######## dmem_arbiter ########
dmem_arbiter/m1.png
Supply wires on this layer in gray.
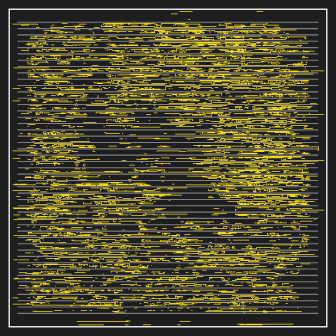

===== config.mk =====
export PLATFORM = sky130hd
export DESIGN_NAME = dmem_arbiter
export DESIGN_NICKNAME = d
export VERILOG_FILES = /design/src/rtl/hotate_pkg.sv /design/src/rtl/arb_grant.sv /design/src/rtl/dmem_arbiter.sv
export SDC_FILE = /design/constraint.sdc
export NUM_CORES = 1
export LEC_CHECK = 0
export ABC_AREA = 1
export ABC_CLOCK_PERIOD_IN_PS = 1750
export CAP_MARGIN = 30
export CORE_MARGIN = 3
export CORE_UTILIZATION = 44
export CTS_CLUSTER_DIAMETER = 30
export CTS_CLUSTER_SIZE = 16
export DETAILED_ROUTE_END_ITERATION = 8
export PLACE_DENSITY = 0.82
export SYNTH_ARGS = -nofsm -noshare
export SYNTH_HDL_FRONTEND = slang
export SYNTH_SLANG_ARGS = --single-unit
export TNS_END_PERCENT = 100

===== constraint.sdc =====
create_clock -name clk -period 1.75 [get_ports clk]
set_input_delay 0.175 -clock clk [delete_from_list [all_inputs] [get_ports clk]]
set_output_delay 0.175 -clock clk [all_outputs]
set_load 0.02 [all_outputs]

===== src/rtl/hotate_pkg.sv =====
// Shared types and constants for the data-memory arbiter.
// Package field widths are the upper bound for the arbiter's ADDR_W/DATA_W.
package hotate_pkg;

  localparam int ARB_ADDR_W = 32;
  localparam int ARB_DATA_W = 32;

  localparam logic OWNER_CORE = 1'b0;
  localparam logic OWNER_HOST = 1'b1;

  typedef enum logic [1:0] {
    IDLE,
    ACCESS,
    RESP
  } arb_state_t;

  typedef struct packed {
    logic                  we;
    logic [ARB_ADDR_W-1:0] addr;
    logic [ARB_DATA_W-1:0] wdata;
  } arb_req_t;

endpackage


===== src/rtl/arb_grant.sv =====
// Grant decision between core and host requesters (0=core, 1=host).
// DMEM_ARB_ROUND_ROBIN_EN selects round-robin; default is fixed core priority.
module arb_grant
  import hotate_pkg::*;
(
  input  logic c_valid,
  input  logic h_valid,
  input  logic owner,
  output logic grant
);

`ifdef DMEM_ARB_ROUND_ROBIN_EN
  always_comb begin
    if (c_valid && h_valid) grant = ~owner;
    else if (c_valid)       grant = OWNER_CORE;
    else if (h_valid)       grant = OWNER_HOST;
    else                    grant = owner;
  end
`else
  logic unused_owner;
  assign unused_owner = owner;

  always_comb begin
    grant = (!c_valid && h_valid) ? OWNER_HOST : OWNER_CORE;
  end
`endif

endmodule


===== src/rtl/dmem_arbiter.sv =====
// Two-requester data-memory arbiter: IDLE -> ACCESS -> RESP, one access per 3 cycles.
// Arbitration policy chosen by DMEM_ARB_ROUND_ROBIN_EN (see arb_grant).
module dmem_arbiter
  import hotate_pkg::*;
#(
  parameter int ADDR_W = 32,
  parameter int DATA_W = 32
) (
  input  logic              clk,
  input  logic              rst,
  input  logic              c_req_valid,
  output logic              c_req_ready,
  input  logic              c_req_we,
  input  logic [ADDR_W-1:0] c_req_addr,
  input  logic [DATA_W-1:0] c_req_wdata,
  output logic              c_rsp_valid,
  output logic [DATA_W-1:0] c_rsp_rdata,
  input  logic              h_req_valid,
  output logic              h_req_ready,
  input  logic              h_req_we,
  input  logic [ADDR_W-1:0] h_req_addr,
  input  logic [DATA_W-1:0] h_req_wdata,
  output logic              h_rsp_valid,
  output logic [DATA_W-1:0] h_rsp_rdata,
  output logic              mem_en,
  output logic              mem_we,
  output logic [ADDR_W-1:0] mem_addr,
  output logic [DATA_W-1:0] mem_wdata,
  input  logic [DATA_W-1:0] mem_rdata,
  output logic              busy,
  output logic              owner
);

  arb_state_t        state, state_nxt;
  arb_req_t          req_q, req_sel;
  logic              owner_q;
  logic              ready_en;
  logic              grant;
  logic              idle_open;
  logic              accept;
  logic [DATA_W-1:0] c_rdata_q, h_rdata_q;

  arb_grant u_grant (
    .c_valid (c_req_valid),
    .h_valid (h_req_valid),
    .owner   (owner_q),
    .grant   (grant)
  );

  // ready_en keeps the first post-reset cycle closed to requests
  assign idle_open = (state == IDLE) && ready_en && !rst;
  assign accept    = idle_open && (grant ? h_req_valid : c_req_valid);

  always_comb begin
    req_sel.we    = grant ? h_req_we : c_req_we;
    req_sel.addr  = ARB_ADDR_W'(grant ? h_req_addr : c_req_addr);
    req_sel.wdata = ARB_DATA_W'(grant ? h_req_wdata : c_req_wdata);
  end

  always_ff @(posedge clk) begin
    if (rst) state <= IDLE;
    else     state <= state_nxt;
  end

  always_comb begin
    state_nxt = state;
    case (state)
      IDLE:    if (accept) state_nxt = ACCESS;
      ACCESS:  state_nxt = RESP;
      RESP:    state_nxt = IDLE;
      default: state_nxt = IDLE;
    endcase
  end

  always_ff @(posedge clk) begin
    if (rst) begin
      ready_en  <= 1'b0;
      owner_q   <= OWNER_CORE;
      req_q     <= '0;
      c_rdata_q <= '0;
      h_rdata_q <= '0;
    end else begin
      ready_en <= 1'b1;
      if (accept) begin
        owner_q <= grant;
        req_q   <= req_sel;
      end
      // only reads refresh the held data; write acks leave it alone
      if (state == RESP && !req_q.we) begin
        if (owner_q == OWNER_HOST) h_rdata_q <= mem_rdata;
        else                       c_rdata_q <= mem_rdata;
      end
    end
  end

  always_comb begin
    c_req_ready = idle_open && (grant == OWNER_CORE);
    h_req_ready = idle_open && (grant == OWNER_HOST);
    mem_en      = !rst && (state == ACCESS);
    mem_we      = mem_en && req_q.we;
    mem_addr    = rst ? '0 : ADDR_W'(req_q.addr);
    mem_wdata   = rst ? '0 : DATA_W'(req_q.wdata);
    c_rsp_valid = !rst && (state == RESP) && (owner_q == OWNER_CORE);
    h_rsp_valid = !rst && (state == RESP) && (owner_q == OWNER_HOST);
    c_rsp_rdata = rst ? '0 : (c_rsp_valid ? mem_rdata : c_rdata_q);
    h_rsp_rdata = rst ? '0 : (h_rsp_valid ? mem_rdata : h_rdata_q);
    busy        = !rst && (state != IDLE);
    owner       = rst ? OWNER_CORE : owner_q;
  end

endmodule


######## des_key_sched ########
--- config.mk ---
export PLATFORM = sky130hd
export DESIGN_NAME = des_key_sched
export DESIGN_NICKNAME = d
export VERILOG_FILES = /design/src/rtl/des_pkg.sv /design/src/rtl/des_pc2_perm.sv /design/src/rtl/des_key_sched.sv
export SDC_FILE = /design/constraint.sdc
export NUM_CORES = 2
export LEC_CHECK = 0
export CAP_MARGIN = 20
export CORE_MARGIN = 1.5
export CORE_UTILIZATION = 55
export CTS_BUF_LIST = sky130_fd_sc_hd__clkbuf_4
export DETAILED_ROUTE_END_ITERATION = 16
export PLACE_DENSITY = 0.82
export SLEW_MARGIN = 20
export SYNTH_ARGS = -nofsm -noshare
export SYNTH_HDL_FRONTEND = slang
export SYNTH_SLANG_ARGS = --single-unit
--- constraint.sdc ---
create_clock -name clk -period 6.7 [get_ports clk]
set_input_delay 1.34 -clock clk [delete_from_list [all_inputs] [get_ports clk]]
set_output_delay 1.34 -clock clk [all_outputs]
set_load 0.02 [all_outputs]
--- src/rtl/des_pkg.sv ---
// des_pkg: shared constants for the DES key schedule.
//   state_t / ST_*   : key-schedule FSM encoding (2 bits)
//   SHIFT1_SCHED     : bit (k-1) set when round k rotates C/D by one place
//   PC1_TAB, PC2_TAB : standard DES permutation tables, 1-based DES bit numbers
//   pc1_perm()       : 64-bit key -> 56-bit C0||D0
// DES numbers bits from the MSB, so DES bit b of an N-bit vector is v[N-b].
package des_pkg;

  typedef logic [1:0] state_t;

  localparam state_t ST_IDLE = 2'd0;
  localparam state_t ST_LOAD = 2'd1;
  localparam state_t ST_GEN  = 2'd2;
  localparam state_t ST_DONE = 2'd3;

  // Rounds 1, 2, 9 and 16 rotate by one; all others by two.
  localparam logic [15:0] SHIFT1_SCHED = 16'h8103;

  localparam logic [5:0] PC1_TAB [56] = '{
    6'd57, 6'd49, 6'd41, 6'd33, 6'd25, 6'd17, 6'd9,
    6'd1,  6'd58, 6'd50, 6'd42, 6'd34, 6'd26, 6'd18,
    6'd10, 6'd2,  6'd59, 6'd51, 6'd43, 6'd35, 6'd27,
    6'd19, 6'd11, 6'd3,  6'd60, 6'd52, 6'd44, 6'd36,
    6'd63, 6'd55, 6'd47, 6'd39, 6'd31, 6'd23, 6'd15,
    6'd7,  6'd62, 6'd54, 6'd46, 6'd38, 6'd30, 6'd22,
    6'd14, 6'd6,  6'd61, 6'd53, 6'd45, 6'd37, 6'd29,
    6'd21, 6'd13, 6'd5,  6'd28, 6'd20, 6'd12, 6'd4
  };

  localparam logic [5:0] PC2_TAB [48] = '{
    6'd14, 6'd17, 6'd11, 6'd24, 6'd1,  6'd5,
    6'd3,  6'd28, 6'd15, 6'd6,  6'd21, 6'd10,
    6'd23, 6'd19, 6'd12, 6'd4,  6'd26, 6'd8,
    6'd16, 6'd7,  6'd27, 6'd20, 6'd13, 6'd2,
    6'd41, 6'd52, 6'd31, 6'd37, 6'd47, 6'd55,
    6'd30, 6'd40, 6'd51, 6'd45, 6'd33, 6'd48,
    6'd44, 6'd49, 6'd39, 6'd56, 6'd34, 6'd53,
    6'd46, 6'd42, 6'd50, 6'd36, 6'd29, 6'd32
  };

  // PC1 never selects a parity bit, so every entry is at most 63 and the
  // source index 64-b fits in 6 bits when written as (63-b)+1.
  function automatic logic [55:0] pc1_perm(input logic [63:0] key);
    logic [55:0] r;
    r = 56'd0;
    for (logic [5:0] j = 6'd0; j < 6'd56; j = j + 6'd1) begin
      r[6'd55 - j] = key[6'd63 - PC1_TAB[j] + 6'd1];
    end
    return r;
  endfunction

endpackage

--- src/rtl/des_pc2_perm.sv ---
// des_pc2_perm: combinational DES PC-2 permutation (56 -> 48 bits).
//   cd_i : C||D, DES bit 1 at cd_i[55]
//   k_o  : 48-bit subkey, DES bit 1 at k_o[47]
module des_pc2_perm (
  input  logic [55:0] cd_i,
  output logic [47:0] k_o
);
  import des_pkg::*;

  // Table-driven bit select; DES bit b of C||D lives at cd_i[56-b].
  always_comb begin
    k_o = 48'd0;
    for (logic [5:0] j = 6'd0; j < 6'd48; j = j + 6'd1) begin
      k_o[6'd47 - j] = cd_i[6'd56 - PC2_TAB[j]];
    end
  end

endmodule

--- src/rtl/des_key_sched.sv ---
// des_key_sched: DES key-schedule responder.
//   clk, reset (async, active-low)
//   key[63:0]     raw key incl. parity, DES bit 1 = MSB
//   iPd / fPd     parity-drop request level / C0,D0 loaded flag (sticky)
//   iKg / fKg     key-generation request level / all subkeys valid (sticky)
//   busy          high while the 16 generation steps run
//   decrypt,round select the subkey; subkey is registered, one-clock latency
module des_key_sched (
  input  logic        clk,
  input  logic        reset,
  input  logic [63:0] key,
  input  logic        iPd,
  input  logic        iKg,
  input  logic        decrypt,
  input  logic [4:0]  round,
  output logic        fPd,
  output logic        fKg,
  output logic        busy,
  output logic [47:0] subkey
);
  import des_pkg::*;

  state_t      state_q, state_d;
  logic [27:0] creg_q, creg_d;
  logic [27:0] dreg_q, dreg_d;
  logic [4:0]  k_q, k_d;
  logic        fpd_q, fpd_d;
  logic        fkg_q, fkg_d;
  logic        busy_q, busy_d;
  logic [47:0] subkey_q, subkey_d;
  logic [47:0] store_q [16];

  logic [3:0]  k_idx_s;
  logic        rot1_s;
  logic [27:0] c_rot_s, d_rot_s;
  logic [47:0] pc2_s;
  logic        store_we_s;
  logic        round_ok_s;
  logic [3:0]  rd_idx_s;

  // Step k (1..16) maps to store slot and schedule bit k-1.
  assign k_idx_s = 4'(k_q - 5'd1);
  assign rot1_s  = SHIFT1_SCHED[k_idx_s];
  assign c_rot_s = rot1_s ? {creg_q[26:0], creg_q[27]} : {creg_q[25:0], creg_q[27:26]};
  assign d_rot_s = rot1_s ? {dreg_q[26:0], dreg_q[27]} : {dreg_q[25:0], dreg_q[27:26]};

  des_pc2_perm u_pc2 (
    .cd_i (({c_rot_s, d_rot_s})),
    .k_o  (pc2_s)
  );

  // Control FSM next-state, C/D and flag updates.
  always_comb begin
    state_d    = state_q;
    creg_d     = creg_q;
    dreg_d     = dreg_q;
    k_d        = k_q;
    fpd_d      = fpd_q;
    fkg_d      = fkg_q;
    store_we_s = 1'b0;
    case (state_q)
      ST_IDLE: begin
        if (iPd) begin
          state_d = ST_LOAD;
        end else begin
          state_d = ST_IDLE;
        end
      end
      ST_LOAD: begin
        {creg_d, dreg_d} = pc1_perm(key);
        fpd_d   = 1'b1;
        fkg_d   = 1'b0;
        state_d = ST_DONE;
      end
      ST_GEN: begin
        // GEN runs to completion regardless of the request inputs.
        creg_d     = c_rot_s;
        dreg_d     = d_rot_s;
        store_we_s = 1'b1;
        if (k_q == 5'd16) begin
          fkg_d   = 1'b1;
          state_d = ST_DONE;
        end else begin
          k_d = k_q + 5'd1;
        end
      end
      ST_DONE: begin
        // fKg gates both requests so held levels fire only once.
        if (iKg && !fkg_q) begin
          k_d     = 5'd1;
          state_d = ST_GEN;
        end else if (iPd && fkg_q) begin
          state_d = ST_LOAD;
        end else begin
          state_d = ST_DONE;
        end
      end
      default: begin
        state_d = ST_IDLE;
      end
    endcase
    busy_d = (state_d == ST_GEN);
  end

  // Read port: range check on round first, then index 17-round or round.
  always_comb begin
    round_ok_s = (round >= 5'd1) && (round <= 5'd16);
    if (decrypt) begin
      rd_idx_s = 4'(5'd16 - round);
    end else begin
      rd_idx_s = 4'(round - 5'd1);
    end
    if (round_ok_s) begin
      subkey_d = store_q[rd_idx_s];
    end else begin
      subkey_d = 48'd0;
    end
  end

  // Control, key halves, flags and read-port registers.
  always_ff @(posedge clk or negedge reset) begin
    if (!reset) begin
      state_q  <= ST_IDLE;
      creg_q   <= 28'd0;
      dreg_q   <= 28'd0;
      k_q      <= 5'd0;
      fpd_q    <= 1'b0;
      fkg_q    <= 1'b0;
      busy_q   <= 1'b0;
      subkey_q <= 48'd0;
    end else begin
      state_q  <= state_d;
      creg_q   <= creg_d;
      dreg_q   <= dreg_d;
      k_q      <= k_d;
      fpd_q    <= fpd_d;
      fkg_q    <= fkg_d;
      busy_q   <= busy_d;
      subkey_q <= subkey_d;
    end
  end

  // Subkey store, one slot written per generation step.
  always_ff @(posedge clk or negedge reset) begin
    if (!reset) begin
      for (int i = 0; i < 16; i++) begin
        store_q[i] <= 48'd0;
      end
    end else begin
      if (store_we_s) begin
        store_q[k_idx_s] <= pc2_s;
      end
    end
  end

  assign fPd    = fpd_q;
  assign fKg    = fkg_q;
  assign busy   = busy_q;
  assign subkey = subkey_q;

endmodule

dmem_arbiter/m4.png
Supply wires on this layer in gray.
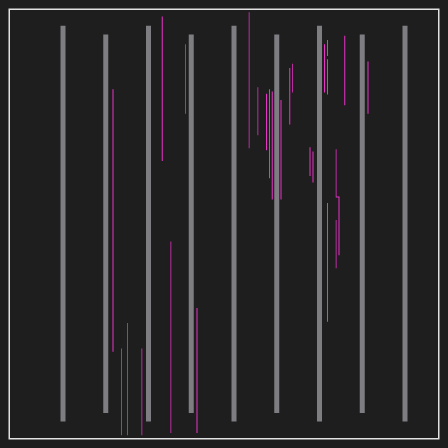
The layer holds 2.6% of the routed length. The layer carries 709 um of wire.

About dmem_arbiter/m1.png:
The wires run mostly horizontal. The longest straight run is 30.8 um. The layer carries 10400 um of wire. 1570 nets have wire on it. The layer holds 38% of the routed length.

==> impl_metrics.env, dmem_arbiter <==
# source this file to load flow results
export IMPL_htree_levels=4
export IMPL_hold_violations=0
export IMPL_place_gp_congestion=0.8504
export IMPL_hold_depth=5
export IMPL_ff2ff_path_depth=9
export IMPL_cts_sinks=133
export IMPL_drt_initial_drc_count=721
export IMPL_ys_flops=133
export IMPL_run_status="finished with violations"
export IMPL_async_flop_share_pct=0
export IMPL_wl_met3_um=2721
export IMPL_crit_family="buffers and inverters"
export IMPL_yosys_top_cells_count="nand2_1, nor2_1, dfxtp_1, inv_1, nand3_1"
export IMPL_finalWorstSetupSlack_ns=-0.1990
export IMPL_pin_count=302
export IMPL_clkLatencyLatePin_ns=0.42
export IMPL_fin_skew_ns=0.01063
export IMPL_yosysUniqueCellTypes=20
export IMPL_crit_path_start="state[0]"
export IMPL_setup_viol=60
export IMPL_power_total_w=0.008303
export IMPL_power_density_mw_per_mm2=675.0
export IMPL_ff_count=133
export IMPL_clkTransAtPathRegs_ns=0.06
export IMPL_met3_usage_pct=8.142
export IMPL_violations="negative setup slack"
export IMPL_crit_fanout=6
export IMPL_pwr_share_seq_pct=38.9
export IMPL_synthToLayoutAreaGrowth_pct=65.84
des_key_sched/m4.png
Supply wires on this layer in gray.
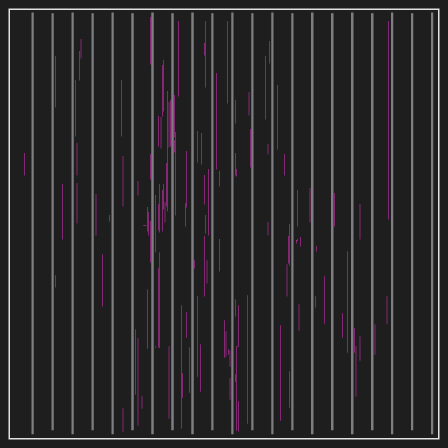
The wires run mostly vertical. The longest straight run is 135 um.

des_key_sched/layers.png
Only two layers are drawn.
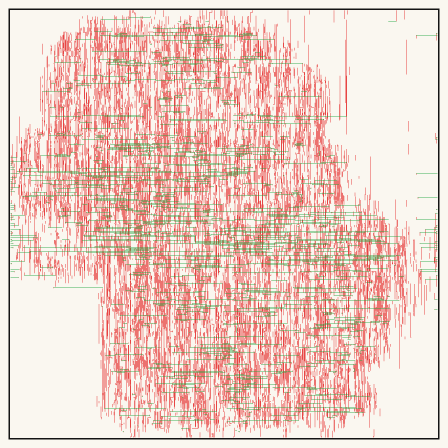
Red marks M2, wire length 54.9 mm. Green marks M3, wire length 11700 um.

==> impl_metrics.env, des_key_sched <==
# source this file to load flow results
export IMPL_largest_register="store_q"
export IMPL_synth_compound_gate_area_share_pct=13.26
export IMPL_crit_fanout=56
export IMPL_ys_flops=882
export IMPL_met3_usage_pct=7.609
export IMPL_top_power_group="combinational logic"
export IMPL_crit_path_start="k_q[0]"
export IMPL_yosysUniqueCellTypes=47
export IMPL_rsz0062_at_grt="false"
export IMPL_largest_reg_flops=768
export IMPL_yosys_top_cells_count="dfrtp_1, nor2_1, a21oi_1, mux4_2, a21oi_2"
export IMPL_topCellsByArea="dfrtp_1, mux4_2, nor2_1, a21oi_1, a21oi_2"
export IMPL_swShare_pct=39.90
export IMPL_via_per_inst=6.496
export IMPL_warnings=64
export IMPL_worstPathRequired_ns=7.58
export IMPL_run_status="finished, final reports clean"
export IMPL_comb_share_pct=43.70
export IMPL_netlist_area_leader_share_pct=48.45
export IMPL_ys_flop_type="dfrtp_1"

==> layout pictures side by side <==
Zoomed window.
(a)
Scale bar: 10 um. Region (130, 130) to (160, 160) um. Cells in gray, sequential cells in the stronger gray; small squares are vias.
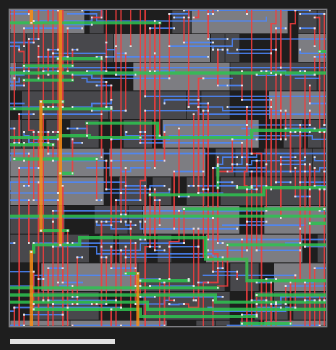
(b)
Scale bar: 10 um. Region (53, 53) to (83, 83) um. Cells in gray, sequential cells in the stronger gray; small squares are vias.
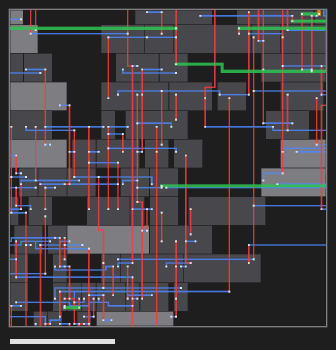
Of these, largest die: (a)
For des_key_sched, see (a).
For dmem_arbiter, see (b).

Key to (a):
Orange marks M4. Red marks M2. Blue marks M1. Green marks M3.
56 logic cells have their middle in the window. Sequential cells in the window: 14. Netlist names of flops here include store_q (14). Most frequent: dfrtp_1 (14), nor2_1 (12), a21oi_1 (10).


######## instruction_fetch ########
instruction_fetch/m1.png
Supply wires on this layer in gray.
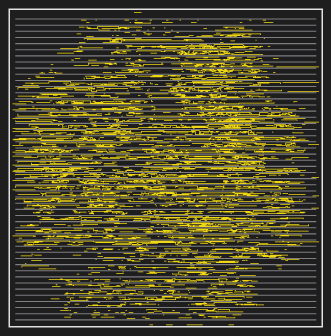

### config.mk
export PLATFORM = sky130hd
export DESIGN_NAME = instruction_fetch
export DESIGN_NICKNAME = d
export VERILOG_FILES = /design/src/rtl/instruction_fetch.sv
export SDC_FILE = /design/constraint.sdc
export NUM_CORES = 1
export LEC_CHECK = 0
export CAP_MARGIN = 15
export CORE_AREA = 2 2 136 138
export DETAILED_ROUTE_END_ITERATION = 8
export DIE_AREA = 0 0 138 140
export PLACE_DENSITY = 0.66
export SETUP_SLACK_MARGIN = 0.5
export SLEW_MARGIN = 20
export SYNTH_ARGS = -nofsm -noshare
export SYNTH_HDL_FRONTEND = slang
export SYNTH_SLANG_ARGS = --single-unit
### constraint.sdc
create_clock -name clk -period 3.74 [get_ports clk]
set_input_delay 0.748 -clock clk [delete_from_list [all_inputs] [get_ports clk]]
set_output_delay 0.748 -clock clk [all_outputs]
set_load 0.02 [all_outputs]
### src/rtl/instruction_fetch.sv
// Fetch stage: owns the PC, drives a 1-cycle-latency instruction memory, presents instr/PC/PC+4 to decode.
// Result appears 1 cycle after request; stall with a valid instruction holds it in a skid register, no new request.
module instruction_fetch #(
  parameter logic [31:0] RESET_PC = 32'h0000_0000,
  parameter int unsigned PC_STEP  = 4
) (
  input  logic        clk,
  input  logic        rst,
  output logic        imem_req,
  output logic [31:0] imem_addr,
  input  logic [31:0] imem_rdata,
  input  logic        stall,
  input  logic        Jump,
  input  logic        Branch,
  input  logic        Bne,
  input  logic        alu_zero,
  output logic [31:0] instruction,
  output logic        instr_valid,
  output logic [31:0] pc_out,
  output logic [31:0] pc_plus4,
  output logic        redirect
);

  localparam logic [31:0] STEP = 32'(PC_STEP);

  logic [31:0] fetch_pc_q, fetch_pc_d;
  logic [31:0] out_pc_q, out_pc_d;
  logic [31:0] hold_instr_q, hold_instr_d;
  logic        out_valid_q, out_valid_d;
  logic        hold_valid_q, hold_valid_d;

  logic        stalled;
  logic        accept;
  logic        taken;
  logic [31:0] pc_seq;
  logic [31:0] br_offset;
  logic [31:0] jump_target;
  logic [31:0] branch_target;
  logic [31:0] redirect_target;

  // A bubble has nothing to hold, so stall only bites when the presented slot is valid.
  assign stalled   = stall && out_valid_q;
  assign accept    = out_valid_q && !stall;
  assign imem_req  = !rst && !stalled;
  assign imem_addr = fetch_pc_q;

  assign instruction = !out_valid_q ? 32'h0 : (hold_valid_q ? hold_instr_q : imem_rdata);
  assign instr_valid = out_valid_q;
  assign pc_out      = out_pc_q;
  assign pc_plus4    = out_pc_q + 32'd4;

  assign taken    = Jump | (Branch & (alu_zero ^ Bne));
  assign redirect = accept && taken;

  assign pc_seq          = fetch_pc_q + STEP;
  assign br_offset       = {{14{instruction[15]}}, instruction[15:0], 2'b00};
  assign jump_target     = {pc_plus4[31:28], instruction[25:0], 2'b00};
  assign branch_target   = pc_plus4 + br_offset;
  assign redirect_target = Jump ? jump_target : branch_target;

  always_comb begin
    fetch_pc_d   = fetch_pc_q;
    out_pc_d     = out_pc_q;
    out_valid_d  = out_valid_q;
    hold_valid_d = hold_valid_q;
    hold_instr_d = hold_instr_q;

    if (redirect) begin
      // The sequential fetch issued this cycle is squashed: one bubble.
      fetch_pc_d   = redirect_target;
      out_valid_d  = 1'b0;
      hold_valid_d = 1'b0;
    end else if (imem_req) begin
      fetch_pc_d   = pc_seq;
      out_pc_d     = fetch_pc_q;
      out_valid_d  = 1'b1;
      hold_valid_d = 1'b0;
    end else if (!hold_valid_q) begin
      // First stalled cycle: memory data is only valid now, capture it.
      hold_instr_d = imem_rdata;
      hold_valid_d = 1'b1;
    end
  end

  always_ff @(posedge clk or posedge rst) begin
    if (rst) begin
      fetch_pc_q   <= RESET_PC;
      out_pc_q     <= 32'h0;
      out_valid_q  <= 1'b0;
      hold_valid_q <= 1'b0;
      hold_instr_q <= 32'h0;
    end else begin
      fetch_pc_q   <= fetch_pc_d;
      out_pc_q     <= out_pc_d;
      out_valid_q  <= out_valid_d;
      hold_valid_q <= hold_valid_d;
      hold_instr_q <= hold_instr_d;
    end
  end

endmodule
######## serial_add_sub ########
<file path="src/rtl/serial_add_sub.sv">
// Bit-serial two's-complement adder/subtractor.
// One full-adder cell and a carry flip-flop process one operand bit per clock,
// LSB first. A start/busy/done handshake wraps the datapath. A result appears
// WIDTH cycles after the accepting edge.
module serial_add_sub #(
    parameter int WIDTH = 8
) (
    input  logic             in_clk,
    input  logic             in_rst_n,
    input  logic             in_start,
    input  logic             in_sub,
    input  logic [WIDTH-1:0] in_op_a,
    input  logic [WIDTH-1:0] in_op_b,
    output logic             out_busy,
    output logic             out_done,
    output logic [WIDTH-1:0] out_sum,
    output logic             out_carry,
    output logic             out_overflow
);

    localparam int CNT_W = $clog2(WIDTH + 1);
    localparam logic [CNT_W-1:0] LAST_CNT = CNT_W'(WIDTH - 1);

    typedef enum logic [1:0] {
        ST_IDLE,
        ST_RUN,
        ST_DONE
    } state_t;

    state_t             r_state;
    state_t             w_state_next;
    logic               w_load;
    logic               w_step;
    logic               w_last;

    logic [WIDTH-1:0]   r_a;
    logic [WIDTH-1:0]   r_b;
    // Holds the WIDTH-1 sum bits already produced. The final bit comes
    // straight from the adder on the completing edge.
    logic [WIDTH-2:0]   r_sum;
    logic               r_carry;
    logic [CNT_W-1:0]   r_cnt;

    logic               w_s;
    logic               w_c_next;
    logic [WIDTH-1:0]   w_sum_next;

    // Full-adder cell working on the current LSBs and the carry FF.
    assign w_s        = r_a[0] ^ r_b[0] ^ r_carry;
    assign w_c_next   = (r_a[0] & r_b[0]) | ((r_a[0] ^ r_b[0]) & r_carry);
    assign w_sum_next = {w_s, r_sum};

    // State register.
    // NOTE: sequential state uses non-blocking assignments so every flop
    // samples pre-edge values, whatever order the always blocks run in.
    always_ff @(posedge in_clk or negedge in_rst_n) begin
        if (!in_rst_n) begin
            r_state <= ST_IDLE;
        end else begin
            r_state <= w_state_next;
        end
    end

    // Next-state logic and datapath controls; start is ignored while in RUN.
    // NOTE: every signal gets a default before the case so that no path
    // leaves it unassigned, which would otherwise infer a latch.
    always_comb begin
        w_state_next = r_state;
        w_load       = 1'b0;
        w_step       = 1'b0;
        w_last       = 1'b0;
        out_busy     = 1'b0;
        out_done     = 1'b0;
        case (r_state)
            ST_IDLE: begin
                if (in_start) begin
                    w_load       = 1'b1;
                    w_state_next = ST_RUN;
                end
            end
            ST_RUN: begin
                out_busy = 1'b1;
                w_step   = 1'b1;
                if (r_cnt == LAST_CNT) begin
                    w_last       = 1'b1;
                    w_state_next = ST_DONE;
                end
            end
            ST_DONE: begin
                out_done = 1'b1;
                if (in_start) begin
                    w_load       = 1'b1;
                    w_state_next = ST_RUN;
                end else begin
                    w_state_next = ST_IDLE;
                end
            end
            default: begin
                w_state_next = ST_IDLE;
            end
        endcase
    end

    // Operand load, one serial step per RUN cycle, result capture on the last step.
    always_ff @(posedge in_clk or negedge in_rst_n) begin
        if (!in_rst_n) begin
            r_a          <= '0;
            r_b          <= '0;
            r_sum        <= '0;
            r_carry      <= 1'b0;
            r_cnt        <= '0;
            out_sum      <= '0;
            out_carry    <= 1'b0;
            out_overflow <= 1'b0;
        end else if (w_load) begin
            // Subtraction is A + ~B + 1: invert B and seed the carry with 1.
            r_a     <= in_op_a;
            r_b     <= in_sub ? ~in_op_b : in_op_b;
            r_carry <= in_sub;
            r_cnt   <= '0;
        end else if (w_step) begin
            r_a     <= r_a >> 1;
            r_b     <= r_b >> 1;
            r_sum   <= w_sum_next[WIDTH-1:1];
            r_carry <= w_c_next;
            r_cnt   <= r_cnt + 1'b1;
            if (w_last) begin
                // On the MSB step the carry FF still holds the carry into
                // the MSB, so the signed-overflow term is formed directly.
                out_sum      <= w_sum_next;
                out_carry    <= w_c_next;
                out_overflow <= r_carry ^ w_c_next;
            end
        end
    end

endmodule
</file>
<file path="config.mk">
export PLATFORM = sky130hd
export DESIGN_NAME = serial_add_sub
export DESIGN_NICKNAME = d
export VERILOG_FILES = /design/src/rtl/serial_add_sub.sv
export SDC_FILE = /design/constraint.sdc
export NUM_CORES = 1
export LEC_CHECK = 0
export ABC_CLOCK_PERIOD_IN_PS = 1550
export CAP_MARGIN = 5
export CORE_ASPECT_RATIO = 0.75
export CORE_MARGIN = 2
export CORE_UTILIZATION = 51
export CTS_BUF_LIST = sky130_fd_sc_hd__clkbuf_16
export CTS_CLUSTER_DIAMETER = 80
export DETAILED_ROUTE_END_ITERATION = 10
export PLACE_DENSITY_LB_ADDON = 0.15
export SETUP_SLACK_MARGIN = 0.02
export SYNTH_ARGS = -nofsm -noshare
export SYNTH_HDL_FRONTEND = slang
export SYNTH_SLANG_ARGS = --single-unit
</file>
<file path="constraint.sdc">
create_clock -name in_clk -period 1.55 [get_ports in_clk]
set_clock_uncertainty 0.05 [all_clocks]
set_input_delay 0.31 -clock in_clk [delete_from_list [all_inputs] [get_ports in_clk]]
set_output_delay 0.31 -clock in_clk [all_outputs]
set_load 0.02 [all_outputs]
</file>
######## regfile_2r1w_clr_flat ########
==> src/rtl/regfile_2r1w_clr_if.sv <==
// Bus bundle for the dual-read, single-write register file with clear engine.
// The master drives write/read requests; the slave returns read data and busy.
interface regfile_2r1w_clr_if #(
  parameter int WIDTH = 16,
  parameter int AW    = 3
);
  logic             write;
  logic [AW-1:0]    writenum;
  logic [WIDTH-1:0] data_in;
  logic [AW-1:0]    readnum_a;
  logic [AW-1:0]    readnum_b;
  logic             clear;
  logic [WIDTH-1:0] data_out_a;
  logic [WIDTH-1:0] data_out_b;
  logic             busy;

  modport master (
    output write, writenum, data_in, readnum_a, readnum_b, clear,
    input  data_out_a, data_out_b, busy
  );

  modport slave (
    input  write, writenum, data_in, readnum_a, readnum_b, clear,
    output data_out_a, data_out_b, busy
  );
endinterface

==> src/rtl/regfile_2r1w_clr.sv <==
// NREGS x WIDTH register file: one write port, two combinational read ports,
// optional write-to-read bypass and a one-entry-per-cycle clear sweep.
module regfile_2r1w_clr #(
  parameter int WIDTH  = 16,
  parameter int NREGS  = 8,
  parameter int AW     = 3,
  parameter int BYPASS = 1
) (
  input logic               clk,
  input logic               reset,
  regfile_2r1w_clr_if.slave bus
);

  typedef enum logic {
    CLEAR,
    IDLE
  } state_t;

  localparam logic [AW-1:0] LAST_IDX = AW'(NREGS - 1);

  state_t           state_q, state_d;
  logic [AW-1:0]    ptr_q, ptr_d;
  logic [WIDTH-1:0] mem_q [NREGS];
  logic [WIDTH-1:0] mem_d [NREGS];

  logic busy;
  logic wr_in_range;
  logic rd_a_in_range;
  logic rd_b_in_range;
  logic fwd_ok;

  assign busy          = reset || (state_q == CLEAR);
  assign wr_in_range   = 32'(bus.writenum) < NREGS;
  assign rd_a_in_range = 32'(bus.readnum_a) < NREGS;
  assign rd_b_in_range = 32'(bus.readnum_b) < NREGS;
  assign fwd_ok        = (BYPASS != 0) && bus.write && !bus.clear;

  // A clear request in IDLE takes priority over a write in the same cycle.
  always_comb begin
    state_d = state_q;
    ptr_d   = ptr_q;
    mem_d   = mem_q;
    if (state_q == CLEAR) begin
      mem_d[ptr_q] = '0;
      if (ptr_q == LAST_IDX) begin
        state_d = IDLE;
        ptr_d   = '0;
      end else begin
        ptr_d = ptr_q + 1'b1;
      end
    end else if (bus.clear) begin
      state_d = CLEAR;
      ptr_d   = '0;
    end else if (bus.write && wr_in_range) begin
      mem_d[bus.writenum] = bus.data_in;
    end
  end

  always_ff @(posedge clk) begin
    if (reset) begin
      state_q <= CLEAR;
      ptr_q   <= '0;
    end else begin
      state_q <= state_d;
      ptr_q   <= ptr_d;
      mem_q   <= mem_d;
    end
  end

  always_comb begin
    bus.data_out_a = '0;
    if (!busy && rd_a_in_range) begin
      if (fwd_ok && (bus.readnum_a == bus.writenum)) begin
        bus.data_out_a = bus.data_in;
      end else begin
        bus.data_out_a = mem_q[bus.readnum_a];
      end
    end
  end

  always_comb begin
    bus.data_out_b = '0;
    if (!busy && rd_b_in_range) begin
      if (fwd_ok && (bus.readnum_b == bus.writenum)) begin
        bus.data_out_b = bus.data_in;
      end else begin
        bus.data_out_b = mem_q[bus.readnum_b];
      end
    end
  end

  assign bus.busy = busy;

endmodule

==> src/flat_wrapper.sv <==
// flat-port wrapper written by rule: the top's interface ports become plain ports
module regfile_2r1w_clr_flat 
#(
  parameter int WIDTH  = 16,
  parameter int NREGS  = 8,
  parameter int AW     = 3,
  parameter int BYPASS = 1
)
  (clk, reset, bus_write, bus_writenum, bus_data_in, bus_readnum_a, bus_readnum_b, bus_clear, bus_data_out_a, bus_data_out_b, bus_busy);
  regfile_2r1w_clr_if #(.WIDTH(WIDTH), .AW(AW)) bus_i ();
  input logic clk;
  input logic reset;
  input wire logic [$bits(bus_i.write)-1:0] bus_write;
  input wire logic [$bits(bus_i.writenum)-1:0] bus_writenum;
  input wire logic [$bits(bus_i.data_in)-1:0] bus_data_in;
  input wire logic [$bits(bus_i.readnum_a)-1:0] bus_readnum_a;
  input wire logic [$bits(bus_i.readnum_b)-1:0] bus_readnum_b;
  input wire logic [$bits(bus_i.clear)-1:0] bus_clear;
  output wire logic [$bits(bus_i.data_out_a)-1:0] bus_data_out_a;
  output wire logic [$bits(bus_i.data_out_b)-1:0] bus_data_out_b;
  output wire logic [$bits(bus_i.busy)-1:0] bus_busy;
  assign bus_i.write = bus_write;
  assign bus_i.writenum = bus_writenum;
  assign bus_i.data_in = bus_data_in;
  assign bus_i.readnum_a = bus_readnum_a;
  assign bus_i.readnum_b = bus_readnum_b;
  assign bus_i.clear = bus_clear;
  assign bus_data_out_a = bus_i.data_out_a;
  assign bus_data_out_b = bus_i.data_out_b;
  assign bus_busy = bus_i.busy;
  regfile_2r1w_clr #(.WIDTH(WIDTH), .NREGS(NREGS), .AW(AW), .BYPASS(BYPASS)) u_core (.clk(clk), .reset(reset), .bus(bus_i));
endmodule
==> config.mk <==
export PLATFORM = sky130hd
export DESIGN_NAME = regfile_2r1w_clr_flat
export DESIGN_NICKNAME = d
export VERILOG_FILES = /design/src/rtl/regfile_2r1w_clr_if.sv /design/src/rtl/regfile_2r1w_clr.sv /design/src/flat_wrapper.sv
export SDC_FILE = /design/constraint.sdc
export NUM_CORES = 1
export LEC_CHECK = 0
export CAP_MARGIN = 25
export CORE_MARGIN = 4
export CORE_UTILIZATION = 45
export DETAILED_ROUTE_END_ITERATION = 10
export SLEW_MARGIN = 20
export SYNTH_ARGS = -nofsm -noshare
export SYNTH_HDL_FRONTEND = slang
export SYNTH_SLANG_ARGS = --single-unit
==> constraint.sdc <==
create_clock -name clk -period 3.05 [get_ports clk]
set_input_delay 0.61 -clock clk [delete_from_list [all_inputs] [get_ports clk]]
set_output_delay 0.61 -clock clk [all_outputs]
set_load 0.1 [all_outputs]
regfile_2r1w_clr_flat/closeup.png
Scale bar: 10 um. Region (56, 56) to (86, 86) um. Cells in gray, sequential cells in the stronger gray; small squares are vias.
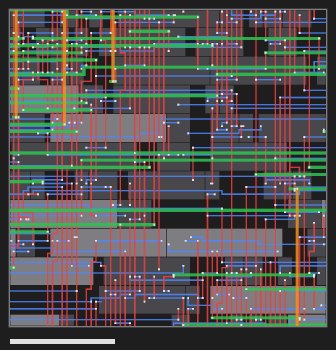
Red marks M2. Orange marks M4. Blue marks M1. Green marks M3.
Sequential cells in the window: 7. Most frequent: nand2_1 (11), o21ai_0 (7), edfxtp_1 (7). Netlist names of flops here include u_core.mem_q (7). 54 logic cells have their middle in the window.

regfile_2r1w_clr_flat/m1.png
Supply wires on this layer in gray.
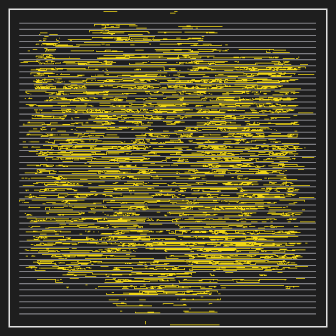
821 nets have wire on it. The layer carries 11700 um of wire. The wires run mostly horizontal.

==> impl_metrics.env, regfile_2r1w_clr_flat <==
# source this file to load flow results
export IMPL_run_status="finished with violations"
export IMPL_violations="negative setup slack"
export IMPL_topCellsByArea="edfxtp_1, o21ai_0, mux2i_1, nand2_1, mux4_1"
export IMPL_finalClockPeriodUsage_pct=100.1
export IMPL_netlist_area_leader_share_pct=47.58
export IMPL_dr_pass1_iters=5
export IMPL_tightest_slew_ns=0.5873
export IMPL_worstPathRequired_ns=2.44
export IMPL_cts_buffers_inserted=17
export IMPL_p_clk_w=0.00217
export IMPL_grt_overflow_total=0
export IMPL_largest_reg_flops=128
export IMPL_ys_area_mm2=0.008079
export IMPL_setup_viol=1
export IMPL_warnings=28
export IMPL_place_gp_congestion=0.9345
export IMPL_p_int_w=0.004030
export IMPL_grt_use_total_pct=28.12
export IMPL_grt_start_max_net_pins=48
export IMPL_largest_cell_class="logic gates"
export IMPL_crit_fanout=7
export IMPL_routedWlPerCell_um=25.93
export IMPL_slowest_stage="clkdlybuf4s50_1"
export IMPL_met3_usage_pct=7.661
export IMPL_min_path_type="flop to flop"
export IMPL_vias=7051
export IMPL_finalWorstSetupSlack_ns=-0.004259
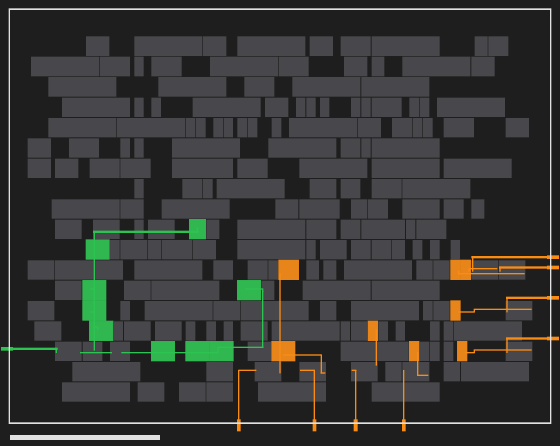
serial_add_sub/port_trees.png
Scale bar: 20 um.
Green marks in_sub, bits 1, direction input, edge left, end cells 9, buffers 3, wire 71.9 um. Orange marks in_op_a, bits 8, direction input, edge 4 bottom, 4 right, end cells 8, buffers 8, wire 127 um.

==> impl_metrics.env, serial_add_sub <==
# source this file to load flow results
export IMPL_finalWorstSetupSlack_ns=0.07768
export IMPL_run_status="finished, final reports clean"
export IMPL_worstPathArrival_ns=1.58
export IMPL_cts_buffers_inserted=5
export IMPL_yosys_warnings=0
export IMPL_drv_max_cap_violation_count=0
export IMPL_synth_xor_area_share_pct=4.427
export IMPL_yosysTopAreaCell="dfrtp_1"
export IMPL_netlist_area_leader_share_pct=56.22
export IMPL_lay_top_count="dfrtp_1"
export IMPL_dp_slack_ns=-0.07251
export IMPL_worstPathRequired_ns=1.66
export IMPL_pg_seq_w=0.00185
export IMPL_wl_met2_um=1505
export IMPL_grt_start_max_net_pins=41
export IMPL_core_mm2=0.003311
export IMPL_portBuffers=31
export IMPL_regToRegStartpoint="r_cnt[0]"
export IMPL_ys_cells=156
export IMPL_min_period_ns=1.472
export IMPL_routedWlPerCell_um=13.93
export IMPL_finalClockPeriodUsage_pct=94.99
export IMPL_ff_count=40
export IMPL_setup_viol=0
export IMPL_warnings=26
export IMPL_via_per_inst=5.295
export IMPL_crit_type="flop to flop"
export IMPL_wirelength_um=3356
export IMPL_ys_flops=40
export IMPL_syn_inst=156
instruction_fetch/clock_nets.png
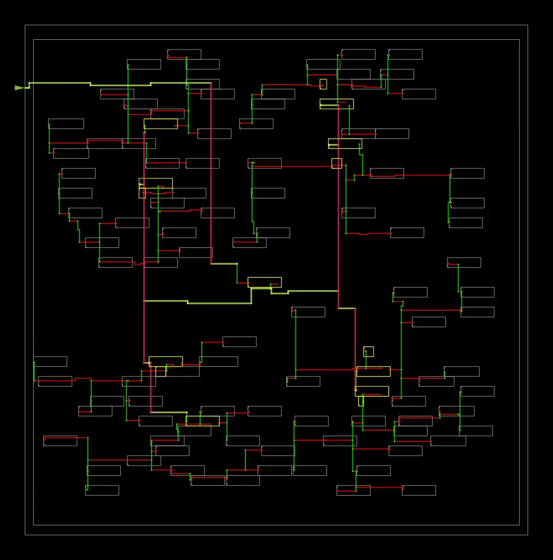
Num CTS Buffers: 9
Clock Skew: 0.01101 ns
worst skew pair latency: 0.36 ns

instruction_fetch/closeup.png
Scale bar: 10 um. Region (54, 55) to (84, 85) um. Cells in gray, sequential cells in the stronger gray; small squares are vias.
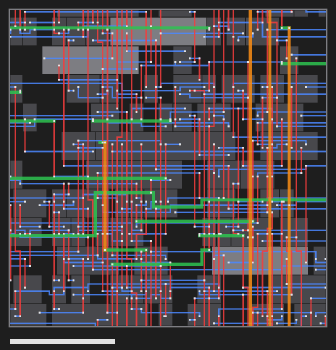
Orange marks M4. Red marks M2. Blue marks M1. Green marks M3.
Sequential cells in the window: 3. Netlist names of flops here include imem_addr (3). 71 logic cells have their middle in the window. Most frequent: nor2_1 (10), nand2_1 (9), o21ai_0 (8).

Notes on instruction_fetch/m1.png above:
The longest straight run is 37.3 um. 945 nets have wire on it. The layer holds 44% of the routed length. The wires run mostly horizontal. The layer carries 10200 um of wire.

==> impl_metrics.env, instruction_fetch <==
# source this file to load flow results
export IMPL_p_int_w=0.004955
export IMPL_rr_endpoint="imem_addr[30]"
export IMPL_inv_count=19
export IMPL_pwr_share_seq_pct=22.6
export IMPL_dr_pass1_iters=5
export IMPL_rsz0062_at_grt="true"
export IMPL_drv_max_cap_violation_count=0
export IMPL_setup_viol=0
export IMPL_drt_initial_drc_count=492
export IMPL_post_dp_cell_area_mm2=0.009365
export IMPL_p_sw_w=0.004181
export IMPL_tightest_slew_ns=0.7959
export IMPL_synth_xor_area_share_pct=9.710
export IMPL_layout_cells_most_common_list="clkdlybuf4s50_1, dfrtp_1, buf_4"
export IMPL_cts_sinks=98
export IMPL_run_status="finished, final reports clean"

######## alu_const_select_sequencer ########
### config.mk
export PLATFORM = sky130hd
export DESIGN_NAME = alu_const_select_sequencer
export DESIGN_NICKNAME = d
export VERILOG_FILES = /design/src/rtl/alu_const_select_sequencer.sv
export SDC_FILE = /design/constraint.sdc
export NUM_CORES = 1
export LEC_CHECK = 0
export CAP_MARGIN = 0
export CORE_MARGIN = 2
export CORE_UTILIZATION = 29
export CTS_BUF_LIST = sky130_fd_sc_hd__clkbuf_16
export DETAILED_ROUTE_END_ITERATION = 6
export HOLD_SLACK_MARGIN = 0.06
export PLACE_DENSITY = 0.63
export SKIP_CTS_REPAIR_TIMING = 1
export SLEW_MARGIN = 40
export SYNTH_ARGS = -nofsm -noshare
export SYNTH_HDL_FRONTEND = slang
export SYNTH_SLANG_ARGS = --single-unit
### constraint.sdc
create_clock -name CLK -period 2.7 [get_ports CLK]
set_clock_uncertainty 0.05 [all_clocks]
set_input_delay 0.675 -clock CLK [delete_from_list [all_inputs] [get_ports CLK]]
set_output_delay 0.675 -clock CLK [all_outputs]
set_load 0.005 [all_outputs]
### src/rtl/alu_const_select_sequencer.sv
// Drives one-hot ALU constant-mux selects for HOLD_CYCLES per request (DAA: CMP_LATENCY of 0x99, then correction).
// Latency accept->Done: HOLD_CYCLES+1 (DAA: CMP_LATENCY+HOLD_CYCLES+1); Req_Ready only in IDLE, requester holds Req_Valid.
module alu_const_select_sequencer #(
    parameter int HOLD_CYCLES = 1,
    parameter int CMP_LATENCY = 1
) (
    input  logic        CLK,
    input  logic        RESET_n,
    input  logic        Req_Valid,
    output logic        Req_Ready,
    input  logic [2:0]  Req_Kind,
    input  logic [2:0]  Req_Index,
    input  logic        Flag_H,
    input  logic        Flag_C,
    input  logic        Low_Nib_Gt9,
    input  logic        Alu_Gt99,
    output logic [17:0] Sel,
    output logic        Done,
    output logic        Daa_Carry
);

    typedef enum logic [2:0] {IDLE, DRIVE, DAA_CMP, DAA_DRIVE, DONE} state_t;

    localparam logic [2:0] K_INC     = 3'd1;
    localparam logic [2:0] K_BITMASK = 3'd2;
    localparam logic [2:0] K_RST     = 3'd3;
    localparam logic [2:0] K_DAA     = 3'd4;
    localparam logic [2:0] K_FFOP    = 3'd5;

    localparam logic [3:0] HOLD_LOAD = 4'(HOLD_CYCLES - 1);
    localparam logic [3:0] CMP_LOAD  = 4'(CMP_LATENCY - 1);

    state_t      r_state, w_state_nxt;
    logic [3:0]  r_cnt, w_cnt_nxt;
    logic [17:0] r_sel, w_sel_nxt;
    logic        r_done, w_done_nxt;
    logic        r_daa_carry, w_carry_nxt;
    logic        r_lo, w_lo_nxt;
    logic        r_flag_c, w_flag_c_nxt;
    logic        r_hi, w_hi_nxt;

    logic [17:0] w_decode;
    logic [17:0] w_daa_sel;
    logic [4:0]  w_rst_bit;
    logic        w_hi_now;

    assign Req_Ready = (r_state == IDLE) && RESET_n;
    assign Sel       = r_sel;
    assign Done      = r_done;
    assign Daa_Carry = r_daa_carry;

    // RST vector n*8 sits on Sel[n+2] for n = 1..7
    assign w_rst_bit = {2'b00, Req_Index} + 5'd2;
    assign w_hi_now  = r_flag_c | Alu_Gt99;

    always_comb begin
        w_decode = '0;
        case (Req_Kind)
            K_INC:  w_decode[2] = 1'b1;
            K_FFOP: w_decode[1] = 1'b1;
            K_BITMASK: begin
                case (Req_Index)
                    3'd0: w_decode[2]  = 1'b1;
                    3'd1: w_decode[14] = 1'b1;
                    3'd2: w_decode[15] = 1'b1;
                    3'd3: w_decode[3]  = 1'b1;
                    3'd4: w_decode[4]  = 1'b1;
                    3'd5: w_decode[6]  = 1'b1;
                    3'd6: w_decode[16] = 1'b1;
                    default: w_decode[17] = 1'b1;
                endcase
            end
            K_RST: begin
                if (Req_Index != 3'd0) w_decode[w_rst_bit] = 1'b1;
            end
            default: w_decode = '0;
        endcase
    end

    always_comb begin
        w_daa_sel = '0;
        if (r_lo && w_hi_now)  w_daa_sel[10] = 1'b1;
        else if (w_hi_now)     w_daa_sel[13] = 1'b1;
        else if (r_lo)         w_daa_sel[12] = 1'b1;
    end

    always_comb begin
        w_state_nxt  = r_state;
        w_cnt_nxt    = r_cnt;
        w_sel_nxt    = r_sel;
        w_done_nxt   = 1'b0;
        w_carry_nxt  = r_daa_carry;
        w_lo_nxt     = r_lo;
        w_flag_c_nxt = r_flag_c;
        w_hi_nxt     = r_hi;
        case (r_state)
            IDLE: begin
                if (Req_Valid && Req_Ready) begin
                    w_lo_nxt     = Flag_H | Low_Nib_Gt9;
                    w_flag_c_nxt = Flag_C;
                    if (Req_Kind == K_DAA) begin
                        w_state_nxt   = DAA_CMP;
                        w_cnt_nxt     = CMP_LOAD;
                        w_sel_nxt     = '0;
                        w_sel_nxt[11] = 1'b1;
                    end else begin
                        w_state_nxt = DRIVE;
                        w_cnt_nxt   = HOLD_LOAD;
                        w_sel_nxt   = w_decode;
                    end
                end
            end
            DRIVE: begin
                if (r_cnt == 4'd0) begin
                    w_state_nxt = DONE;
                    w_sel_nxt   = '0;
                    w_done_nxt  = 1'b1;
                end else begin
                    w_cnt_nxt = r_cnt - 4'd1;
                end
            end
            DAA_CMP: begin
                // Alu_Gt99 only matters on the last 0x99 cycle
                if (r_cnt == 4'd0) begin
                    w_state_nxt = DAA_DRIVE;
                    w_cnt_nxt   = HOLD_LOAD;
                    w_hi_nxt    = w_hi_now;
                    w_sel_nxt   = w_daa_sel;
                end else begin
                    w_cnt_nxt = r_cnt - 4'd1;
                end
            end
            DAA_DRIVE: begin
                if (r_cnt == 4'd0) begin
                    w_state_nxt = DONE;
                    w_sel_nxt   = '0;
                    w_done_nxt  = 1'b1;
                    w_carry_nxt = r_hi;
                end else begin
                    w_cnt_nxt = r_cnt - 4'd1;
                end
            end
            DONE: begin
                w_state_nxt = IDLE;
                w_sel_nxt   = '0;
            end
            default: begin
                w_state_nxt = IDLE;
                w_sel_nxt   = '0;
            end
        endcase
    end

    always_ff @(posedge CLK) begin
        if (!RESET_n) begin
            r_state     <= IDLE;
            r_cnt       <= '0;
            r_sel       <= '0;
            r_done      <= 1'b0;
            r_daa_carry <= 1'b0;
            r_lo        <= 1'b0;
            r_flag_c    <= 1'b0;
            r_hi        <= 1'b0;
        end else begin
            r_state     <= w_state_nxt;
            r_cnt       <= w_cnt_nxt;
            r_sel       <= w_sel_nxt;
            r_done      <= w_done_nxt;
            r_daa_carry <= w_carry_nxt;
            r_lo        <= w_lo_nxt;
            r_flag_c    <= w_flag_c_nxt;
            r_hi        <= w_hi_nxt;
        end
    end

endmodule

######## pipe_ctrl_flat ########
### src/rtl/pipe_ctrl_if.sv
// Pipeline control bundle: hazard-detection inputs from the D/E/M stages and
// the resulting write-enable / bubble / multiply-divide status outputs.
interface pipe_ctrl_if;
  logic [4:0]  D_rs;
  logic [4:0]  D_rt;
  logic [1:0]  D_tuse_rs;
  logic [1:0]  D_tuse_rt;
  logic        D_md;
  logic [4:0]  E_waddr;
  logic [1:0]  E_tnew;
  logic [4:0]  M_waddr;
  logic [1:0]  M_tnew;
  logic        E_md_start;
  logic        E_md_div;
  logic        F_WE;
  logic        D_WE;
  logic        E_clr;
  logic        md_busy;
  logic [31:0] stall_cnt;

  // master: the datapath that reports stage state and obeys the enables
  modport master (
    output D_rs, D_rt, D_tuse_rs, D_tuse_rt, D_md,
           E_waddr, E_tnew, M_waddr, M_tnew, E_md_start, E_md_div,
    input  F_WE, D_WE, E_clr, md_busy, stall_cnt
  );

  modport slave (
    input  D_rs, D_rt, D_tuse_rs, D_tuse_rt, D_md,
           E_waddr, E_tnew, M_waddr, M_tnew, E_md_start, E_md_div,
    output F_WE, D_WE, E_clr, md_busy, stall_cnt
  );
endinterface

### src/rtl/pipe_ctrl.sv
// Hazard/stall controller for a 5-stage pipeline: Tuse/Tnew data hazards,
// multiply/divide occupancy tracking and a saturating stall-cycle counter.
module pipe_ctrl #(
  parameter int MULT_CYC = 5,
  parameter int DIV_CYC  = 10
) (
  input  logic        clk,
  input  logic        reset,
  pipe_ctrl_if.slave  bus
);

  localparam logic [3:0]  MULT_LOAD = 4'(MULT_CYC);
  localparam logic [3:0]  DIV_LOAD  = 4'(DIV_CYC);
  localparam logic [31:0] CNT_MAX   = 32'hFFFF_FFFF;

  logic [3:0]  md_cnt;
  logic [31:0] stall_cnt_q;
  logic        md_busy;
  logic        stall_rs;
  logic        stall_rt;
  logic        stall_md;
  logic        stall;

  // Busy and every stall term are gated by reset so the pipeline free-runs
  // while reset is held, whatever the stage inputs say.
  assign md_busy = reset && (md_cnt != 4'd0);

  // NOTE: every combinational output gets a default first, so no path can
  // leave a signal unassigned and infer a latch.
  always_comb begin
    stall_rs = 1'b0;
    stall_rt = 1'b0;
    stall_md = 1'b0;
    if (reset) begin
      stall_rs = (bus.D_rs != 5'd0) &&
                 ((bus.D_rs == bus.E_waddr && bus.E_tnew > bus.D_tuse_rs) ||
                  (bus.D_rs == bus.M_waddr && bus.M_tnew > bus.D_tuse_rs));
      stall_rt = (bus.D_rt != 5'd0) &&
                 ((bus.D_rt == bus.E_waddr && bus.E_tnew > bus.D_tuse_rt) ||
                  (bus.D_rt == bus.M_waddr && bus.M_tnew > bus.D_tuse_rt));
      stall_md = bus.D_md && (bus.E_md_start || md_busy);
    end
    stall = stall_rs || stall_rt || stall_md;
  end

  assign bus.F_WE      = !stall;
  assign bus.D_WE      = !stall;
  assign bus.E_clr     = stall;
  assign bus.md_busy   = md_busy;
  assign bus.stall_cnt = stall_cnt_q;

  // NOTE: sequential state uses non-blocking assignments only, so every
  // register sees the pre-edge value of every other register.
  always_ff @(posedge clk) begin
    if (!reset) begin
      md_cnt <= 4'd0;
    end else if (bus.E_md_start) begin
      // A new start always wins, even over a unit that is still counting.
      md_cnt <= bus.E_md_div ? DIV_LOAD : MULT_LOAD;
    end else if (md_cnt != 4'd0) begin
      md_cnt <= md_cnt - 4'd1;
    end
  end

  always_ff @(posedge clk) begin
    if (!reset) begin
      stall_cnt_q <= 32'd0;
    end else if (stall && stall_cnt_q != CNT_MAX) begin
      stall_cnt_q <= stall_cnt_q + 32'd1;
    end
  end

endmodule

### src/flat_wrapper.sv
// flat-port wrapper written by rule: the top's interface ports become plain ports
module pipe_ctrl_flat 
#(
  parameter int MULT_CYC = 5,
  parameter int DIV_CYC  = 10
)
  (clk, reset, bus_D_rs, bus_D_rt, bus_D_tuse_rs, bus_D_tuse_rt, bus_D_md, bus_E_waddr, bus_E_tnew, bus_M_waddr, bus_M_tnew, bus_E_md_start, bus_E_md_div, bus_F_WE, bus_D_WE, bus_E_clr, bus_md_busy, bus_stall_cnt);
  pipe_ctrl_if bus_i ();
  input  logic clk;
  input  logic reset;
  input wire logic [$bits(bus_i.D_rs)-1:0] bus_D_rs;
  input wire logic [$bits(bus_i.D_rt)-1:0] bus_D_rt;
  input wire logic [$bits(bus_i.D_tuse_rs)-1:0] bus_D_tuse_rs;
  input wire logic [$bits(bus_i.D_tuse_rt)-1:0] bus_D_tuse_rt;
  input wire logic [$bits(bus_i.D_md)-1:0] bus_D_md;
  input wire logic [$bits(bus_i.E_waddr)-1:0] bus_E_waddr;
  input wire logic [$bits(bus_i.E_tnew)-1:0] bus_E_tnew;
  input wire logic [$bits(bus_i.M_waddr)-1:0] bus_M_waddr;
  input wire logic [$bits(bus_i.M_tnew)-1:0] bus_M_tnew;
  input wire logic [$bits(bus_i.E_md_start)-1:0] bus_E_md_start;
  input wire logic [$bits(bus_i.E_md_div)-1:0] bus_E_md_div;
  output wire logic [$bits(bus_i.F_WE)-1:0] bus_F_WE;
  output wire logic [$bits(bus_i.D_WE)-1:0] bus_D_WE;
  output wire logic [$bits(bus_i.E_clr)-1:0] bus_E_clr;
  output wire logic [$bits(bus_i.md_busy)-1:0] bus_md_busy;
  output wire logic [$bits(bus_i.stall_cnt)-1:0] bus_stall_cnt;
  assign bus_i.D_rs = bus_D_rs;
  assign bus_i.D_rt = bus_D_rt;
  assign bus_i.D_tuse_rs = bus_D_tuse_rs;
  assign bus_i.D_tuse_rt = bus_D_tuse_rt;
  assign bus_i.D_md = bus_D_md;
  assign bus_i.E_waddr = bus_E_waddr;
  assign bus_i.E_tnew = bus_E_tnew;
  assign bus_i.M_waddr = bus_M_waddr;
  assign bus_i.M_tnew = bus_M_tnew;
  assign bus_i.E_md_start = bus_E_md_start;
  assign bus_i.E_md_div = bus_E_md_div;
  assign bus_F_WE = bus_i.F_WE;
  assign bus_D_WE = bus_i.D_WE;
  assign bus_E_clr = bus_i.E_clr;
  assign bus_md_busy = bus_i.md_busy;
  assign bus_stall_cnt = bus_i.stall_cnt;
  pipe_ctrl #(.MULT_CYC(MULT_CYC), .DIV_CYC(DIV_CYC)) u_core (.clk(clk), .reset(reset), .bus(bus_i));
endmodule
### config.mk
export PLATFORM = sky130hd
export DESIGN_NAME = pipe_ctrl_flat
export DESIGN_NICKNAME = d
export VERILOG_FILES = /design/src/rtl/pipe_ctrl_if.sv /design/src/rtl/pipe_ctrl.sv /design/src/flat_wrapper.sv
export SDC_FILE = /design/constraint.sdc
export NUM_CORES = 1
export LEC_CHECK = 0
export ABC_AREA = 1
export CAP_MARGIN = 20
export CELL_PAD_IN_SITES_DETAIL_PLACEMENT = 1
export CELL_PAD_IN_SITES_GLOBAL_PLACEMENT = 2
export CORE_UTILIZATION = 27
export DETAILED_ROUTE_END_ITERATION = 7
export PLACE_DENSITY_LB_ADDON = 0.15
export SYNTH_ARGS = -nofsm -noshare
export SYNTH_HDL_FRONTEND = slang
export SYNTH_SLANG_ARGS = --single-unit
### constraint.sdc
create_clock -name clk -period 5.05 [get_ports clk]
set_input_delay 1.515 -clock clk [delete_from_list [all_inputs] [get_ports clk]]
set_output_delay 1.515 -clock clk [all_outputs]
set_load 0.005 [all_outputs]
######## pc_fetch_unit ########
## src/rtl/pc_fetch_unit.sv

```systemverilog
`default_nettype none
// ============================================================================
// Module   : pc_fetch_unit
// Purpose  : Fetch program counter with redirect priority, pending capture,
//            halt control and target alignment checking.
// Revision : 1.0
// ============================================================================
module pc_fetch_unit #(
   parameter int                 ADDR_W      = 32,
   parameter int                 INSTR_BYTES = 4,
   parameter logic [ADDR_W-1:0]  RESET_VEC   = '0,
   parameter logic [ADDR_W-1:0]  EXC_VEC     = ADDR_W'('h40)
) (
   input  logic              clk,
   input  logic              rst_n,
   input  logic              stall,
   input  logic              halt,
   input  logic              resume,
   input  logic              branch_taken,
   input  logic [ADDR_W-1:0] branch_target,
   input  logic              jump,
   input  logic [ADDR_W-1:0] jump_target,
   input  logic              exception,
   output logic              req_valid,
   input  logic              req_ready,
   output logic [ADDR_W-1:0] req_addr,
   output logic [ADDR_W-1:0] pc_plus,
   output logic              misalign_err,
   output logic              halted
);

   localparam int                c_ALIGN_W = $clog2(INSTR_BYTES);
   localparam logic [ADDR_W-1:0] c_INC     = ADDR_W'(INSTR_BYTES);

   typedef enum logic [1:0] {
      S_BOOT = 2'd0,
      S_RUN  = 2'd1,
      S_HALT = 2'd2
   } state_t;

   state_t            r_state;
   logic [ADDR_W-1:0] r_pc;
   logic [ADDR_W-1:0] r_pend_target;
   logic              r_pend_valid;
   logic              r_outstanding;
   logic              r_misalign;

   logic              w_req_valid;
   logic              w_xfer;
   logic              w_hold;
   logic [ADDR_W-1:0] w_pc_plus;
   logic              w_jump_mis;
   logic              w_branch_mis;
   logic              w_redirect;
   logic              w_redir_mis;
   logic [ADDR_W-1:0] w_redir_target;
   logic [ADDR_W-1:0] w_xfer_target;

   generate
      if (c_ALIGN_W > 0) begin : g_align_chk
         assign w_jump_mis   = |jump_target[c_ALIGN_W-1:0];
         assign w_branch_mis = |branch_target[c_ALIGN_W-1:0];
      end else begin : g_no_align_chk
         assign w_jump_mis   = 1'b0;
         assign w_branch_mis = 1'b0;
      end
   endgenerate

   // A request once raised stays up until accepted, whatever stall does.
   assign w_req_valid = (r_state == S_RUN) && (r_outstanding || !stall);
   assign w_xfer      = w_req_valid && req_ready;
   assign w_hold      = w_req_valid && !req_ready;
   assign w_pc_plus   = r_pc + c_INC;

   always_comb begin
      w_redirect     = exception || jump || branch_taken;
      w_redir_mis    = 1'b0;
      w_redir_target = w_pc_plus;
      if (exception) begin
         w_redir_target = EXC_VEC;
      end else if (jump) begin
         w_redir_mis    = w_jump_mis;
         w_redir_target = w_jump_mis ? EXC_VEC : jump_target;
      end else if (branch_taken) begin
         w_redir_mis    = w_branch_mis;
         w_redir_target = w_branch_mis ? EXC_VEC : branch_target;
      end
   end

   always_comb begin
      w_xfer_target = w_pc_plus;
      if (w_redirect) begin
         w_xfer_target = w_redir_target;
      end else if (r_pend_valid) begin
         w_xfer_target = r_pend_target;
      end
   end

   always_ff @(posedge clk) begin
      if (!rst_n) begin
         r_state       <= S_BOOT;
         r_pc          <= RESET_VEC;
         r_pend_target <= RESET_VEC;
         r_pend_valid  <= 1'b0;
         r_outstanding <= 1'b0;
         r_misalign    <= 1'b0;
      end else begin
         r_outstanding <= 1'b0;
         r_misalign    <= 1'b0;
         case (r_state)
            S_BOOT: begin
               r_state <= S_RUN;
               if (w_redirect) begin
                  r_pc       <= w_redir_target;
                  r_misalign <= w_redir_mis;
               end
            end
            S_RUN: begin
               r_outstanding <= w_hold;
               r_misalign    <= w_redirect && w_redir_mis;
               if (w_xfer) begin
                  r_pc         <= w_xfer_target;
                  r_pend_valid <= 1'b0;
               end else if (w_req_valid) begin
                  if (w_redirect) begin
                     r_pend_valid  <= 1'b1;
                     r_pend_target <= w_redir_target;
                  end
               end else if (w_redirect) begin
                  r_pc <= w_redir_target;
               end
               if (halt && !w_hold) begin
                  r_state <= S_HALT;
               end
            end
            S_HALT: begin
               if (exception) begin
                  r_pc    <= EXC_VEC;
                  r_state <= S_RUN;
               end else if (resume && !halt) begin
                  r_state <= S_RUN;
               end
            end
            default: r_state <= S_BOOT;
         endcase
      end
   end

   assign req_valid    = w_req_valid;
   assign req_addr     = r_pc;
   assign pc_plus      = w_pc_plus;
   assign misalign_err = r_misalign;
   assign halted       = (r_state == S_HALT);

endmodule
`default_nettype wire

```

## config.mk

```make
export PLATFORM = sky130hd
export DESIGN_NAME = pc_fetch_unit
export DESIGN_NICKNAME = d
export VERILOG_FILES = /design/src/rtl/pc_fetch_unit.sv
export SDC_FILE = /design/constraint.sdc
export NUM_CORES = 1
export LEC_CHECK = 0
export ABC_AREA = 0
export CORE_ASPECT_RATIO = 0.5
export CORE_UTILIZATION = 30
export CTS_CLUSTER_SIZE = 25
export DETAILED_ROUTE_END_ITERATION = 8
export PLACE_DENSITY = 0.65
export SLEW_MARGIN = 15
export SYNTH_ARGS = -nofsm -noshare
export SYNTH_HDL_FRONTEND = slang
export SYNTH_SLANG_ARGS = --single-unit
export TNS_END_PERCENT = 1
```

## constraint.sdc

```tcl
create_clock -name clk -period 7.1 [get_ports clk]
set_input_delay 1.42 -clock clk [delete_from_list [all_inputs] [get_ports clk]]
set_output_delay 1.42 -clock clk [all_outputs]
set_load 0.02 [all_outputs]
```

pc_fetch_unit/m4.png
Supply wires on this layer in gray.
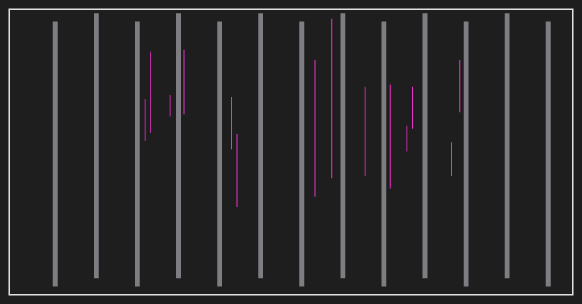
The wires run mostly vertical. The layer holds 1.6% of the routed length. 11 nets have wire on it. The longest straight run is 52.4 um. The layer carries 319 um of wire.

==> impl_metrics.env, pc_fetch_unit <==
# source this file to load flow results
export IMPL_run_status="finished, final reports clean"
export IMPL_nFillCells=1707
export IMPL_pg_seq_w=0.000468
export IMPL_min_path_type="flop to flop"
export IMPL_nClkBuffers=11
export IMPL_dp_slack_ns=2.181
export IMPL_portBuffers=139
export IMPL_yosysUniqueCellTypes=71
export IMPL_grt_pass1_vias=5301
export IMPL_num_rows=33
export IMPL_core_mm2=0.01643
export IMPL_layout_cells_most_common_list="clkdlybuf4s50_1, nand2_1, dfxtp_1"
export IMPL_logic_area_mm2=0.003216
export IMPL_power_density_mw_per_mm2=232.6
export IMPL_wl_met1_um=8701
export IMPL_worstPathArrival_ns=3.44
export IMPL_netlist_area_leader_share_pct=27.31
export IMPL_dr_pass1_iters=6
export IMPL_top_logic_kind="AND-OR/OR-AND gates"
export IMPL_yosys_top_cells_count="nand2_1, dfxtp_1, o21ai_0, a21oi_1, nor2_1"
export IMPL_crit_family="simple AND/OR/NAND/NOR gates"
export IMPL_grt_first_pass_wirelength_um=29590
export IMPL_cts_resized=0
export IMPL_hold_depth=2
export IMPL_synth_nets=738
export IMPL_top_layer="met4"
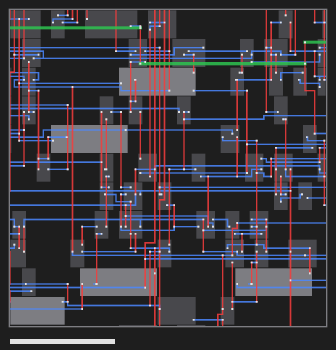
pipe_ctrl_flat/closeup.png
Scale bar: 10 um. Region (38, 38) to (68, 68) um. Cells in gray, sequential cells in the stronger gray; small squares are vias.
Green marks M3. Blue marks M1. Red marks M2.
Netlist names of flops here include u_core.bus.stall_cnt (5). 54 logic cells have their middle in the window. Sequential cells in the window: 5. Most frequent: inv_1 (11), nor2_1 (10), nand2_1 (9).

==> impl_metrics.env, pipe_ctrl_flat <==
# source this file to load flow results
export IMPL_run_status="finished, final reports clean"
export IMPL_drc=0
export IMPL_grt_start_max_net_pins=41
export IMPL_maxSlewHeadroom_pct=45.29
export IMPL_yosysTopAreaCell="dfxtp_1"
export IMPL_wl_met3_um=210
export IMPL_core_mm2=0.01037
export IMPL_ant_nets=0
export IMPL_ff2ff_path_depth=14
export IMPL_regToRegStartpoint="u_core.bus.stall_cnt[0]"
export IMPL_htree_levels=2
export IMPL_layout_cells_most_common_list="nand2_1, inv_1, nor2_1"
export IMPL_tritoncts="done"
export IMPL_p_int_w=0.0004871
export IMPL_ys_flop_type="dfxtp_1"
export IMPL_power_total_w=0.0007149
export IMPL_finalWorstSetupSlack_ns=0.3000
export IMPL_clkLatencyLatePin_ns=0.29
export IMPL_grt_first_pass_wirelength_um=15750
export IMPL_comb_share_pct=45.32
export IMPL_tap_cells=136
export IMPL_cts_resized=3
alu_const_select_sequencer/layers.png
Only two layers are drawn.
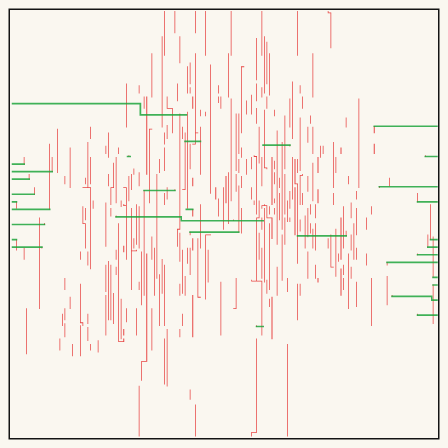
Red marks M2, wire length 1570 um. Green marks M3, wire length 185 um.

alu_const_select_sequencer/port_trees.png
Scale bar: 20 um.
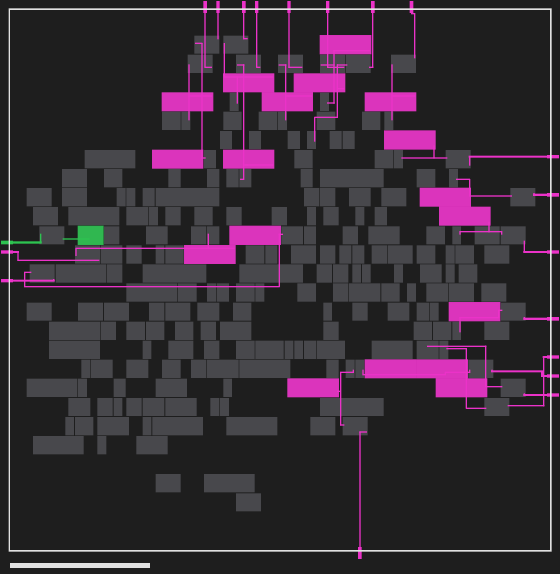
Green marks Flag_H, bits 1, direction input, edge left, end cells 1, buffers 1, wire 8.80 um. Magenta marks Sel, bits 18, direction output, edge 8 top, 7 right, 2 left, 1 bottom, end cells 18, buffers 18, wire 433 um.

==> impl_metrics.env, alu_const_select_sequencer <==
# source this file to load flow results
export IMPL_netlist_area_leader_share_pct=38.83
export IMPL_yosysTopAreaCell="dfxtp_1"
export IMPL_syn_inst=178
export IMPL_wl_met3_um=184
export IMPL_run_status="finished, final reports clean"
export IMPL_ys_flops=30
export IMPL_finalWorstSetupSlack_ns=0.1619
export IMPL_ys_sh_mux_pct=1.942
export IMPL_critical_path_max_stage_delay_ns=0.50
export IMPL_hold_depth=2
export IMPL_synth_compound_gate_area_share_pct=20.06
export IMPL_synth_area_mm2=0.001546
export IMPL_regToRegStartpoint="r_cnt[0]"
export IMPL_comb_share_pct=41.35
export IMPL_ff2ff_path_depth=6

######## latency_stats_scheduler ########
latency_stats_scheduler/clock_nets.png
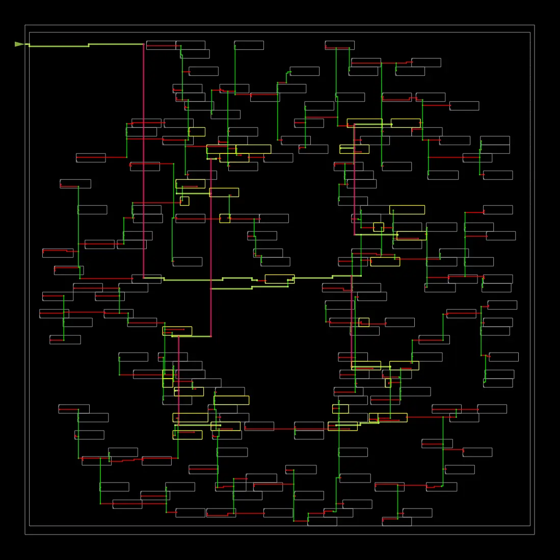

[config.mk]
export PLATFORM = sky130hd
export DESIGN_NAME = latency_stats_scheduler
export DESIGN_NICKNAME = d
export VERILOG_FILES = /design/src/rtl/metrics_pkg.sv /design/src/rtl/metrics_window_avg.sv /design/src/rtl/latency_stats_scheduler.sv
export SDC_FILE = /design/constraint.sdc
export NUM_CORES = 1
export LEC_CHECK = 0
export CAP_MARGIN = 10
export CELL_PAD_IN_SITES_DETAIL_PLACEMENT = 0
export CELL_PAD_IN_SITES_GLOBAL_PLACEMENT = 2
export CORE_UTILIZATION = 38
export CTS_CLUSTER_SIZE = 40
export DETAILED_ROUTE_END_ITERATION = 12
export PLACE_DENSITY = 0.87
export SLEW_MARGIN = 20
export SYNTH_ARGS = -nofsm -noshare
export SYNTH_HDL_FRONTEND = slang
export SYNTH_SLANG_ARGS = --single-unit
[constraint.sdc]
create_clock -name clk -period 3.3 [get_ports clk]
set_input_delay 0.495 -clock clk [delete_from_list [all_inputs] [get_ports clk]]
set_output_delay 0.495 -clock clk [all_outputs]
set_load 0.02 [all_outputs]
[src/rtl/metrics_pkg.sv]
// Shared widths, display-mode encoding and helpers for the latency statistics block.
// Latency: n/a (package only).
// Backpressure: n/a (package only).
package metrics_pkg;

  localparam int LATENCY_WIDTH = 24;
  localparam int COUNT_WIDTH   = 16;

  typedef enum logic [1:0] {
    DISP_LAST = 2'd0,
    DISP_MIN  = 2'd1,
    DISP_MAX  = 2'd2,
    DISP_AVG  = 2'd3
  } disp_mode_t;

  // Running minimum starts at the largest representable latency so the
  // first real sample always replaces it.
  localparam logic [LATENCY_WIDTH-1:0] MIN_INIT = '1;

endpackage

[src/rtl/metrics_window_avg.sv]
// Windowed average of latency samples over 2^AVG_LOG2 samples (truncating).
// Latency: avg_value updates on the edge that captures the final sample of a window.
// Backpressure: none; accepts one sample per cycle, clear discards the partial window.
module metrics_window_avg
  import metrics_pkg::*;
#(
  parameter int AVG_LOG2 = 3
) (
  input  logic                     clk,
  input  logic                     rst_l,
  input  logic                     sample_valid,
  input  logic [LATENCY_WIDTH-1:0] sample_value,
  input  logic                     clear,
  output logic [LATENCY_WIDTH-1:0] avg_value
);

  // Accumulator carries AVG_LOG2 extra bits so a full window of maximum
  // samples cannot overflow.
  localparam int ACC_W = LATENCY_WIDTH + AVG_LOG2;

  logic [ACC_W-1:0]         acc_q, acc_d, sum;
  logic [AVG_LOG2-1:0]      win_cnt_q, win_cnt_d;
  logic [LATENCY_WIDTH-1:0] avg_q, avg_d;

  // Accumulate samples; on the last sample of a window publish the mean and restart.
  always_comb begin
    sum       = acc_q + ACC_W'(sample_value);
    acc_d     = acc_q;
    win_cnt_d = win_cnt_q;
    avg_d     = avg_q;
    if (clear) begin
      acc_d     = '0;
      win_cnt_d = '0;
      avg_d     = '0;
    end else if (sample_valid) begin
      if (win_cnt_q == '1) begin
        avg_d     = sum[ACC_W-1:AVG_LOG2];
        acc_d     = '0;
        win_cnt_d = '0;
      end else begin
        acc_d     = sum;
        win_cnt_d = win_cnt_q + AVG_LOG2'(1);
      end
    end
  end

  // Window state registers.
  always_ff @(posedge clk or negedge rst_l) begin
    if (!rst_l) begin
      acc_q     <= '0;
      win_cnt_q <= '0;
      avg_q     <= '0;
    end else begin
      acc_q     <= acc_d;
      win_cnt_q <= win_cnt_d;
      avg_q     <= avg_d;
    end
  end

  assign avg_value = avg_q;

endmodule

[src/rtl/latency_stats_scheduler.sv]
// Last/min/max/avg latency statistics and display-mode scheduler for the HEX display.
// Latency: statistics update on the capture edge; disp_value follows one cycle later.
// Backpressure: none; full-rate samples. Optional METRICS_AUTO_ROTATE_EN adds a dwell rotate timer.
module latency_stats_scheduler
  import metrics_pkg::*;
#(
  parameter int AVG_LOG2      = 3,
  parameter int ROTATE_CYCLES = 50_000_000
) (
  input  logic                     clk,
  input  logic                     rst_l,
  input  logic                     sample_valid,
  input  logic [LATENCY_WIDTH-1:0] sample_value,
  input  logic                     clear,
  input  logic                     mode_next,
  output logic [LATENCY_WIDTH-1:0] disp_value,
  output logic [1:0]               disp_mode,
  output logic                     stats_valid,
  output logic [COUNT_WIDTH-1:0]   sample_count
);

  logic [LATENCY_WIDTH-1:0] last_q, last_d;
  logic [LATENCY_WIDTH-1:0] min_q, min_d;
  logic [LATENCY_WIDTH-1:0] max_q, max_d;
  logic [COUNT_WIDTH-1:0]   cnt_q, cnt_d;
  logic                     vld_q, vld_d;
  logic [LATENCY_WIDTH-1:0] disp_q, disp_d;
  logic [LATENCY_WIDTH-1:0] avg_value;
  disp_mode_t               mode_q, mode_d;
  logic                     advance;

  metrics_window_avg #(
    .AVG_LOG2     (AVG_LOG2)
  ) u_window_avg (
    .clk          (clk),
    .rst_l        (rst_l),
    .sample_valid (sample_valid),
    .sample_value (sample_value),
    .clear        (clear),
    .avg_value    (avg_value)
  );

`ifdef METRICS_AUTO_ROTATE_EN
  logic [31:0] dwell_q, dwell_d;
  logic        dwell_exp;

  // Dwell timer: expiry and mode_next both advance once and restart the count.
  always_comb begin
    dwell_exp = (dwell_q == 32'(ROTATE_CYCLES - 1));
    advance   = mode_next | dwell_exp;
    dwell_d   = advance ? 32'd0 : dwell_q + 32'd1;
  end

  // Dwell counter register.
  always_ff @(posedge clk or negedge rst_l) begin
    if (!rst_l) dwell_q <= '0;
    else        dwell_q <= dwell_d;
  end
`else
  logic rotate_unused;
  assign rotate_unused = (ROTATE_CYCLES == 0);
  assign advance       = mode_next;
`endif

  // Statistics update: clear wins over a same-cycle sample.
  always_comb begin
    last_d = last_q;
    min_d  = min_q;
    max_d  = max_q;
    cnt_d  = cnt_q;
    vld_d  = vld_q;
    if (clear) begin
      last_d = '0;
      min_d  = MIN_INIT;
      max_d  = '0;
      cnt_d  = '0;
      vld_d  = 1'b0;
    end else if (sample_valid) begin
      last_d = sample_value;
      if (sample_value < min_q) min_d = sample_value;
      if (sample_value > max_q) max_d = sample_value;
      vld_d = 1'b1;
      if (cnt_q != '1) cnt_d = cnt_q + COUNT_WIDTH'(1);
    end
  end

  // Mode FSM next state: rotate LAST -> MIN -> MAX -> AVG -> LAST, independent of clear.
  always_comb begin
    mode_d = mode_q;
    if (advance) begin
      unique case (mode_q)
        DISP_LAST: mode_d = DISP_MIN;
        DISP_MIN:  mode_d = DISP_MAX;
        DISP_MAX:  mode_d = DISP_AVG;
        DISP_AVG:  mode_d = DISP_LAST;
        default:   mode_d = DISP_LAST;
      endcase
    end
  end

  // Output mux from registered state; MIN hides its all-ones seed until a sample exists.
  always_comb begin
    disp_d = '0;
    unique case (mode_q)
      DISP_LAST: disp_d = last_q;
      DISP_MIN:  disp_d = vld_q ? min_q : '0;
      DISP_MAX:  disp_d = max_q;
      DISP_AVG:  disp_d = avg_value;
      default:   disp_d = '0;
    endcase
  end

  // Statistic, mode and display registers.
  always_ff @(posedge clk or negedge rst_l) begin
    if (!rst_l) begin
      last_q <= '0;
      min_q  <= MIN_INIT;
      max_q  <= '0;
      cnt_q  <= '0;
      vld_q  <= 1'b0;
      mode_q <= DISP_LAST;
      disp_q <= '0;
    end else begin
      last_q <= last_d;
      min_q  <= min_d;
      max_q  <= max_d;
      cnt_q  <= cnt_d;
      vld_q  <= vld_d;
      mode_q <= mode_d;
      disp_q <= disp_d;
    end
  end

  assign disp_value   = disp_q;
  assign disp_mode    = mode_q;
  assign stats_valid  = vld_q;
  assign sample_count = cnt_q;

endmodule
######## msu_result_capture ########
$ cat config.mk
export PLATFORM = sky130hd
export DESIGN_NAME = msu_result_capture
export DESIGN_NICKNAME = d
export VERILOG_FILES = /design/src/rtl/msu_result_capture.sv
export SDC_FILE = /design/constraint.sdc
export NUM_CORES = 2
export LEC_CHECK = 0
export ABC_AREA = 0
export CAP_MARGIN = 20
export CORE_AREA = 2 2 434 436
export DETAILED_ROUTE_END_ITERATION = 6
export DIE_AREA = 0 0 436 438
export PLACE_DENSITY = 0.51
export SLEW_MARGIN = 20
export SYNTH_ARGS = -nofsm -noshare
export SYNTH_HDL_FRONTEND = slang
export SYNTH_SLANG_ARGS = --single-unit
$ cat constraint.sdc
create_clock -name clk -period 54.1 [get_ports clk]
set_input_delay 10.82 -clock clk [delete_from_list [all_inputs] [get_ports clk]]
set_output_delay 10.82 -clock clk [all_outputs]
set_load 0.03 [all_outputs]
$ cat src/rtl/msu_result_capture.sv
// msu_result_capture: takes in the squaring unit's result stream (t_current, then
// sq_out, least-significant word first) and rebuilds it as one parallel frame.
// The frame is handed to the host through a valid/ready handshake. While a
// captured frame is still waiting to be taken, the block stalls the stream.
// Optional feature: define MSU_RESULT_TIMEOUT_EN to build a stall watchdog on COLLECT.
module msu_result_capture #(
  parameter int AXI_LEN        = 32,
  parameter int T_LEN          = 64,
  parameter int SQ_OUT_BITS    = 1024,
  parameter int TIMEOUT_CYCLES = 4096
) (
  input  logic                   clk,
  input  logic                   reset,
  input  logic                   start_xfer,
  input  logic                   s_axis_tvalid,
  output logic                   s_axis_tready,
  input  logic [AXI_LEN-1:0]     s_axis_tdata,
  output logic                   result_valid,
  input  logic                   result_ready,
  output logic [T_LEN-1:0]       result_t,
  output logic [SQ_OUT_BITS-1:0] result_sq,
  output logic                   frame_err,
  output logic                   timeout
);

  localparam int FRAME_WORDS = T_LEN/AXI_LEN + SQ_OUT_BITS/AXI_LEN;
  localparam int FRAME_BITS  = FRAME_WORDS * AXI_LEN;
  localparam int CNT_W       = $clog2(FRAME_WORDS + 1);

  typedef enum logic [1:0] {IDLE, COLLECT, HOLD} state_t;

  state_t                  state, state_n;
  logic [CNT_W-1:0]        cnt, cnt_n;
  logic                    pend, pend_n;
  logic                    err_n, to_n;
  logic                    frame_err_r, timeout_r;
  logic [FRAME_BITS-1:0]   frame;
  logic                    hs;
  logic                    stall_hit;

  // The handshake signals are decoded from registered state only, so the stream side does not see combinational paths from its own inputs.
  assign s_axis_tready = (state == COLLECT);
  assign result_valid  = (state == HOLD);
  assign hs            = s_axis_tvalid && s_axis_tready;
  assign result_t      = frame[T_LEN-1:0];
  assign result_sq     = frame[FRAME_BITS-1:T_LEN];
  assign frame_err     = frame_err_r;
  assign timeout       = timeout_r;

`ifdef MSU_RESULT_TIMEOUT_EN
  localparam int STALL_W = (TIMEOUT_CYCLES > 2) ? $clog2(TIMEOUT_CYCLES) : 1;
  logic [STALL_W-1:0] stall;

  assign stall_hit = (stall == STALL_W'(TIMEOUT_CYCLES - 1));

  // Stall watchdog: counts COLLECT cycles since the last accepted word or the last frame (re)start.
  always_ff @(posedge clk or posedge reset) begin
    if (reset)
      stall <= '0;
    else if (state != COLLECT || hs || start_xfer)
      stall <= '0;
    else
      stall <= stall + STALL_W'(1);
  end
`else
  assign stall_hit = 1'b0;
`endif

  // Next-state logic. In COLLECT, start_xfer has priority over a word that arrives in the same cycle; that word becomes word 0 of the new frame.
  always_comb begin
    state_n = state;
    cnt_n   = cnt;
    pend_n  = pend;
    err_n   = 1'b0;
    to_n    = 1'b0;
    case (state)
      IDLE: begin
        if (start_xfer) begin
          state_n = COLLECT;
          cnt_n   = '0;
        end
      end
      COLLECT: begin
        if (start_xfer) begin
          err_n = (cnt != '0);
          cnt_n = hs ? CNT_W'(1) : '0;
        end else if (hs) begin
          if (cnt == CNT_W'(FRAME_WORDS - 1)) begin
            state_n = HOLD;
            cnt_n   = '0;
          end else begin
            cnt_n = cnt + CNT_W'(1);
          end
        end else if (stall_hit) begin
          state_n = IDLE;
          cnt_n   = '0;
          to_n    = 1'b1;
        end
      end
      HOLD: begin
        if (start_xfer) pend_n = 1'b1;
        if (result_ready) begin
          // A start seen during HOLD, including in the accept cycle itself, goes directly to COLLECT.
          state_n = (pend || start_xfer) ? COLLECT : IDLE;
          pend_n  = 1'b0;
          cnt_n   = '0;
        end
      end
      default: begin
        state_n = IDLE;
        cnt_n   = '0;
        pend_n  = 1'b0;
      end
    endcase
  end

  // Control registers and the single-cycle error pulses.
  always_ff @(posedge clk or posedge reset) begin
    if (reset) begin
      state       <= IDLE;
      cnt         <= '0;
      pend        <= 1'b0;
      frame_err_r <= 1'b0;
      timeout_r   <= 1'b0;
    end else begin
      state       <= state_n;
      cnt         <= cnt_n;
      pend        <= pend_n;
      frame_err_r <= err_n;
      timeout_r   <= to_n;
    end
  end

  // Frame shift register: each accepted word enters at the top, so after a full frame word 0 ends up at the bottom.
  always_ff @(posedge clk or posedge reset) begin
    if (reset)
      frame <= '0;
    else if (hs)
      frame <= {s_axis_tdata, frame[FRAME_BITS-1:AXI_LEN]};
  end

endmodule

msu_result_capture/m4.png
Supply wires on this layer in gray.
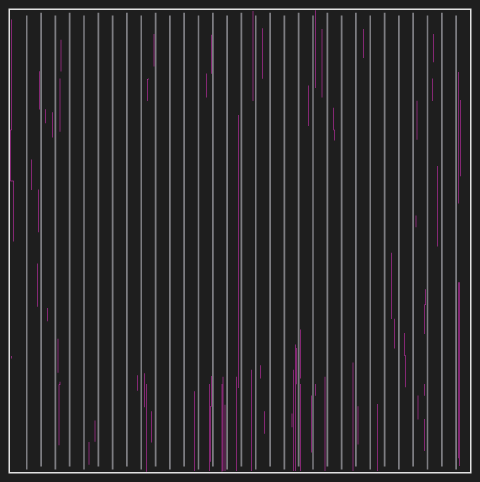
The layer carries 3920 um of wire. The longest straight run is 258 um.

msu_result_capture/clock_nets.png
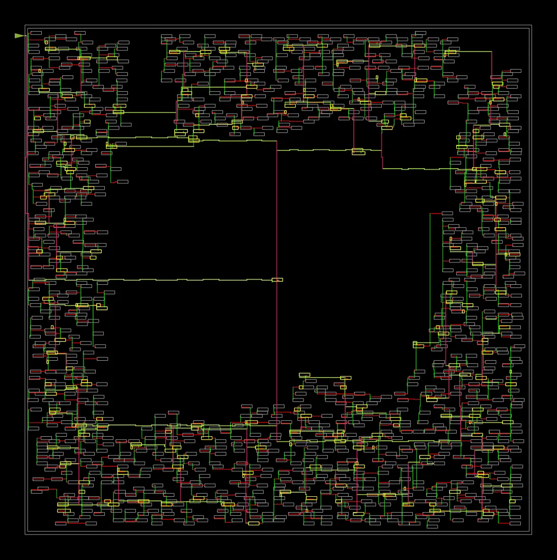
clock tree buffer count of the final layout: 200
flop count: 1098
Clock Skew: 0.03172 ns
Num CTS Buffers: 133

==> impl_metrics.env, msu_result_capture <==
# source this file to load flow results
export IMPL_run_status="finished, final reports clean"
export IMPL_yosys_warnings=0
export IMPL_p_clk_w=0.000875
export IMPL_grt_pass1_vias=25700
export IMPL_via_per_inst=3.991
export IMPL_yosysUniqueCellTypes=36
export IMPL_edf_count=0
export IMPL_wl_met2_um=70410
export IMPL_largest_reg_flops=1088
export IMPL_ys_cells=2361
export IMPL_design_area_mm2=0.06020
export IMPL_synth_area_mm2=0.04220
export IMPL_cts_resized=0
export IMPL_portBuffers=1127
export IMPL_largest_cell_class="registers"
export IMPL_crit_type="primary input to asynchronous set/reset pin"
export IMPL_end_kind="asynchronous set/reset pin"
export IMPL_htree_levels=4
export IMPL_seq_share_pct=45.64
export IMPL_drv_max_cap_violation_count=0
export IMPL_crit_fanout=107
export IMPL_cts_path_max_buffers=3
export IMPL_largestRegisters="frame (1088), cnt (6), state (2)"
export IMPL_pg_seq_w=0.00144
export IMPL_top_layer="met4"
export IMPL_busiest_layer="met2"
export IMPL_whs_endpoint="pend"
latency_stats_scheduler/layers.png
Only two layers are drawn.
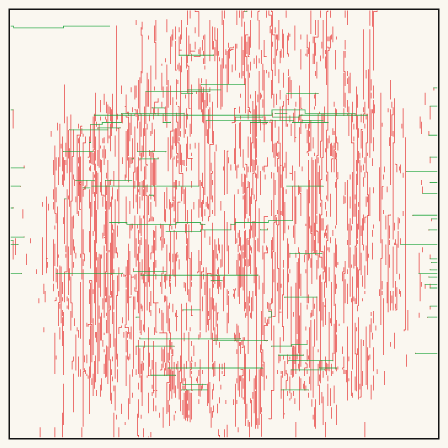
Red marks M2, wire length 11900 um. Green marks M3, wire length 1030 um.

latency_stats_scheduler/closeup.png
Scale bar: 10 um. Region (65, 65) to (95, 95) um. Cells in gray, sequential cells in the stronger gray; small squares are vias.
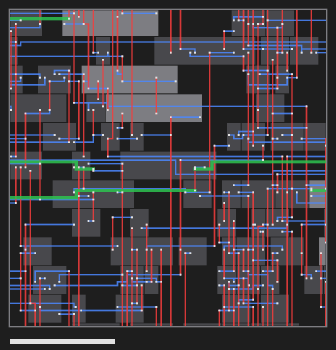
Blue marks M1. Red marks M2. Green marks M3.
Netlist names of flops here include u_window_avg.acc_q (2), u_window_avg.avg_value (1). Most frequent: buf_4 (9), o21ai_0 (5). 54 logic cells have their middle in the window. Sequential cells in the window: 3.

Notes on latency_stats_scheduler/clock_nets.png above:
flop count: 169
Sink Count: 169

==> impl_metrics.env, latency_stats_scheduler <==
# source this file to load flow results
export IMPL_run_status="finished, final reports clean"
export IMPL_synth_compound_gate_area_share_pct=20.25
export IMPL_synth_area_per_cell_um2=10.05
export IMPL_most_common_cell="dfrtp_1"
export IMPL_drive_gt1_share_pct=14.72
export IMPL_hold_ws_ns=0.05676
export IMPL_layout_cells_most_common_list="dfrtp_1, a21oi_1, nor2_1"
export IMPL_clkTransAtPathRegs_ns=0.07
export IMPL_fp_dieW_um=160.1
export IMPL_seq_share_pct=36.27
export IMPL_nFillCells=2323
export IMPL_rr_endpoint="u_window_avg.avg_value[23]"
export IMPL_p_clk_w=0.00226
export IMPL_ant_nets=0
export IMPL_grt_start_max_net_pins=67
export IMPL_comb_share_pct=40.65
export IMPL_cp_endpoint="u_window_avg.avg_value[23]"
export IMPL_wl_met2_um=11880
export IMPL_lay_top_count="dfrtp_1"
export IMPL_clkCellAreaFrac_pct=5.679
export IMPL_logic_area_mm2=0.004773
export IMPL_top_logic_kind="AND-OR/OR-AND gates"
export IMPL_dp_hpwl_um=19260
export IMPL_clockPowerShare_pct=31.2
export IMPL_ctsHoldBuffers=0
export IMPL_start_kind="primary input"
export IMPL_synth_area_mm2=0.009493
export IMPL_root_buffer="clkbuf_16"

######## mmio_operand_port ########
mmio_operand_port/clock_nets.png
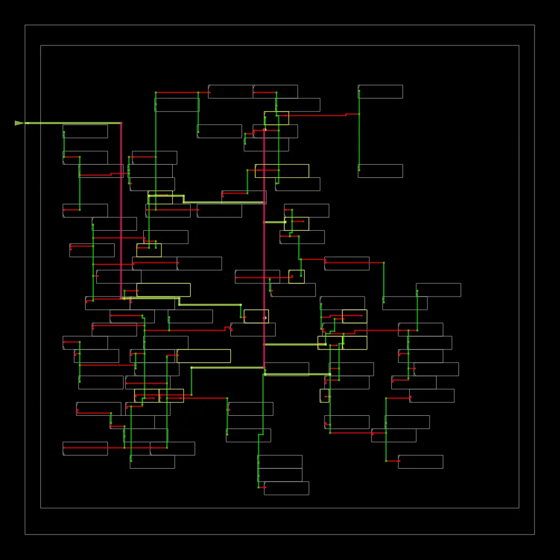

File: src/rtl/mmio_pkg.sv
// Shared definitions for the MMIO operand port.
// Holds register offsets (word index within the 16-byte window), STATUS bit
// positions and the default window base address.
package mmio_pkg;

  localparam logic [1:0] OFF_STATUS   = 2'd0;
  localparam logic [1:0] OFF_OPERANDS = 2'd1;
  localparam logic [1:0] OFF_RESULT   = 2'd2;

  localparam int ST_OPR_VALID    = 0;
  localparam int ST_RESULT_VALID = 1;
  localparam int ST_OVERFLOW     = 2;
  localparam int ST_IRQ_MASK     = 3;

  localparam logic [31:0] DEFAULT_BASE_ADDR = 32'h0000_1000;

endpackage

File: src/rtl/mmio_operand_port_sync_edge.sv
// sync_edge: multi-flop synchronizer for asynchronous inputs.
// Parameters:
//   WIDTH       - number of independent bits synchronized in parallel
//   SYNC_STAGES - flop depth of the synchronizer chain (>= 2)
//   EDGE        - 0: out_o is the synchronized level
//                 1: out_o is a one-cycle pulse per synchronized rising edge
// Ports:
//   clk, resetn  - clock, asynchronous active-low reset
//   d_i          - asynchronous input bits
//   out_o        - synchronized level or rising-edge pulse (see EDGE)
module sync_edge #(
  parameter int WIDTH       = 1,
  parameter int SYNC_STAGES = 2,
  parameter bit EDGE        = 1'b0
) (
  input  logic             clk,
  input  logic             resetn,
  input  logic [WIDTH-1:0] d_i,
  output logic [WIDTH-1:0] out_o
);

  logic [WIDTH-1:0] sync_q [SYNC_STAGES];
  logic [WIDTH-1:0] sync_d [SYNC_STAGES];

  always_comb begin
    sync_d[0] = d_i;
    for (int i = 1; i < SYNC_STAGES; i++) begin
      sync_d[i] = sync_q[i-1];
    end
  end

  always_ff @(posedge clk or negedge resetn) begin
    if (!resetn) begin
      for (int i = 0; i < SYNC_STAGES; i++) begin
        sync_q[i] <= '0;
      end
    end else begin
      for (int i = 0; i < SYNC_STAGES; i++) begin
        sync_q[i] <= sync_d[i];
      end
    end
  end

  generate
    if (EDGE) begin : g_edge
      // Previous synchronized value; a held-high input yields a single pulse.
      logic [WIDTH-1:0] prev_q;
      logic [WIDTH-1:0] prev_d;

      always_comb prev_d = sync_q[SYNC_STAGES-1];

      always_ff @(posedge clk or negedge resetn) begin
        if (!resetn) prev_q <= '0;
        else         prev_q <= prev_d;
      end

      assign out_o = sync_q[SYNC_STAGES-1] & ~prev_q;
    end else begin : g_level
      assign out_o = sync_q[SYNC_STAGES-1];
    end
  endgenerate

endmodule

File: src/rtl/mmio_operand_port.sv
// mmio_operand_port: memory-mapped responder bridging the CPU data bus and
// the external operator (switch operands in, 16-bit result out).
// Optional feature macro: MMIO_OPERAND_IRQ_EN (adds irq output and the
// STATUS IRQ_MASK bit).
// Ports:
//   clk, resetn         - clock, asynchronous active-low reset
//   bus_addr/we/wdata   - CPU data-bus request (byte address)
//   bus_rdata           - combinational read data, 0 when not hit
//   bus_hit             - address falls inside the 16-byte window
//   opr1, opr2          - asynchronous operand switches
//   opr_strobe          - asynchronous capture button
//   result, result_valid- last result written by software, pending flag
//   result_ack          - asynchronous operator acknowledge
//   irq                 - (MMIO_OPERAND_IRQ_EN only) registered flag interrupt
// Register map (offset): 0x0 STATUS, 0x4 OPERANDS, 0x8 RESULT, 0xC reserved.
module mmio_operand_port
  import mmio_pkg::*;
#(
  parameter logic [31:0] BASE_ADDR   = DEFAULT_BASE_ADDR,
  parameter int          SYNC_STAGES = 2
) (
  input  logic        clk,
  input  logic        resetn,
  input  logic [31:0] bus_addr,
  input  logic        bus_we,
  input  logic [31:0] bus_wdata,
  output logic [31:0] bus_rdata,
  output logic        bus_hit,
  input  logic [7:0]  opr1,
  input  logic [7:0]  opr2,
  input  logic        opr_strobe,
  output logic [15:0] result,
  output logic        result_valid,
  input  logic        result_ack
`ifdef MMIO_OPERAND_IRQ_EN
  ,
  output logic        irq
`endif
);

  logic [1:0]  offset;
  logic        wr_status;
  logic        wr_result;
  logic [15:0] opr_sync;
  logic [1:0]  ctl_pulse;
  logic        strobe_pulse;
  logic        ack_pulse;
  logic [31:0] status_rd;

  logic        opr_valid_q,    opr_valid_d;
  logic        overflow_q,     overflow_d;
  logic [7:0]  opr1_lat_q,     opr1_lat_d;
  logic [7:0]  opr2_lat_q,     opr2_lat_d;
  logic [15:0] result_q,       result_d;
  logic        result_valid_q, result_valid_d;

  sync_edge #(
    .WIDTH       (16),
    .SYNC_STAGES (SYNC_STAGES),
    .EDGE        (1'b0)
  ) u_opr_sync (
    .clk    (clk),
    .resetn (resetn),
    .d_i    ({opr2, opr1}),
    .out_o  (opr_sync)
  );

  sync_edge #(
    .WIDTH       (2),
    .SYNC_STAGES (SYNC_STAGES),
    .EDGE        (1'b1)
  ) u_ctl_sync (
    .clk    (clk),
    .resetn (resetn),
    .d_i    ({result_ack, opr_strobe}),
    .out_o  (ctl_pulse)
  );

  assign strobe_pulse = ctl_pulse[0];
  assign ack_pulse    = ctl_pulse[1];

  assign bus_hit   = (bus_addr[31:4] == BASE_ADDR[31:4]);
  assign offset    = bus_addr[3:2];
  assign wr_status = bus_we && bus_hit && (offset == OFF_STATUS);
  assign wr_result = bus_we && bus_hit && (offset == OFF_RESULT);

`ifdef MMIO_OPERAND_IRQ_EN
  logic irq_mask_q, irq_mask_d;
  logic irq_q,      irq_d;

  always_comb begin
    irq_mask_d = irq_mask_q;
    if (wr_status) irq_mask_d = bus_wdata[ST_IRQ_MASK];
    irq_d = irq_mask_q & (opr_valid_q | overflow_q);
  end

  always_ff @(posedge clk or negedge resetn) begin
    if (!resetn) begin
      irq_mask_q <= 1'b0;
      irq_q      <= 1'b0;
    end else begin
      irq_mask_q <= irq_mask_d;
      irq_q      <= irq_d;
    end
  end

  assign irq = irq_q;

  logic unused_bits;
  assign unused_bits = ^{bus_addr[1:0], bus_wdata[31:16], bus_wdata[ST_RESULT_VALID]};
`else
  logic unused_bits;
  assign unused_bits = ^{bus_addr[1:0], bus_wdata[31:16], bus_wdata[ST_IRQ_MASK],
                         bus_wdata[ST_RESULT_VALID]};
`endif

  always_comb begin
    status_rd                  = 32'b0;
    status_rd[ST_OPR_VALID]    = opr_valid_q;
    status_rd[ST_RESULT_VALID] = result_valid_q;
    status_rd[ST_OVERFLOW]     = overflow_q;
`ifdef MMIO_OPERAND_IRQ_EN
    status_rd[ST_IRQ_MASK]     = irq_mask_q;
`endif
  end

  always_comb begin
    bus_rdata = 32'b0;
    if (bus_hit) begin
      case (offset)
        OFF_STATUS:   bus_rdata = status_rd;
        OFF_OPERANDS: bus_rdata = {16'b0, opr2_lat_q, opr1_lat_q};
        OFF_RESULT:   bus_rdata = {16'b0, result_q};
        default:      bus_rdata = 32'b0;
      endcase
    end
  end

  always_comb begin
    opr_valid_d    = opr_valid_q;
    overflow_d     = overflow_q;
    opr1_lat_d     = opr1_lat_q;
    opr2_lat_d     = opr2_lat_q;
    result_d       = result_q;
    result_valid_d = result_valid_q;

    // Software clears are applied before the capture so that a strobe in the
    // same cycle as an opr_valid clear is accepted rather than overflowing.
    if (wr_status && bus_wdata[ST_OPR_VALID]) opr_valid_d = 1'b0;
    if (wr_status && bus_wdata[ST_OVERFLOW])  overflow_d  = 1'b0;

    if (strobe_pulse) begin
      if (!opr_valid_d) begin
        opr1_lat_d  = opr_sync[7:0];
        opr2_lat_d  = opr_sync[15:8];
        opr_valid_d = 1'b1;
      end else begin
        overflow_d = 1'b1;
      end
    end

    // A RESULT write wins over a coincident acknowledge.
    if (ack_pulse) result_valid_d = 1'b0;
    if (wr_result) begin
      result_d       = bus_wdata[15:0];
      result_valid_d = 1'b1;
    end
  end

  always_ff @(posedge clk or negedge resetn) begin
    if (!resetn) begin
      opr_valid_q    <= 1'b0;
      overflow_q     <= 1'b0;
      opr1_lat_q     <= 8'h00;
      opr2_lat_q     <= 8'h00;
      result_q       <= 16'h0000;
      result_valid_q <= 1'b0;
    end else begin
      opr_valid_q    <= opr_valid_d;
      overflow_q     <= overflow_d;
      opr1_lat_q     <= opr1_lat_d;
      opr2_lat_q     <= opr2_lat_d;
      result_q       <= result_d;
      result_valid_q <= result_valid_d;
    end
  end

  assign result       = result_q;
  assign result_valid = result_valid_q;

endmodule

File: config.mk
export PLATFORM = sky130hd
export DESIGN_NAME = mmio_operand_port
export DESIGN_NICKNAME = d
export VERILOG_FILES = /design/src/rtl/mmio_pkg.sv /design/src/rtl/mmio_operand_port_sync_edge.sv /design/src/rtl/mmio_operand_port.sv
export SDC_FILE = /design/constraint.sdc
export NUM_CORES = 1
export LEC_CHECK = 0
export CORE_MARGIN = 3
export CORE_UTILIZATION = 35
export DETAILED_ROUTE_END_ITERATION = 6
export PLACE_DENSITY = 0.71
export SLEW_MARGIN = 40
export SYNTH_ARGS = -nofsm -noshare
export SYNTH_HDL_FRONTEND = slang
export SYNTH_SLANG_ARGS = --single-unit
File: constraint.sdc
create_clock -name clk -period 1.9 [get_ports clk]
set_input_delay 0.38 -clock clk [delete_from_list [all_inputs] [get_ports clk]]
set_output_delay 0.38 -clock clk [all_outputs]
set_load 0.01 [all_outputs]
######## shift_piso_tx ########
==> config.mk <==
export PLATFORM = sky130hd
export DESIGN_NAME = shift_piso_tx
export DESIGN_NICKNAME = d
export VERILOG_FILES = /design/src/rtl/shift_piso_tx.sv
export SDC_FILE = /design/constraint.sdc
export NUM_CORES = 1
export LEC_CHECK = 0
export CELL_PAD_IN_SITES_DETAIL_PLACEMENT = 2
export CELL_PAD_IN_SITES_GLOBAL_PLACEMENT = 2
export CORE_ASPECT_RATIO = 1.4
export CORE_MARGIN = 8
export CORE_UTILIZATION = 32
export DETAILED_ROUTE_END_ITERATION = 12
export PLACE_DENSITY = 0.73
export SLEW_MARGIN = 20
export SYNTH_ARGS = -nofsm -noshare
export SYNTH_HDL_FRONTEND = slang
export SYNTH_SLANG_ARGS = --single-unit
==> constraint.sdc <==
create_clock -name clk -period 2.15 [get_ports clk]
set_input_delay 0.5375 -clock clk [delete_from_list [all_inputs] [get_ports clk]]
set_output_delay 0.5375 -clock clk [all_outputs]
set_load 0.01 [all_outputs]
==> src/rtl/shift_piso_tx.sv <==
// shift_piso_tx: parallel-in/serial-out transmitter paced by a divider tick, with busy/done handshake.
// Defining SHIFT_PISO_PARITY_EN appends an even-parity bit after the data bits.
module shift_piso_tx #(
  parameter int WIDTH     = 8,
  parameter bit MSB_FIRST = 1'b0
) (
  input  logic             clk,
  input  logic             reset,
  input  logic             tick,
  input  logic             load,
  input  logic [WIDTH-1:0] d,
  output logic             s_out,
  output logic             busy,
  output logic             done
);
`ifdef SHIFT_PISO_PARITY_EN
  localparam int FRAME_LEN = WIDTH + 1;
`else
  localparam int FRAME_LEN = WIDTH;
`endif
  localparam int CW = $clog2(FRAME_LEN + 1);
  typedef enum logic [1:0] {IDLE, SHIFT, DONE} state_t;
  state_t state, state_nx;
  logic [FRAME_LEN-1:0] sr, sr_nx, frame;
  logic [CW-1:0] cnt, cnt_nx;
  logic s_out_nx, busy_nx, done_nx, last;
  // The parity bit rides in the shift register so it leaves right after the data bits.
`ifdef SHIFT_PISO_PARITY_EN
  assign frame = MSB_FIRST ? {d, ^d} : {^d, d};
`else
  assign frame = d;
`endif
  assign last = cnt == CW'(FRAME_LEN - 1);
  always_comb begin
    state_nx = state;
    sr_nx    = sr;
    cnt_nx   = cnt;
    s_out_nx = s_out;
    busy_nx  = busy;
    done_nx  = 1'b0;
    case (state)
      IDLE: if (load) begin
        state_nx = SHIFT;
        busy_nx  = 1'b1;
        cnt_nx   = '0;
        s_out_nx = MSB_FIRST ? frame[FRAME_LEN-1] : frame[0];
        sr_nx    = MSB_FIRST ? frame << 1 : frame >> 1;
      end
      SHIFT: if (tick) begin
        cnt_nx   = cnt + 1'b1;
        sr_nx    = MSB_FIRST ? sr << 1 : sr >> 1;
        s_out_nx = last ? 1'b0 : (MSB_FIRST ? sr[FRAME_LEN-1] : sr[0]);
        state_nx = last ? DONE : SHIFT;
        busy_nx  = !last;
        done_nx  = last;
      end
      DONE: begin
        state_nx = IDLE;
        s_out_nx = 1'b0;
        busy_nx  = 1'b0;
      end
      default: state_nx = IDLE;
    endcase
  end
  always_ff @(posedge clk or negedge reset) begin
    if (!reset) begin
      state <= IDLE;
      sr    <= '0;
      cnt   <= '0;
      s_out <= 1'b0;
      busy  <= 1'b0;
      done  <= 1'b0;
    end else begin
      state <= state_nx;
      sr    <= sr_nx;
      cnt   <= cnt_nx;
      s_out <= s_out_nx;
      busy  <= busy_nx;
      done  <= done_nx;
    end
  end
endmodule

######## ad9363_rx_delay_cal ########
==> config.mk <==
export PLATFORM = sky130hd
export DESIGN_NAME = ad9363_rx_delay_cal
export DESIGN_NICKNAME = d
export VERILOG_FILES = /design/src/rtl/ad9363_rx_delay_cal.sv
export SDC_FILE = /design/constraint.sdc
export NUM_CORES = 1
export LEC_CHECK = 0
export CAP_MARGIN = 40
export CELL_PAD_IN_SITES_DETAIL_PLACEMENT = 0
export CELL_PAD_IN_SITES_GLOBAL_PLACEMENT = 1
export CORE_UTILIZATION = 33
export CTS_CLUSTER_SIZE = 8
export DETAILED_ROUTE_END_ITERATION = 10
export DONT_BUFFER_PORTS = 1
export PLACE_DENSITY = 0.59
export SLEW_MARGIN = 40
export SYNTH_ARGS = -nofsm -noshare
export SYNTH_HDL_FRONTEND = slang
export SYNTH_SLANG_ARGS = --single-unit
==> constraint.sdc <==
create_clock -name rx_clk_bufg -period 5.8 [get_ports rx_clk_bufg]
set_clock_uncertainty 0.05 [all_clocks]
set_input_delay 1.74 -clock rx_clk_bufg [delete_from_list [all_inputs] [get_ports rx_clk_bufg]]
set_output_delay 1.74 -clock rx_clk_bufg [all_outputs]
set_load 0.01 [all_outputs]
==> src/rtl/ad9363_rx_delay_cal.sv <==
// Receive IDELAY tap calibration for the AD9363 interface: sweeps all 32 taps against the
// BIST ramp, loads the centre of the widest passing window, then monitors pattern lock.
module ad9363_rx_delay_cal #(
    parameter int LD_CYCLES      = 4,
    parameter int SETTLE_CYCLES  = 64,
    parameter int CHECK_LEN      = 256,
    parameter int TIMEOUT_CYCLES = 4096
) (
    input  logic        rx_clk_bufg,
    input  logic        rst,
    input  logic        cal_start,
    input  logic        adc_valid,
    input  logic [11:0] adc_data_i1,
    input  logic [11:0] adc_data_q1,
    output logic [4:0]  delay_value,
    output logic        delay_load_en,
    output logic        cal_busy,
    output logic        cal_done,
    output logic        cal_ok,
    output logic [31:0] pass_map,
    output logic [4:0]  best_tap,
    output logic [5:0]  win_len,
    output logic        rx_status
);

    typedef enum logic [2:0] {IDLE, LOAD, SETTLE, CHECK, NEXT, EVAL, APPLY, DONE} state_t;

    state_t      state_reg, state_next;
    logic [4:0]  tap_reg, tap_next;
    logic [31:0] cnt_reg, cnt_next;
    logic [15:0] good_cnt_reg, good_cnt_next;
    logic [11:0] prev_i_reg, prev_i_next;
    logic        seeded_reg, seeded_next;
    logic        tap_pass_reg, tap_pass_next;
    logic [4:0]  idx_reg, idx_next;
    logic [4:0]  run_start_reg, run_start_next;
    logic [5:0]  run_len_reg, run_len_next;
    logic [4:0]  best_start_reg, best_start_next;
    logic [5:0]  best_len_reg, best_len_next;
    logic [4:0]  delay_value_reg, delay_value_next;
    logic        load_en_reg, load_en_next;
    logic        busy_reg, busy_next;
    logic        done_reg, done_next;
    logic        ok_reg, ok_next;
    logic [31:0] pass_map_reg, pass_map_next;
    logic [4:0]  best_tap_reg, best_tap_next;
    logic [5:0]  win_len_reg, win_len_next;
    logic        rx_status_reg, rx_status_next;

    logic        sample_good;
    logic        chk_decided;
    logic        chk_pass;
    logic [5:0]  half_len;

    assign sample_good = (adc_data_q1 == adc_data_i1) && (adc_data_i1 == prev_i_reg + 12'd1);

    always_ff @(posedge rx_clk_bufg) begin
        if (rst) begin
            state_reg       <= IDLE;
            tap_reg         <= '0;
            cnt_reg         <= '0;
            good_cnt_reg    <= '0;
            prev_i_reg      <= '0;
            seeded_reg      <= 1'b0;
            tap_pass_reg    <= 1'b0;
            idx_reg         <= '0;
            run_start_reg   <= '0;
            run_len_reg     <= '0;
            best_start_reg  <= '0;
            best_len_reg    <= '0;
            delay_value_reg <= '0;
            load_en_reg     <= 1'b0;
            busy_reg        <= 1'b0;
            done_reg        <= 1'b0;
            ok_reg          <= 1'b0;
            pass_map_reg    <= '0;
            best_tap_reg    <= '0;
            win_len_reg     <= '0;
            rx_status_reg   <= 1'b0;
        end else begin
            state_reg       <= state_next;
            tap_reg         <= tap_next;
            cnt_reg         <= cnt_next;
            good_cnt_reg    <= good_cnt_next;
            prev_i_reg      <= prev_i_next;
            seeded_reg      <= seeded_next;
            tap_pass_reg    <= tap_pass_next;
            idx_reg         <= idx_next;
            run_start_reg   <= run_start_next;
            run_len_reg     <= run_len_next;
            best_start_reg  <= best_start_next;
            best_len_reg    <= best_len_next;
            delay_value_reg <= delay_value_next;
            load_en_reg     <= load_en_next;
            busy_reg        <= busy_next;
            done_reg        <= done_next;
            ok_reg          <= ok_next;
            pass_map_reg    <= pass_map_next;
            best_tap_reg    <= best_tap_next;
            win_len_reg     <= win_len_next;
            rx_status_reg   <= rx_status_next;
        end
    end

    always_comb begin
        state_next       = state_reg;
        tap_next         = tap_reg;
        cnt_next         = cnt_reg;
        good_cnt_next    = good_cnt_reg;
        prev_i_next      = prev_i_reg;
        seeded_next      = seeded_reg;
        tap_pass_next    = tap_pass_reg;
        idx_next         = idx_reg;
        run_start_next   = run_start_reg;
        run_len_next     = run_len_reg;
        best_start_next  = best_start_reg;
        best_len_next    = best_len_reg;
        delay_value_next = delay_value_reg;
        load_en_next     = load_en_reg;
        busy_next        = busy_reg;
        done_next        = done_reg;
        ok_next          = ok_reg;
        pass_map_next    = pass_map_reg;
        best_tap_next    = best_tap_reg;
        win_len_next     = win_len_reg;
        rx_status_next   = 1'b0;
        chk_decided      = 1'b0;
        chk_pass         = 1'b0;
        half_len         = '0;

        case (state_reg)
            LOAD: begin
                if (cnt_reg == 32'(LD_CYCLES - 1)) begin
                    load_en_next = 1'b0;
                    cnt_next     = '0;
                    state_next   = SETTLE;
                end else begin
                    cnt_next = cnt_reg + 32'd1;
                end
            end
            SETTLE: begin
                if (cnt_reg == 32'(SETTLE_CYCLES - 1)) begin
                    cnt_next      = '0;
                    good_cnt_next = '0;
                    seeded_next   = 1'b0;
                    state_next    = CHECK;
                end else begin
                    cnt_next = cnt_reg + 32'd1;
                end
            end
            CHECK: begin
                cnt_next = cnt_reg + 32'd1;
                if (adc_valid) begin
                    prev_i_next = adc_data_i1;
                    if (!seeded_reg) begin
                        seeded_next = 1'b1;
                    end else if (!sample_good) begin
                        chk_decided = 1'b1;
                    end else if (good_cnt_reg == 16'(CHECK_LEN - 1)) begin
                        chk_decided = 1'b1;
                        chk_pass    = 1'b1;
                    end else begin
                        good_cnt_next = good_cnt_reg + 16'd1;
                    end
                end
                if (cnt_reg == 32'(TIMEOUT_CYCLES - 1)) begin
                    chk_decided = 1'b1;
                end
                if (chk_decided) begin
                    tap_pass_next = chk_pass;
                    state_next    = NEXT;
                end
            end
            NEXT: begin
                pass_map_next[tap_reg] = tap_pass_reg;
                if (tap_reg == 5'd31) begin
                    idx_next        = '0;
                    run_start_next  = '0;
                    run_len_next    = '0;
                    best_start_next = '0;
                    best_len_next   = '0;
                    state_next      = EVAL;
                end else begin
                    tap_next         = tap_reg + 5'd1;
                    delay_value_next = tap_reg + 5'd1;
                    load_en_next     = 1'b1;
                    cnt_next         = '0;
                    state_next       = LOAD;
                end
            end
            EVAL: begin
                // Strict '>' keeps the earliest of equally long runs.
                if (pass_map_reg[idx_reg]) begin
                    run_len_next   = run_len_reg + 6'd1;
                    run_start_next = (run_len_reg == 6'd0) ? idx_reg : run_start_reg;
                    if (run_len_next > best_len_reg) begin
                        best_len_next   = run_len_next;
                        best_start_next = run_start_next;
                    end
                end else begin
                    run_len_next = '0;
                end
                idx_next = idx_reg + 5'd1;
                if (idx_reg == 5'd31) begin
                    if (best_len_next != 6'd0) begin
                        half_len      = (best_len_next - 6'd1) >> 1;
                        best_tap_next = best_start_next + half_len[4:0];
                    end else begin
                        best_tap_next = '0;
                    end
                    win_len_next     = best_len_next;
                    ok_next          = (best_len_next != 6'd0);
                    delay_value_next = best_tap_next;
                    load_en_next     = 1'b1;
                    cnt_next         = '0;
                    state_next       = APPLY;
                end
            end
            APPLY: begin
                if (cnt_reg == 32'(LD_CYCLES - 1)) begin
                    load_en_next = 1'b0;
                    busy_next    = 1'b0;
                    done_next    = 1'b1;
                    seeded_next  = 1'b0;
                    state_next   = DONE;
                end else begin
                    cnt_next = cnt_reg + 32'd1;
                end
            end
            DONE: begin
                rx_status_next = rx_status_reg;
                if (adc_valid) begin
                    prev_i_next = adc_data_i1;
                    if (!seeded_reg) begin
                        seeded_next = 1'b1;
                    end else begin
                        rx_status_next = sample_good && ok_reg;
                    end
                end
            end
            default: ;
        endcase

        if (cal_start && (state_reg == IDLE || state_reg == DONE)) begin
            state_next       = LOAD;
            tap_next         = '0;
            cnt_next         = '0;
            delay_value_next = '0;
            load_en_next     = 1'b1;
            busy_next        = 1'b1;
            done_next        = 1'b0;
            ok_next          = 1'b0;
            pass_map_next    = '0;
            best_tap_next    = '0;
            win_len_next     = '0;
            rx_status_next   = 1'b0;
        end
    end

    assign delay_value   = delay_value_reg;
    assign delay_load_en = load_en_reg;
    assign cal_busy      = busy_reg;
    assign cal_done      = done_reg;
    assign cal_ok        = ok_reg;
    assign pass_map      = pass_map_reg;
    assign best_tap      = best_tap_reg;
    assign win_len       = win_len_reg;
    assign rx_status     = rx_status_reg;

endmodule

######## seq_shifter ########
**src/rtl/seq_shifter.sv**
```systemverilog
// Multi-cycle shifter/rotator: moves a WIDTH-bit operand one bit position per clock
// and reports the final value and the last bit shifted or rotated out.
module seq_shifter #(
  parameter int WIDTH = 16,
  parameter int AMT_W = 4
) (
  input  logic             clk,
  input  logic             reset_n,
  input  logic             start,
  input  logic [2:0]       op,
  input  logic [AMT_W-1:0] amt,
  input  logic [WIDTH-1:0] din,
  output logic             busy,
  output logic             done,
  output logic [WIDTH-1:0] dout,
  output logic             carry,
  output logic [1:0]       state_dbg
);

  // Handshake: start is accepted on a rising edge whenever busy=0 (IDLE or DONE);
  // busy stays high for exactly the shift cycles, and done is a one-cycle pulse
  // during which dout/carry already hold the new result. start while busy is dropped.

  localparam logic [2:0] OP_LSL = 3'b001;
  localparam logic [2:0] OP_LSR = 3'b010;
  localparam logic [2:0] OP_ASR = 3'b011;
  localparam logic [2:0] OP_ROL = 3'b100;
  localparam logic [2:0] OP_ROR = 3'b101;

  typedef enum logic [1:0] {
    S_IDLE  = 2'd0,
    S_SHIFT = 2'd1,
    S_DONE  = 2'd2
  } state_e;

  state_e           state_q;
  logic [WIDTH-1:0] sreg_q;
  logic [AMT_W-1:0] cnt_q;
  logic [2:0]       op_q;
  logic             cbit_q;
  logic [WIDTH-1:0] dout_q;
  logic             carry_q;
  logic             busy_q;
  logic             done_q;

  logic [WIDTH-1:0] sreg_d;
  logic             out_bit;
  logic             accept;
  logic             real_shift;

  always_comb begin
    sreg_d  = sreg_q;
    out_bit = 1'b0;
    unique case (op_q)
      OP_LSL: begin
        sreg_d  = {sreg_q[WIDTH-2:0], 1'b0};
        out_bit = sreg_q[WIDTH-1];
      end
      OP_LSR: begin
        sreg_d  = {1'b0, sreg_q[WIDTH-1:1]};
        out_bit = sreg_q[0];
      end
      OP_ASR: begin
        sreg_d  = {sreg_q[WIDTH-1], sreg_q[WIDTH-1:1]};
        out_bit = sreg_q[0];
      end
      OP_ROL: begin
        sreg_d  = {sreg_q[WIDTH-2:0], sreg_q[WIDTH-1]};
        out_bit = sreg_q[WIDTH-1];
      end
      OP_ROR: begin
        sreg_d  = {sreg_q[0], sreg_q[WIDTH-1:1]};
        out_bit = sreg_q[0];
      end
      default: begin
        sreg_d  = sreg_q;
        out_bit = 1'b0;
      end
    endcase
  end

  assign accept     = start && (state_q != S_SHIFT);
  // Pass, reserved opcodes and a zero count complete straight from the accept edge.
  assign real_shift = (amt != '0) && (op >= OP_LSL) && (op <= OP_ROR);

  always_ff @(posedge clk or negedge reset_n) begin
    if (!reset_n) begin
      state_q <= S_IDLE;
      sreg_q  <= '0;
      cnt_q   <= '0;
      op_q    <= '0;
      cbit_q  <= 1'b0;
      dout_q  <= '0;
      carry_q <= 1'b0;
      busy_q  <= 1'b0;
      done_q  <= 1'b0;
    end else begin
      unique case (state_q)
        S_SHIFT: begin
          sreg_q <= sreg_d;
          cbit_q <= out_bit;
          cnt_q  <= cnt_q - AMT_W'(1);
          if (cnt_q == AMT_W'(1)) begin
            state_q <= S_DONE;
            dout_q  <= sreg_d;
            carry_q <= out_bit;
            busy_q  <= 1'b0;
            done_q  <= 1'b1;
          end
        end
        default: begin
          if (accept) begin
            sreg_q <= din;
            cnt_q  <= amt;
            op_q   <= op;
            cbit_q <= 1'b0;
            if (real_shift) begin
              state_q <= S_SHIFT;
              busy_q  <= 1'b1;
              done_q  <= 1'b0;
            end else begin
              state_q <= S_DONE;
              dout_q  <= din;
              carry_q <= 1'b0;
              busy_q  <= 1'b0;
              done_q  <= 1'b1;
            end
          end else begin
            state_q <= S_IDLE;
            busy_q  <= 1'b0;
            done_q  <= 1'b0;
          end
        end
      endcase
    end
  end

  assign busy      = busy_q;
  assign done      = done_q;
  assign dout      = dout_q;
  assign carry     = carry_q;
  assign state_dbg = state_q;

endmodule

```
**config.mk**
```make
export PLATFORM = sky130hd
export DESIGN_NAME = seq_shifter
export DESIGN_NICKNAME = d
export VERILOG_FILES = /design/src/rtl/seq_shifter.sv
export SDC_FILE = /design/constraint.sdc
export NUM_CORES = 1
export LEC_CHECK = 0
export CORE_MARGIN = 4
export CORE_UTILIZATION = 40
export DETAILED_ROUTE_END_ITERATION = 10
export PLACE_DENSITY_LB_ADDON = 0.05
export SETUP_SLACK_MARGIN = 0.15
export SLEW_MARGIN = 20
export SYNTH_ARGS = -nofsm -noshare
export SYNTH_HDL_FRONTEND = slang
export SYNTH_SLANG_ARGS = --single-unit
```
**constraint.sdc**
```tcl
create_clock -name clk -period 2.67 [get_ports clk]
set_input_delay 0.534 -clock clk [delete_from_list [all_inputs] [get_ports clk]]
set_output_delay 0.534 -clock clk [all_outputs]
set_load 0.02 [all_outputs]
```
mmio_operand_port/port_trees.png
Scale bar: 20 um.
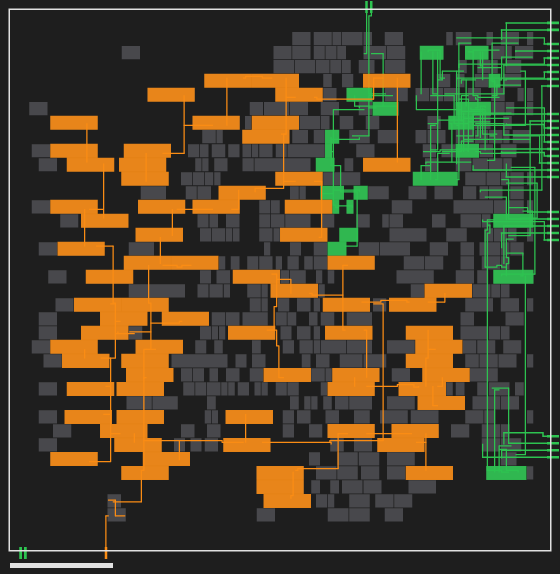
Orange marks resetn, bits 1, direction input, edge bottom, end cells 73, buffers 5, wire 553 um. Green marks bus_addr, bits 32, direction input, edge 28 right, 2 bottom, 2 top, end cells 23, buffers 47, wire 1200 um.

Notes on mmio_operand_port/clock_nets.png above:
worst skew pair latency: 0.34 ns
flop count: 73

==> impl_metrics.env, mmio_operand_port <==
# source this file to load flow results
export IMPL_run_status="finished with violations"
export IMPL_violations="negative setup slack"
export IMPL_drt_initial_drc_count=295
export IMPL_wl_met2_um=4655
export IMPL_synth_simple_area_share_pct=21.44
export IMPL_htree_levels=3
export IMPL_syn_inst=313
export IMPL_start_kind="primary input"
export IMPL_hold_ws_ns=0.3476
export IMPL_end_kind="output pin"
export IMPL_finalWorstSetupSlack_ns=-0.1408
export IMPL_yosys_warnings=0
export IMPL_wl_met1_um=3982
export IMPL_setup_viol=33
export IMPL_portBuffers=100
export IMPL_clkTransAtPathRegs_ns=0.08
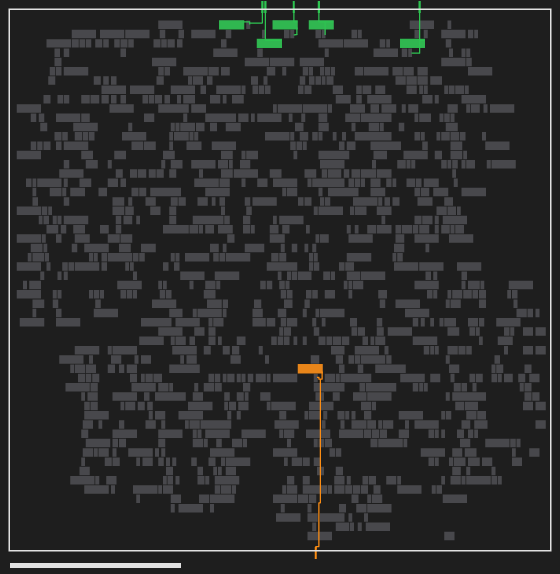
ad9363_rx_delay_cal/port_trees.png
Scale bar: 50 um.
Orange marks rx_status, bits 1, direction output, edge bottom, end cells 1, buffers 0, wire 55.1 um. Green marks best_tap, bits 5, direction output, edge top, end cells 5, buffers 0, wire 57.3 um.

==> impl_metrics.env, ad9363_rx_delay_cal <==
# source this file to load flow results
export IMPL_hold_depth=2
export IMPL_pin_count=81
export IMPL_run_status="finished, final reports clean"
export IMPL_met2_usage_pct=26.73
export IMPL_drv_max_cap_violation_count=0
export IMPL_cts_sinks=150
export IMPL_hold_ws_ns=0.4156
export IMPL_regArea_mm2=0.003004
export IMPL_die_area_mm2=0.02497
export IMPL_ys_sh_mux_pct=5.297
export IMPL_synth_xor_area_share_pct=8.942
export IMPL_powerComb_w=0.0000521
export IMPL_clockPowerShare_pct=50.6
export IMPL_grt_start_max_net_pins=59
export IMPL_ys_area_mm2=0.008031
export IMPL_yosys_top_cells_count="dfxtp_1, nor2_1, nand2_1, a21oi_1, nand3_1"
export IMPL_ff_count=150
export IMPL_whs_endpoint="good_cnt_reg[15]"
export IMPL_worstPathRequired_ns=6.09
export IMPL_path_common_cell="ha_1"
export IMPL_fp_dieW_um=158.0
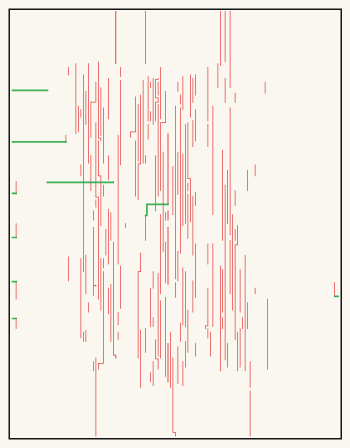
shift_piso_tx/layers.png
Only two layers are drawn.
Red marks M2, wire length 1420 um. Green marks M3, wire length 38.1 um.

==> impl_metrics.env, shift_piso_tx <==
# source this file to load flow results
export IMPL_stdcell_count=144
export IMPL_hold_violations=0
export IMPL_crit_type="flop to flop"
export IMPL_swShare_pct=40.03
export IMPL_wl_met2_um=1419
export IMPL_ys_sh_mux_pct=10.16
export IMPL_run_status="finished, final reports clean"
export IMPL_p_sw_w=0.0006138
export IMPL_dp_slack_ns=0.08345
export IMPL_via_per_inst=5.271
export IMPL_ys_flop_type="dfrtp_1"
export IMPL_root_buffer="clkbuf_8"
export IMPL_ys_area_um2=910.9
export IMPL_p_clk_w=0.000274
export IMPL_die_area_mm2=0.004834
export IMPL_tritoncts="done"
export IMPL_grtUsageMet1_pct=12.36
export IMPL_dr_pass1_iters=3
seq_shifter/m1.png
Supply wires on this layer in gray.
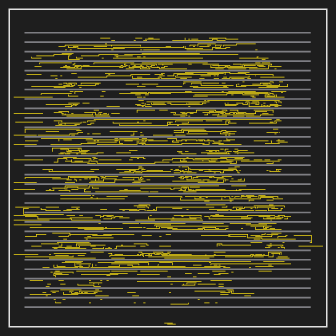
348 nets have wire on it. The layer holds 49% of the routed length. The layer carries 3770 um of wire. The wires run mostly horizontal.

seq_shifter/closeup.png
Scale bar: 10 um. Region (30, 30) to (60, 60) um. Cells in gray, sequential cells in the stronger gray; small squares are vias.
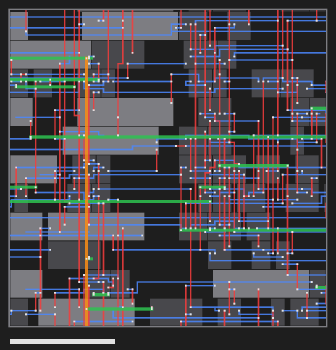
Green marks M3. Blue marks M1. Red marks M2. Orange marks M4.
Sequential cells in the window: 7. Most frequent: nand2b_1 (9), dfrtp_1 (7). 53 logic cells have their middle in the window. Netlist names of flops here include sreg_q (4), dout (3).

==> impl_metrics.env, seq_shifter <==
# source this file to load flow results
export IMPL_non_clock_buffer_count=59
export IMPL_run_status="finished, final reports clean"
export IMPL_ys_flops=42
export IMPL_hold_violations=0
export IMPL_largest_cell_class="logic gates"
export IMPL_async_flop_share_pct=100.0
export IMPL_p_clk_w=0.000615
export IMPL_grt_start_max_net_pins=43
export IMPL_design_area_mm2=0.003372
export IMPL_power_total_w=0.005064
export IMPL_power_leakage_nw=1.341
export IMPL_ant_nets=0
export IMPL_wl_met2_um=3264
export IMPL_synth_nets=342
export IMPL_ys_sh_mux_pct=4.009
export IMPL_routedWlPerCell_um=17.96
export IMPL_powerComb_w=0.00313
export IMPL_dp_cells=417
export IMPL_drv_slew=0
export IMPL_num_rows=29
export IMPL_clkCellAreaFrac_pct=4.230

==> notes/layouts.md <==
Pictures saved along the way, in no particular order.

The clock network.
picture 1
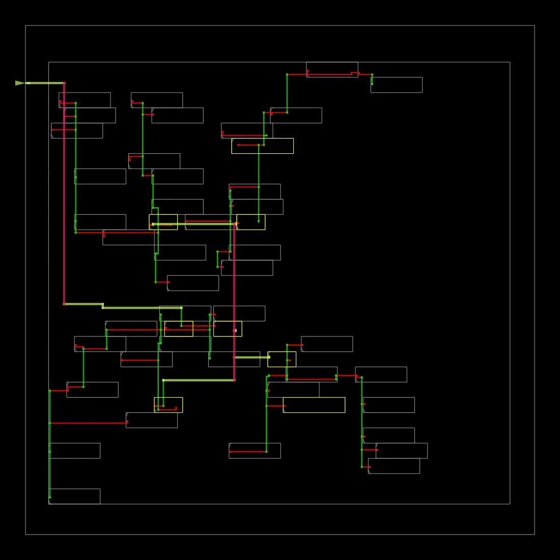
picture 2
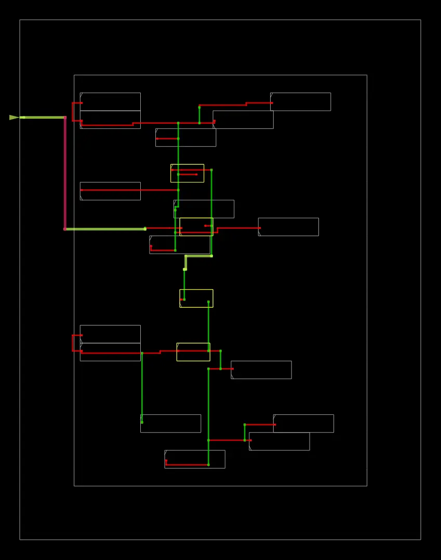
picture 3
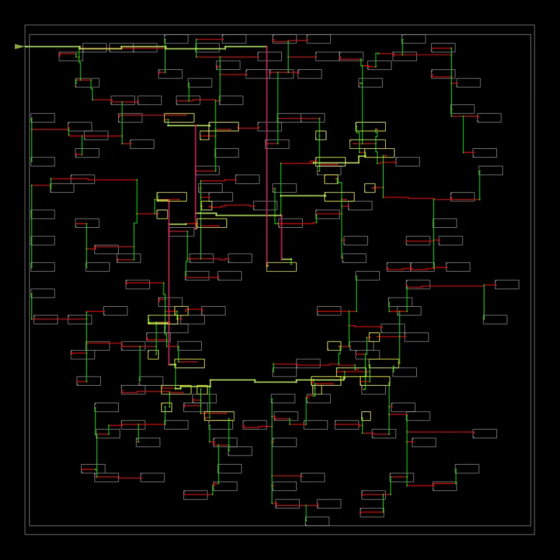
| from | picture |
|---|---|
| ad9363_rx_delay_cal | picture 3 |
| shift_piso_tx | picture 2 |
| seq_shifter | picture 1 |



==> notes/layouts.md <==
Pictures saved along the way, in no particular order.

The clock network.
Plate I
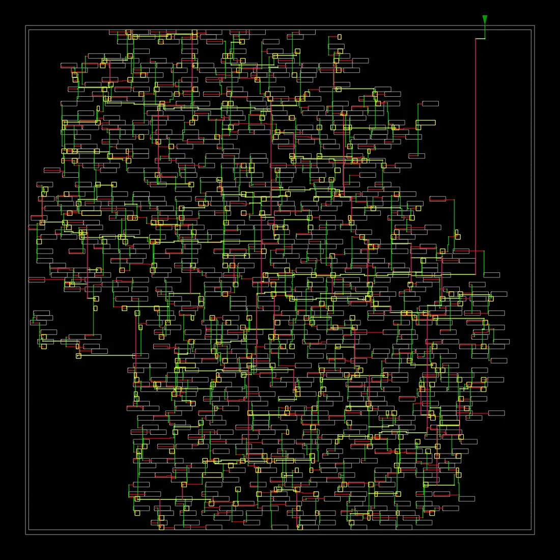
Plate II
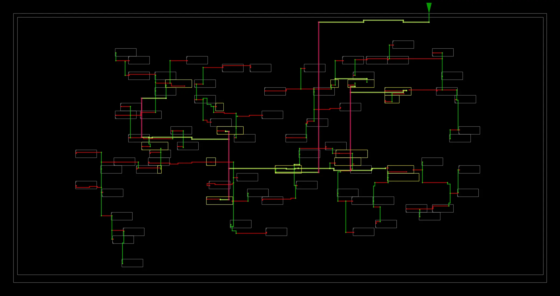
Plate III
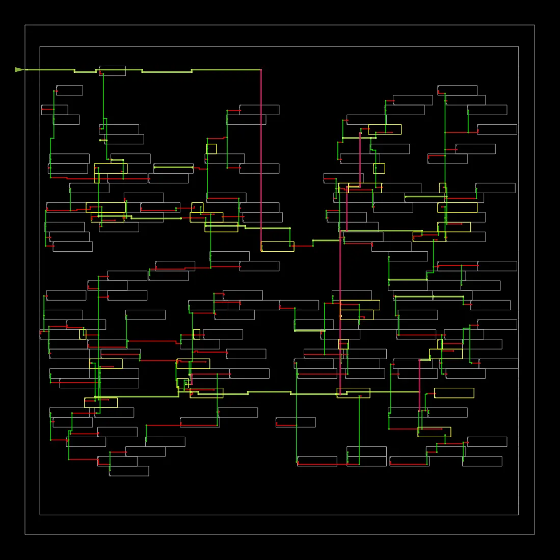
Plate IV
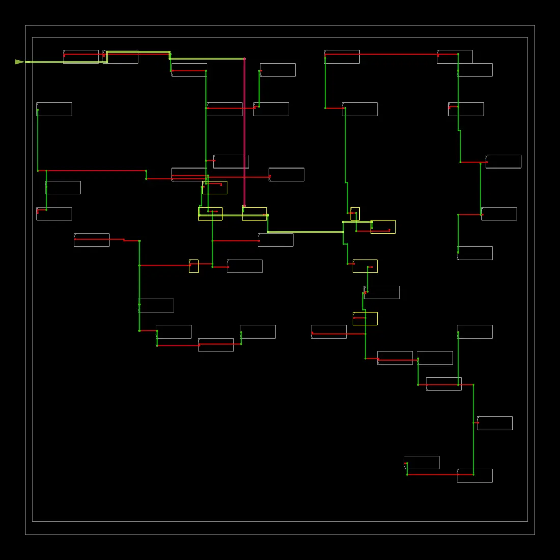
Plate V
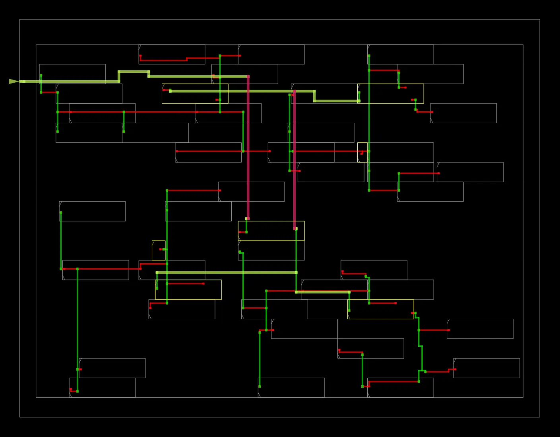
Plate VI
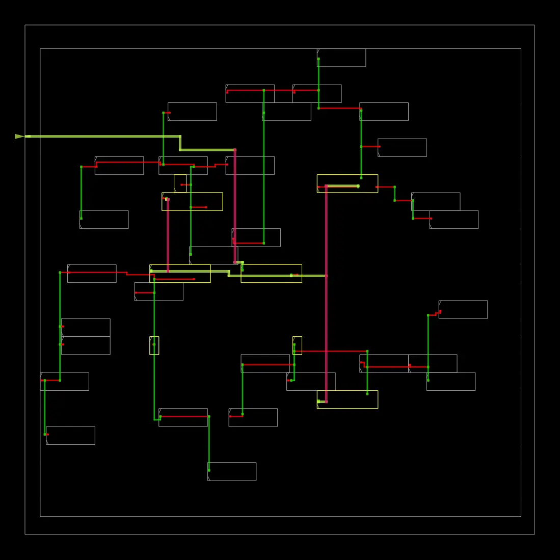
For des_key_sched, see Plate I.
For alu_const_select_sequencer, see Plate VI.
For regfile_2r1w_clr_flat, see Plate III.
For pc_fetch_unit, see Plate II.
For serial_add_sub, see Plate V.
For pipe_ctrl_flat, see Plate IV.
- most sequential cells: Plate I


==> screenshots <==
M4 wires.
Supply wires on this layer in gray.
panel A
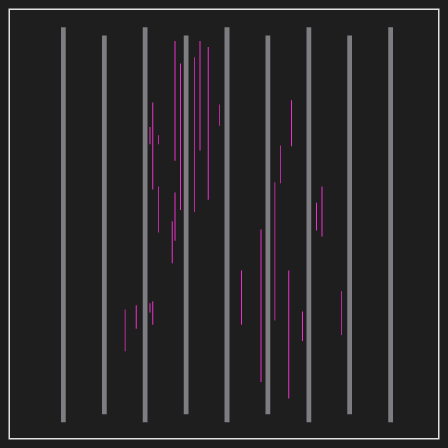
panel B
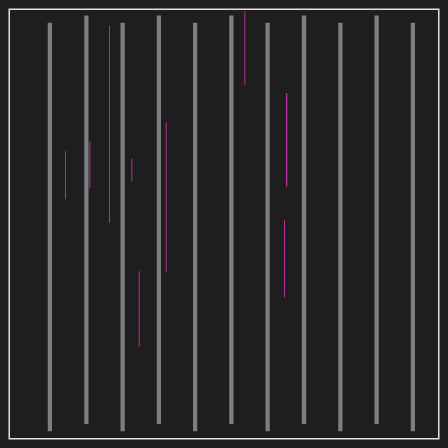
panel C
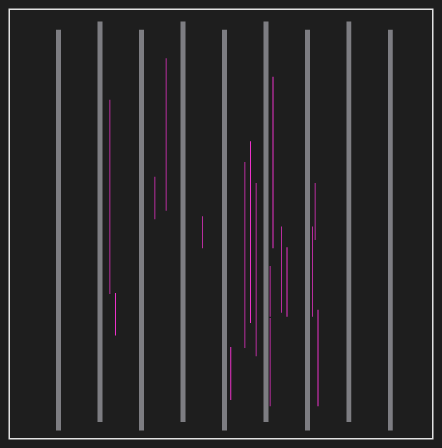
instruction_fetch -> panel C
latency_stats_scheduler -> panel B
regfile_2r1w_clr_flat -> panel A

Key to panel A:
The longest straight run is 51.0 um. The wires run mostly vertical.

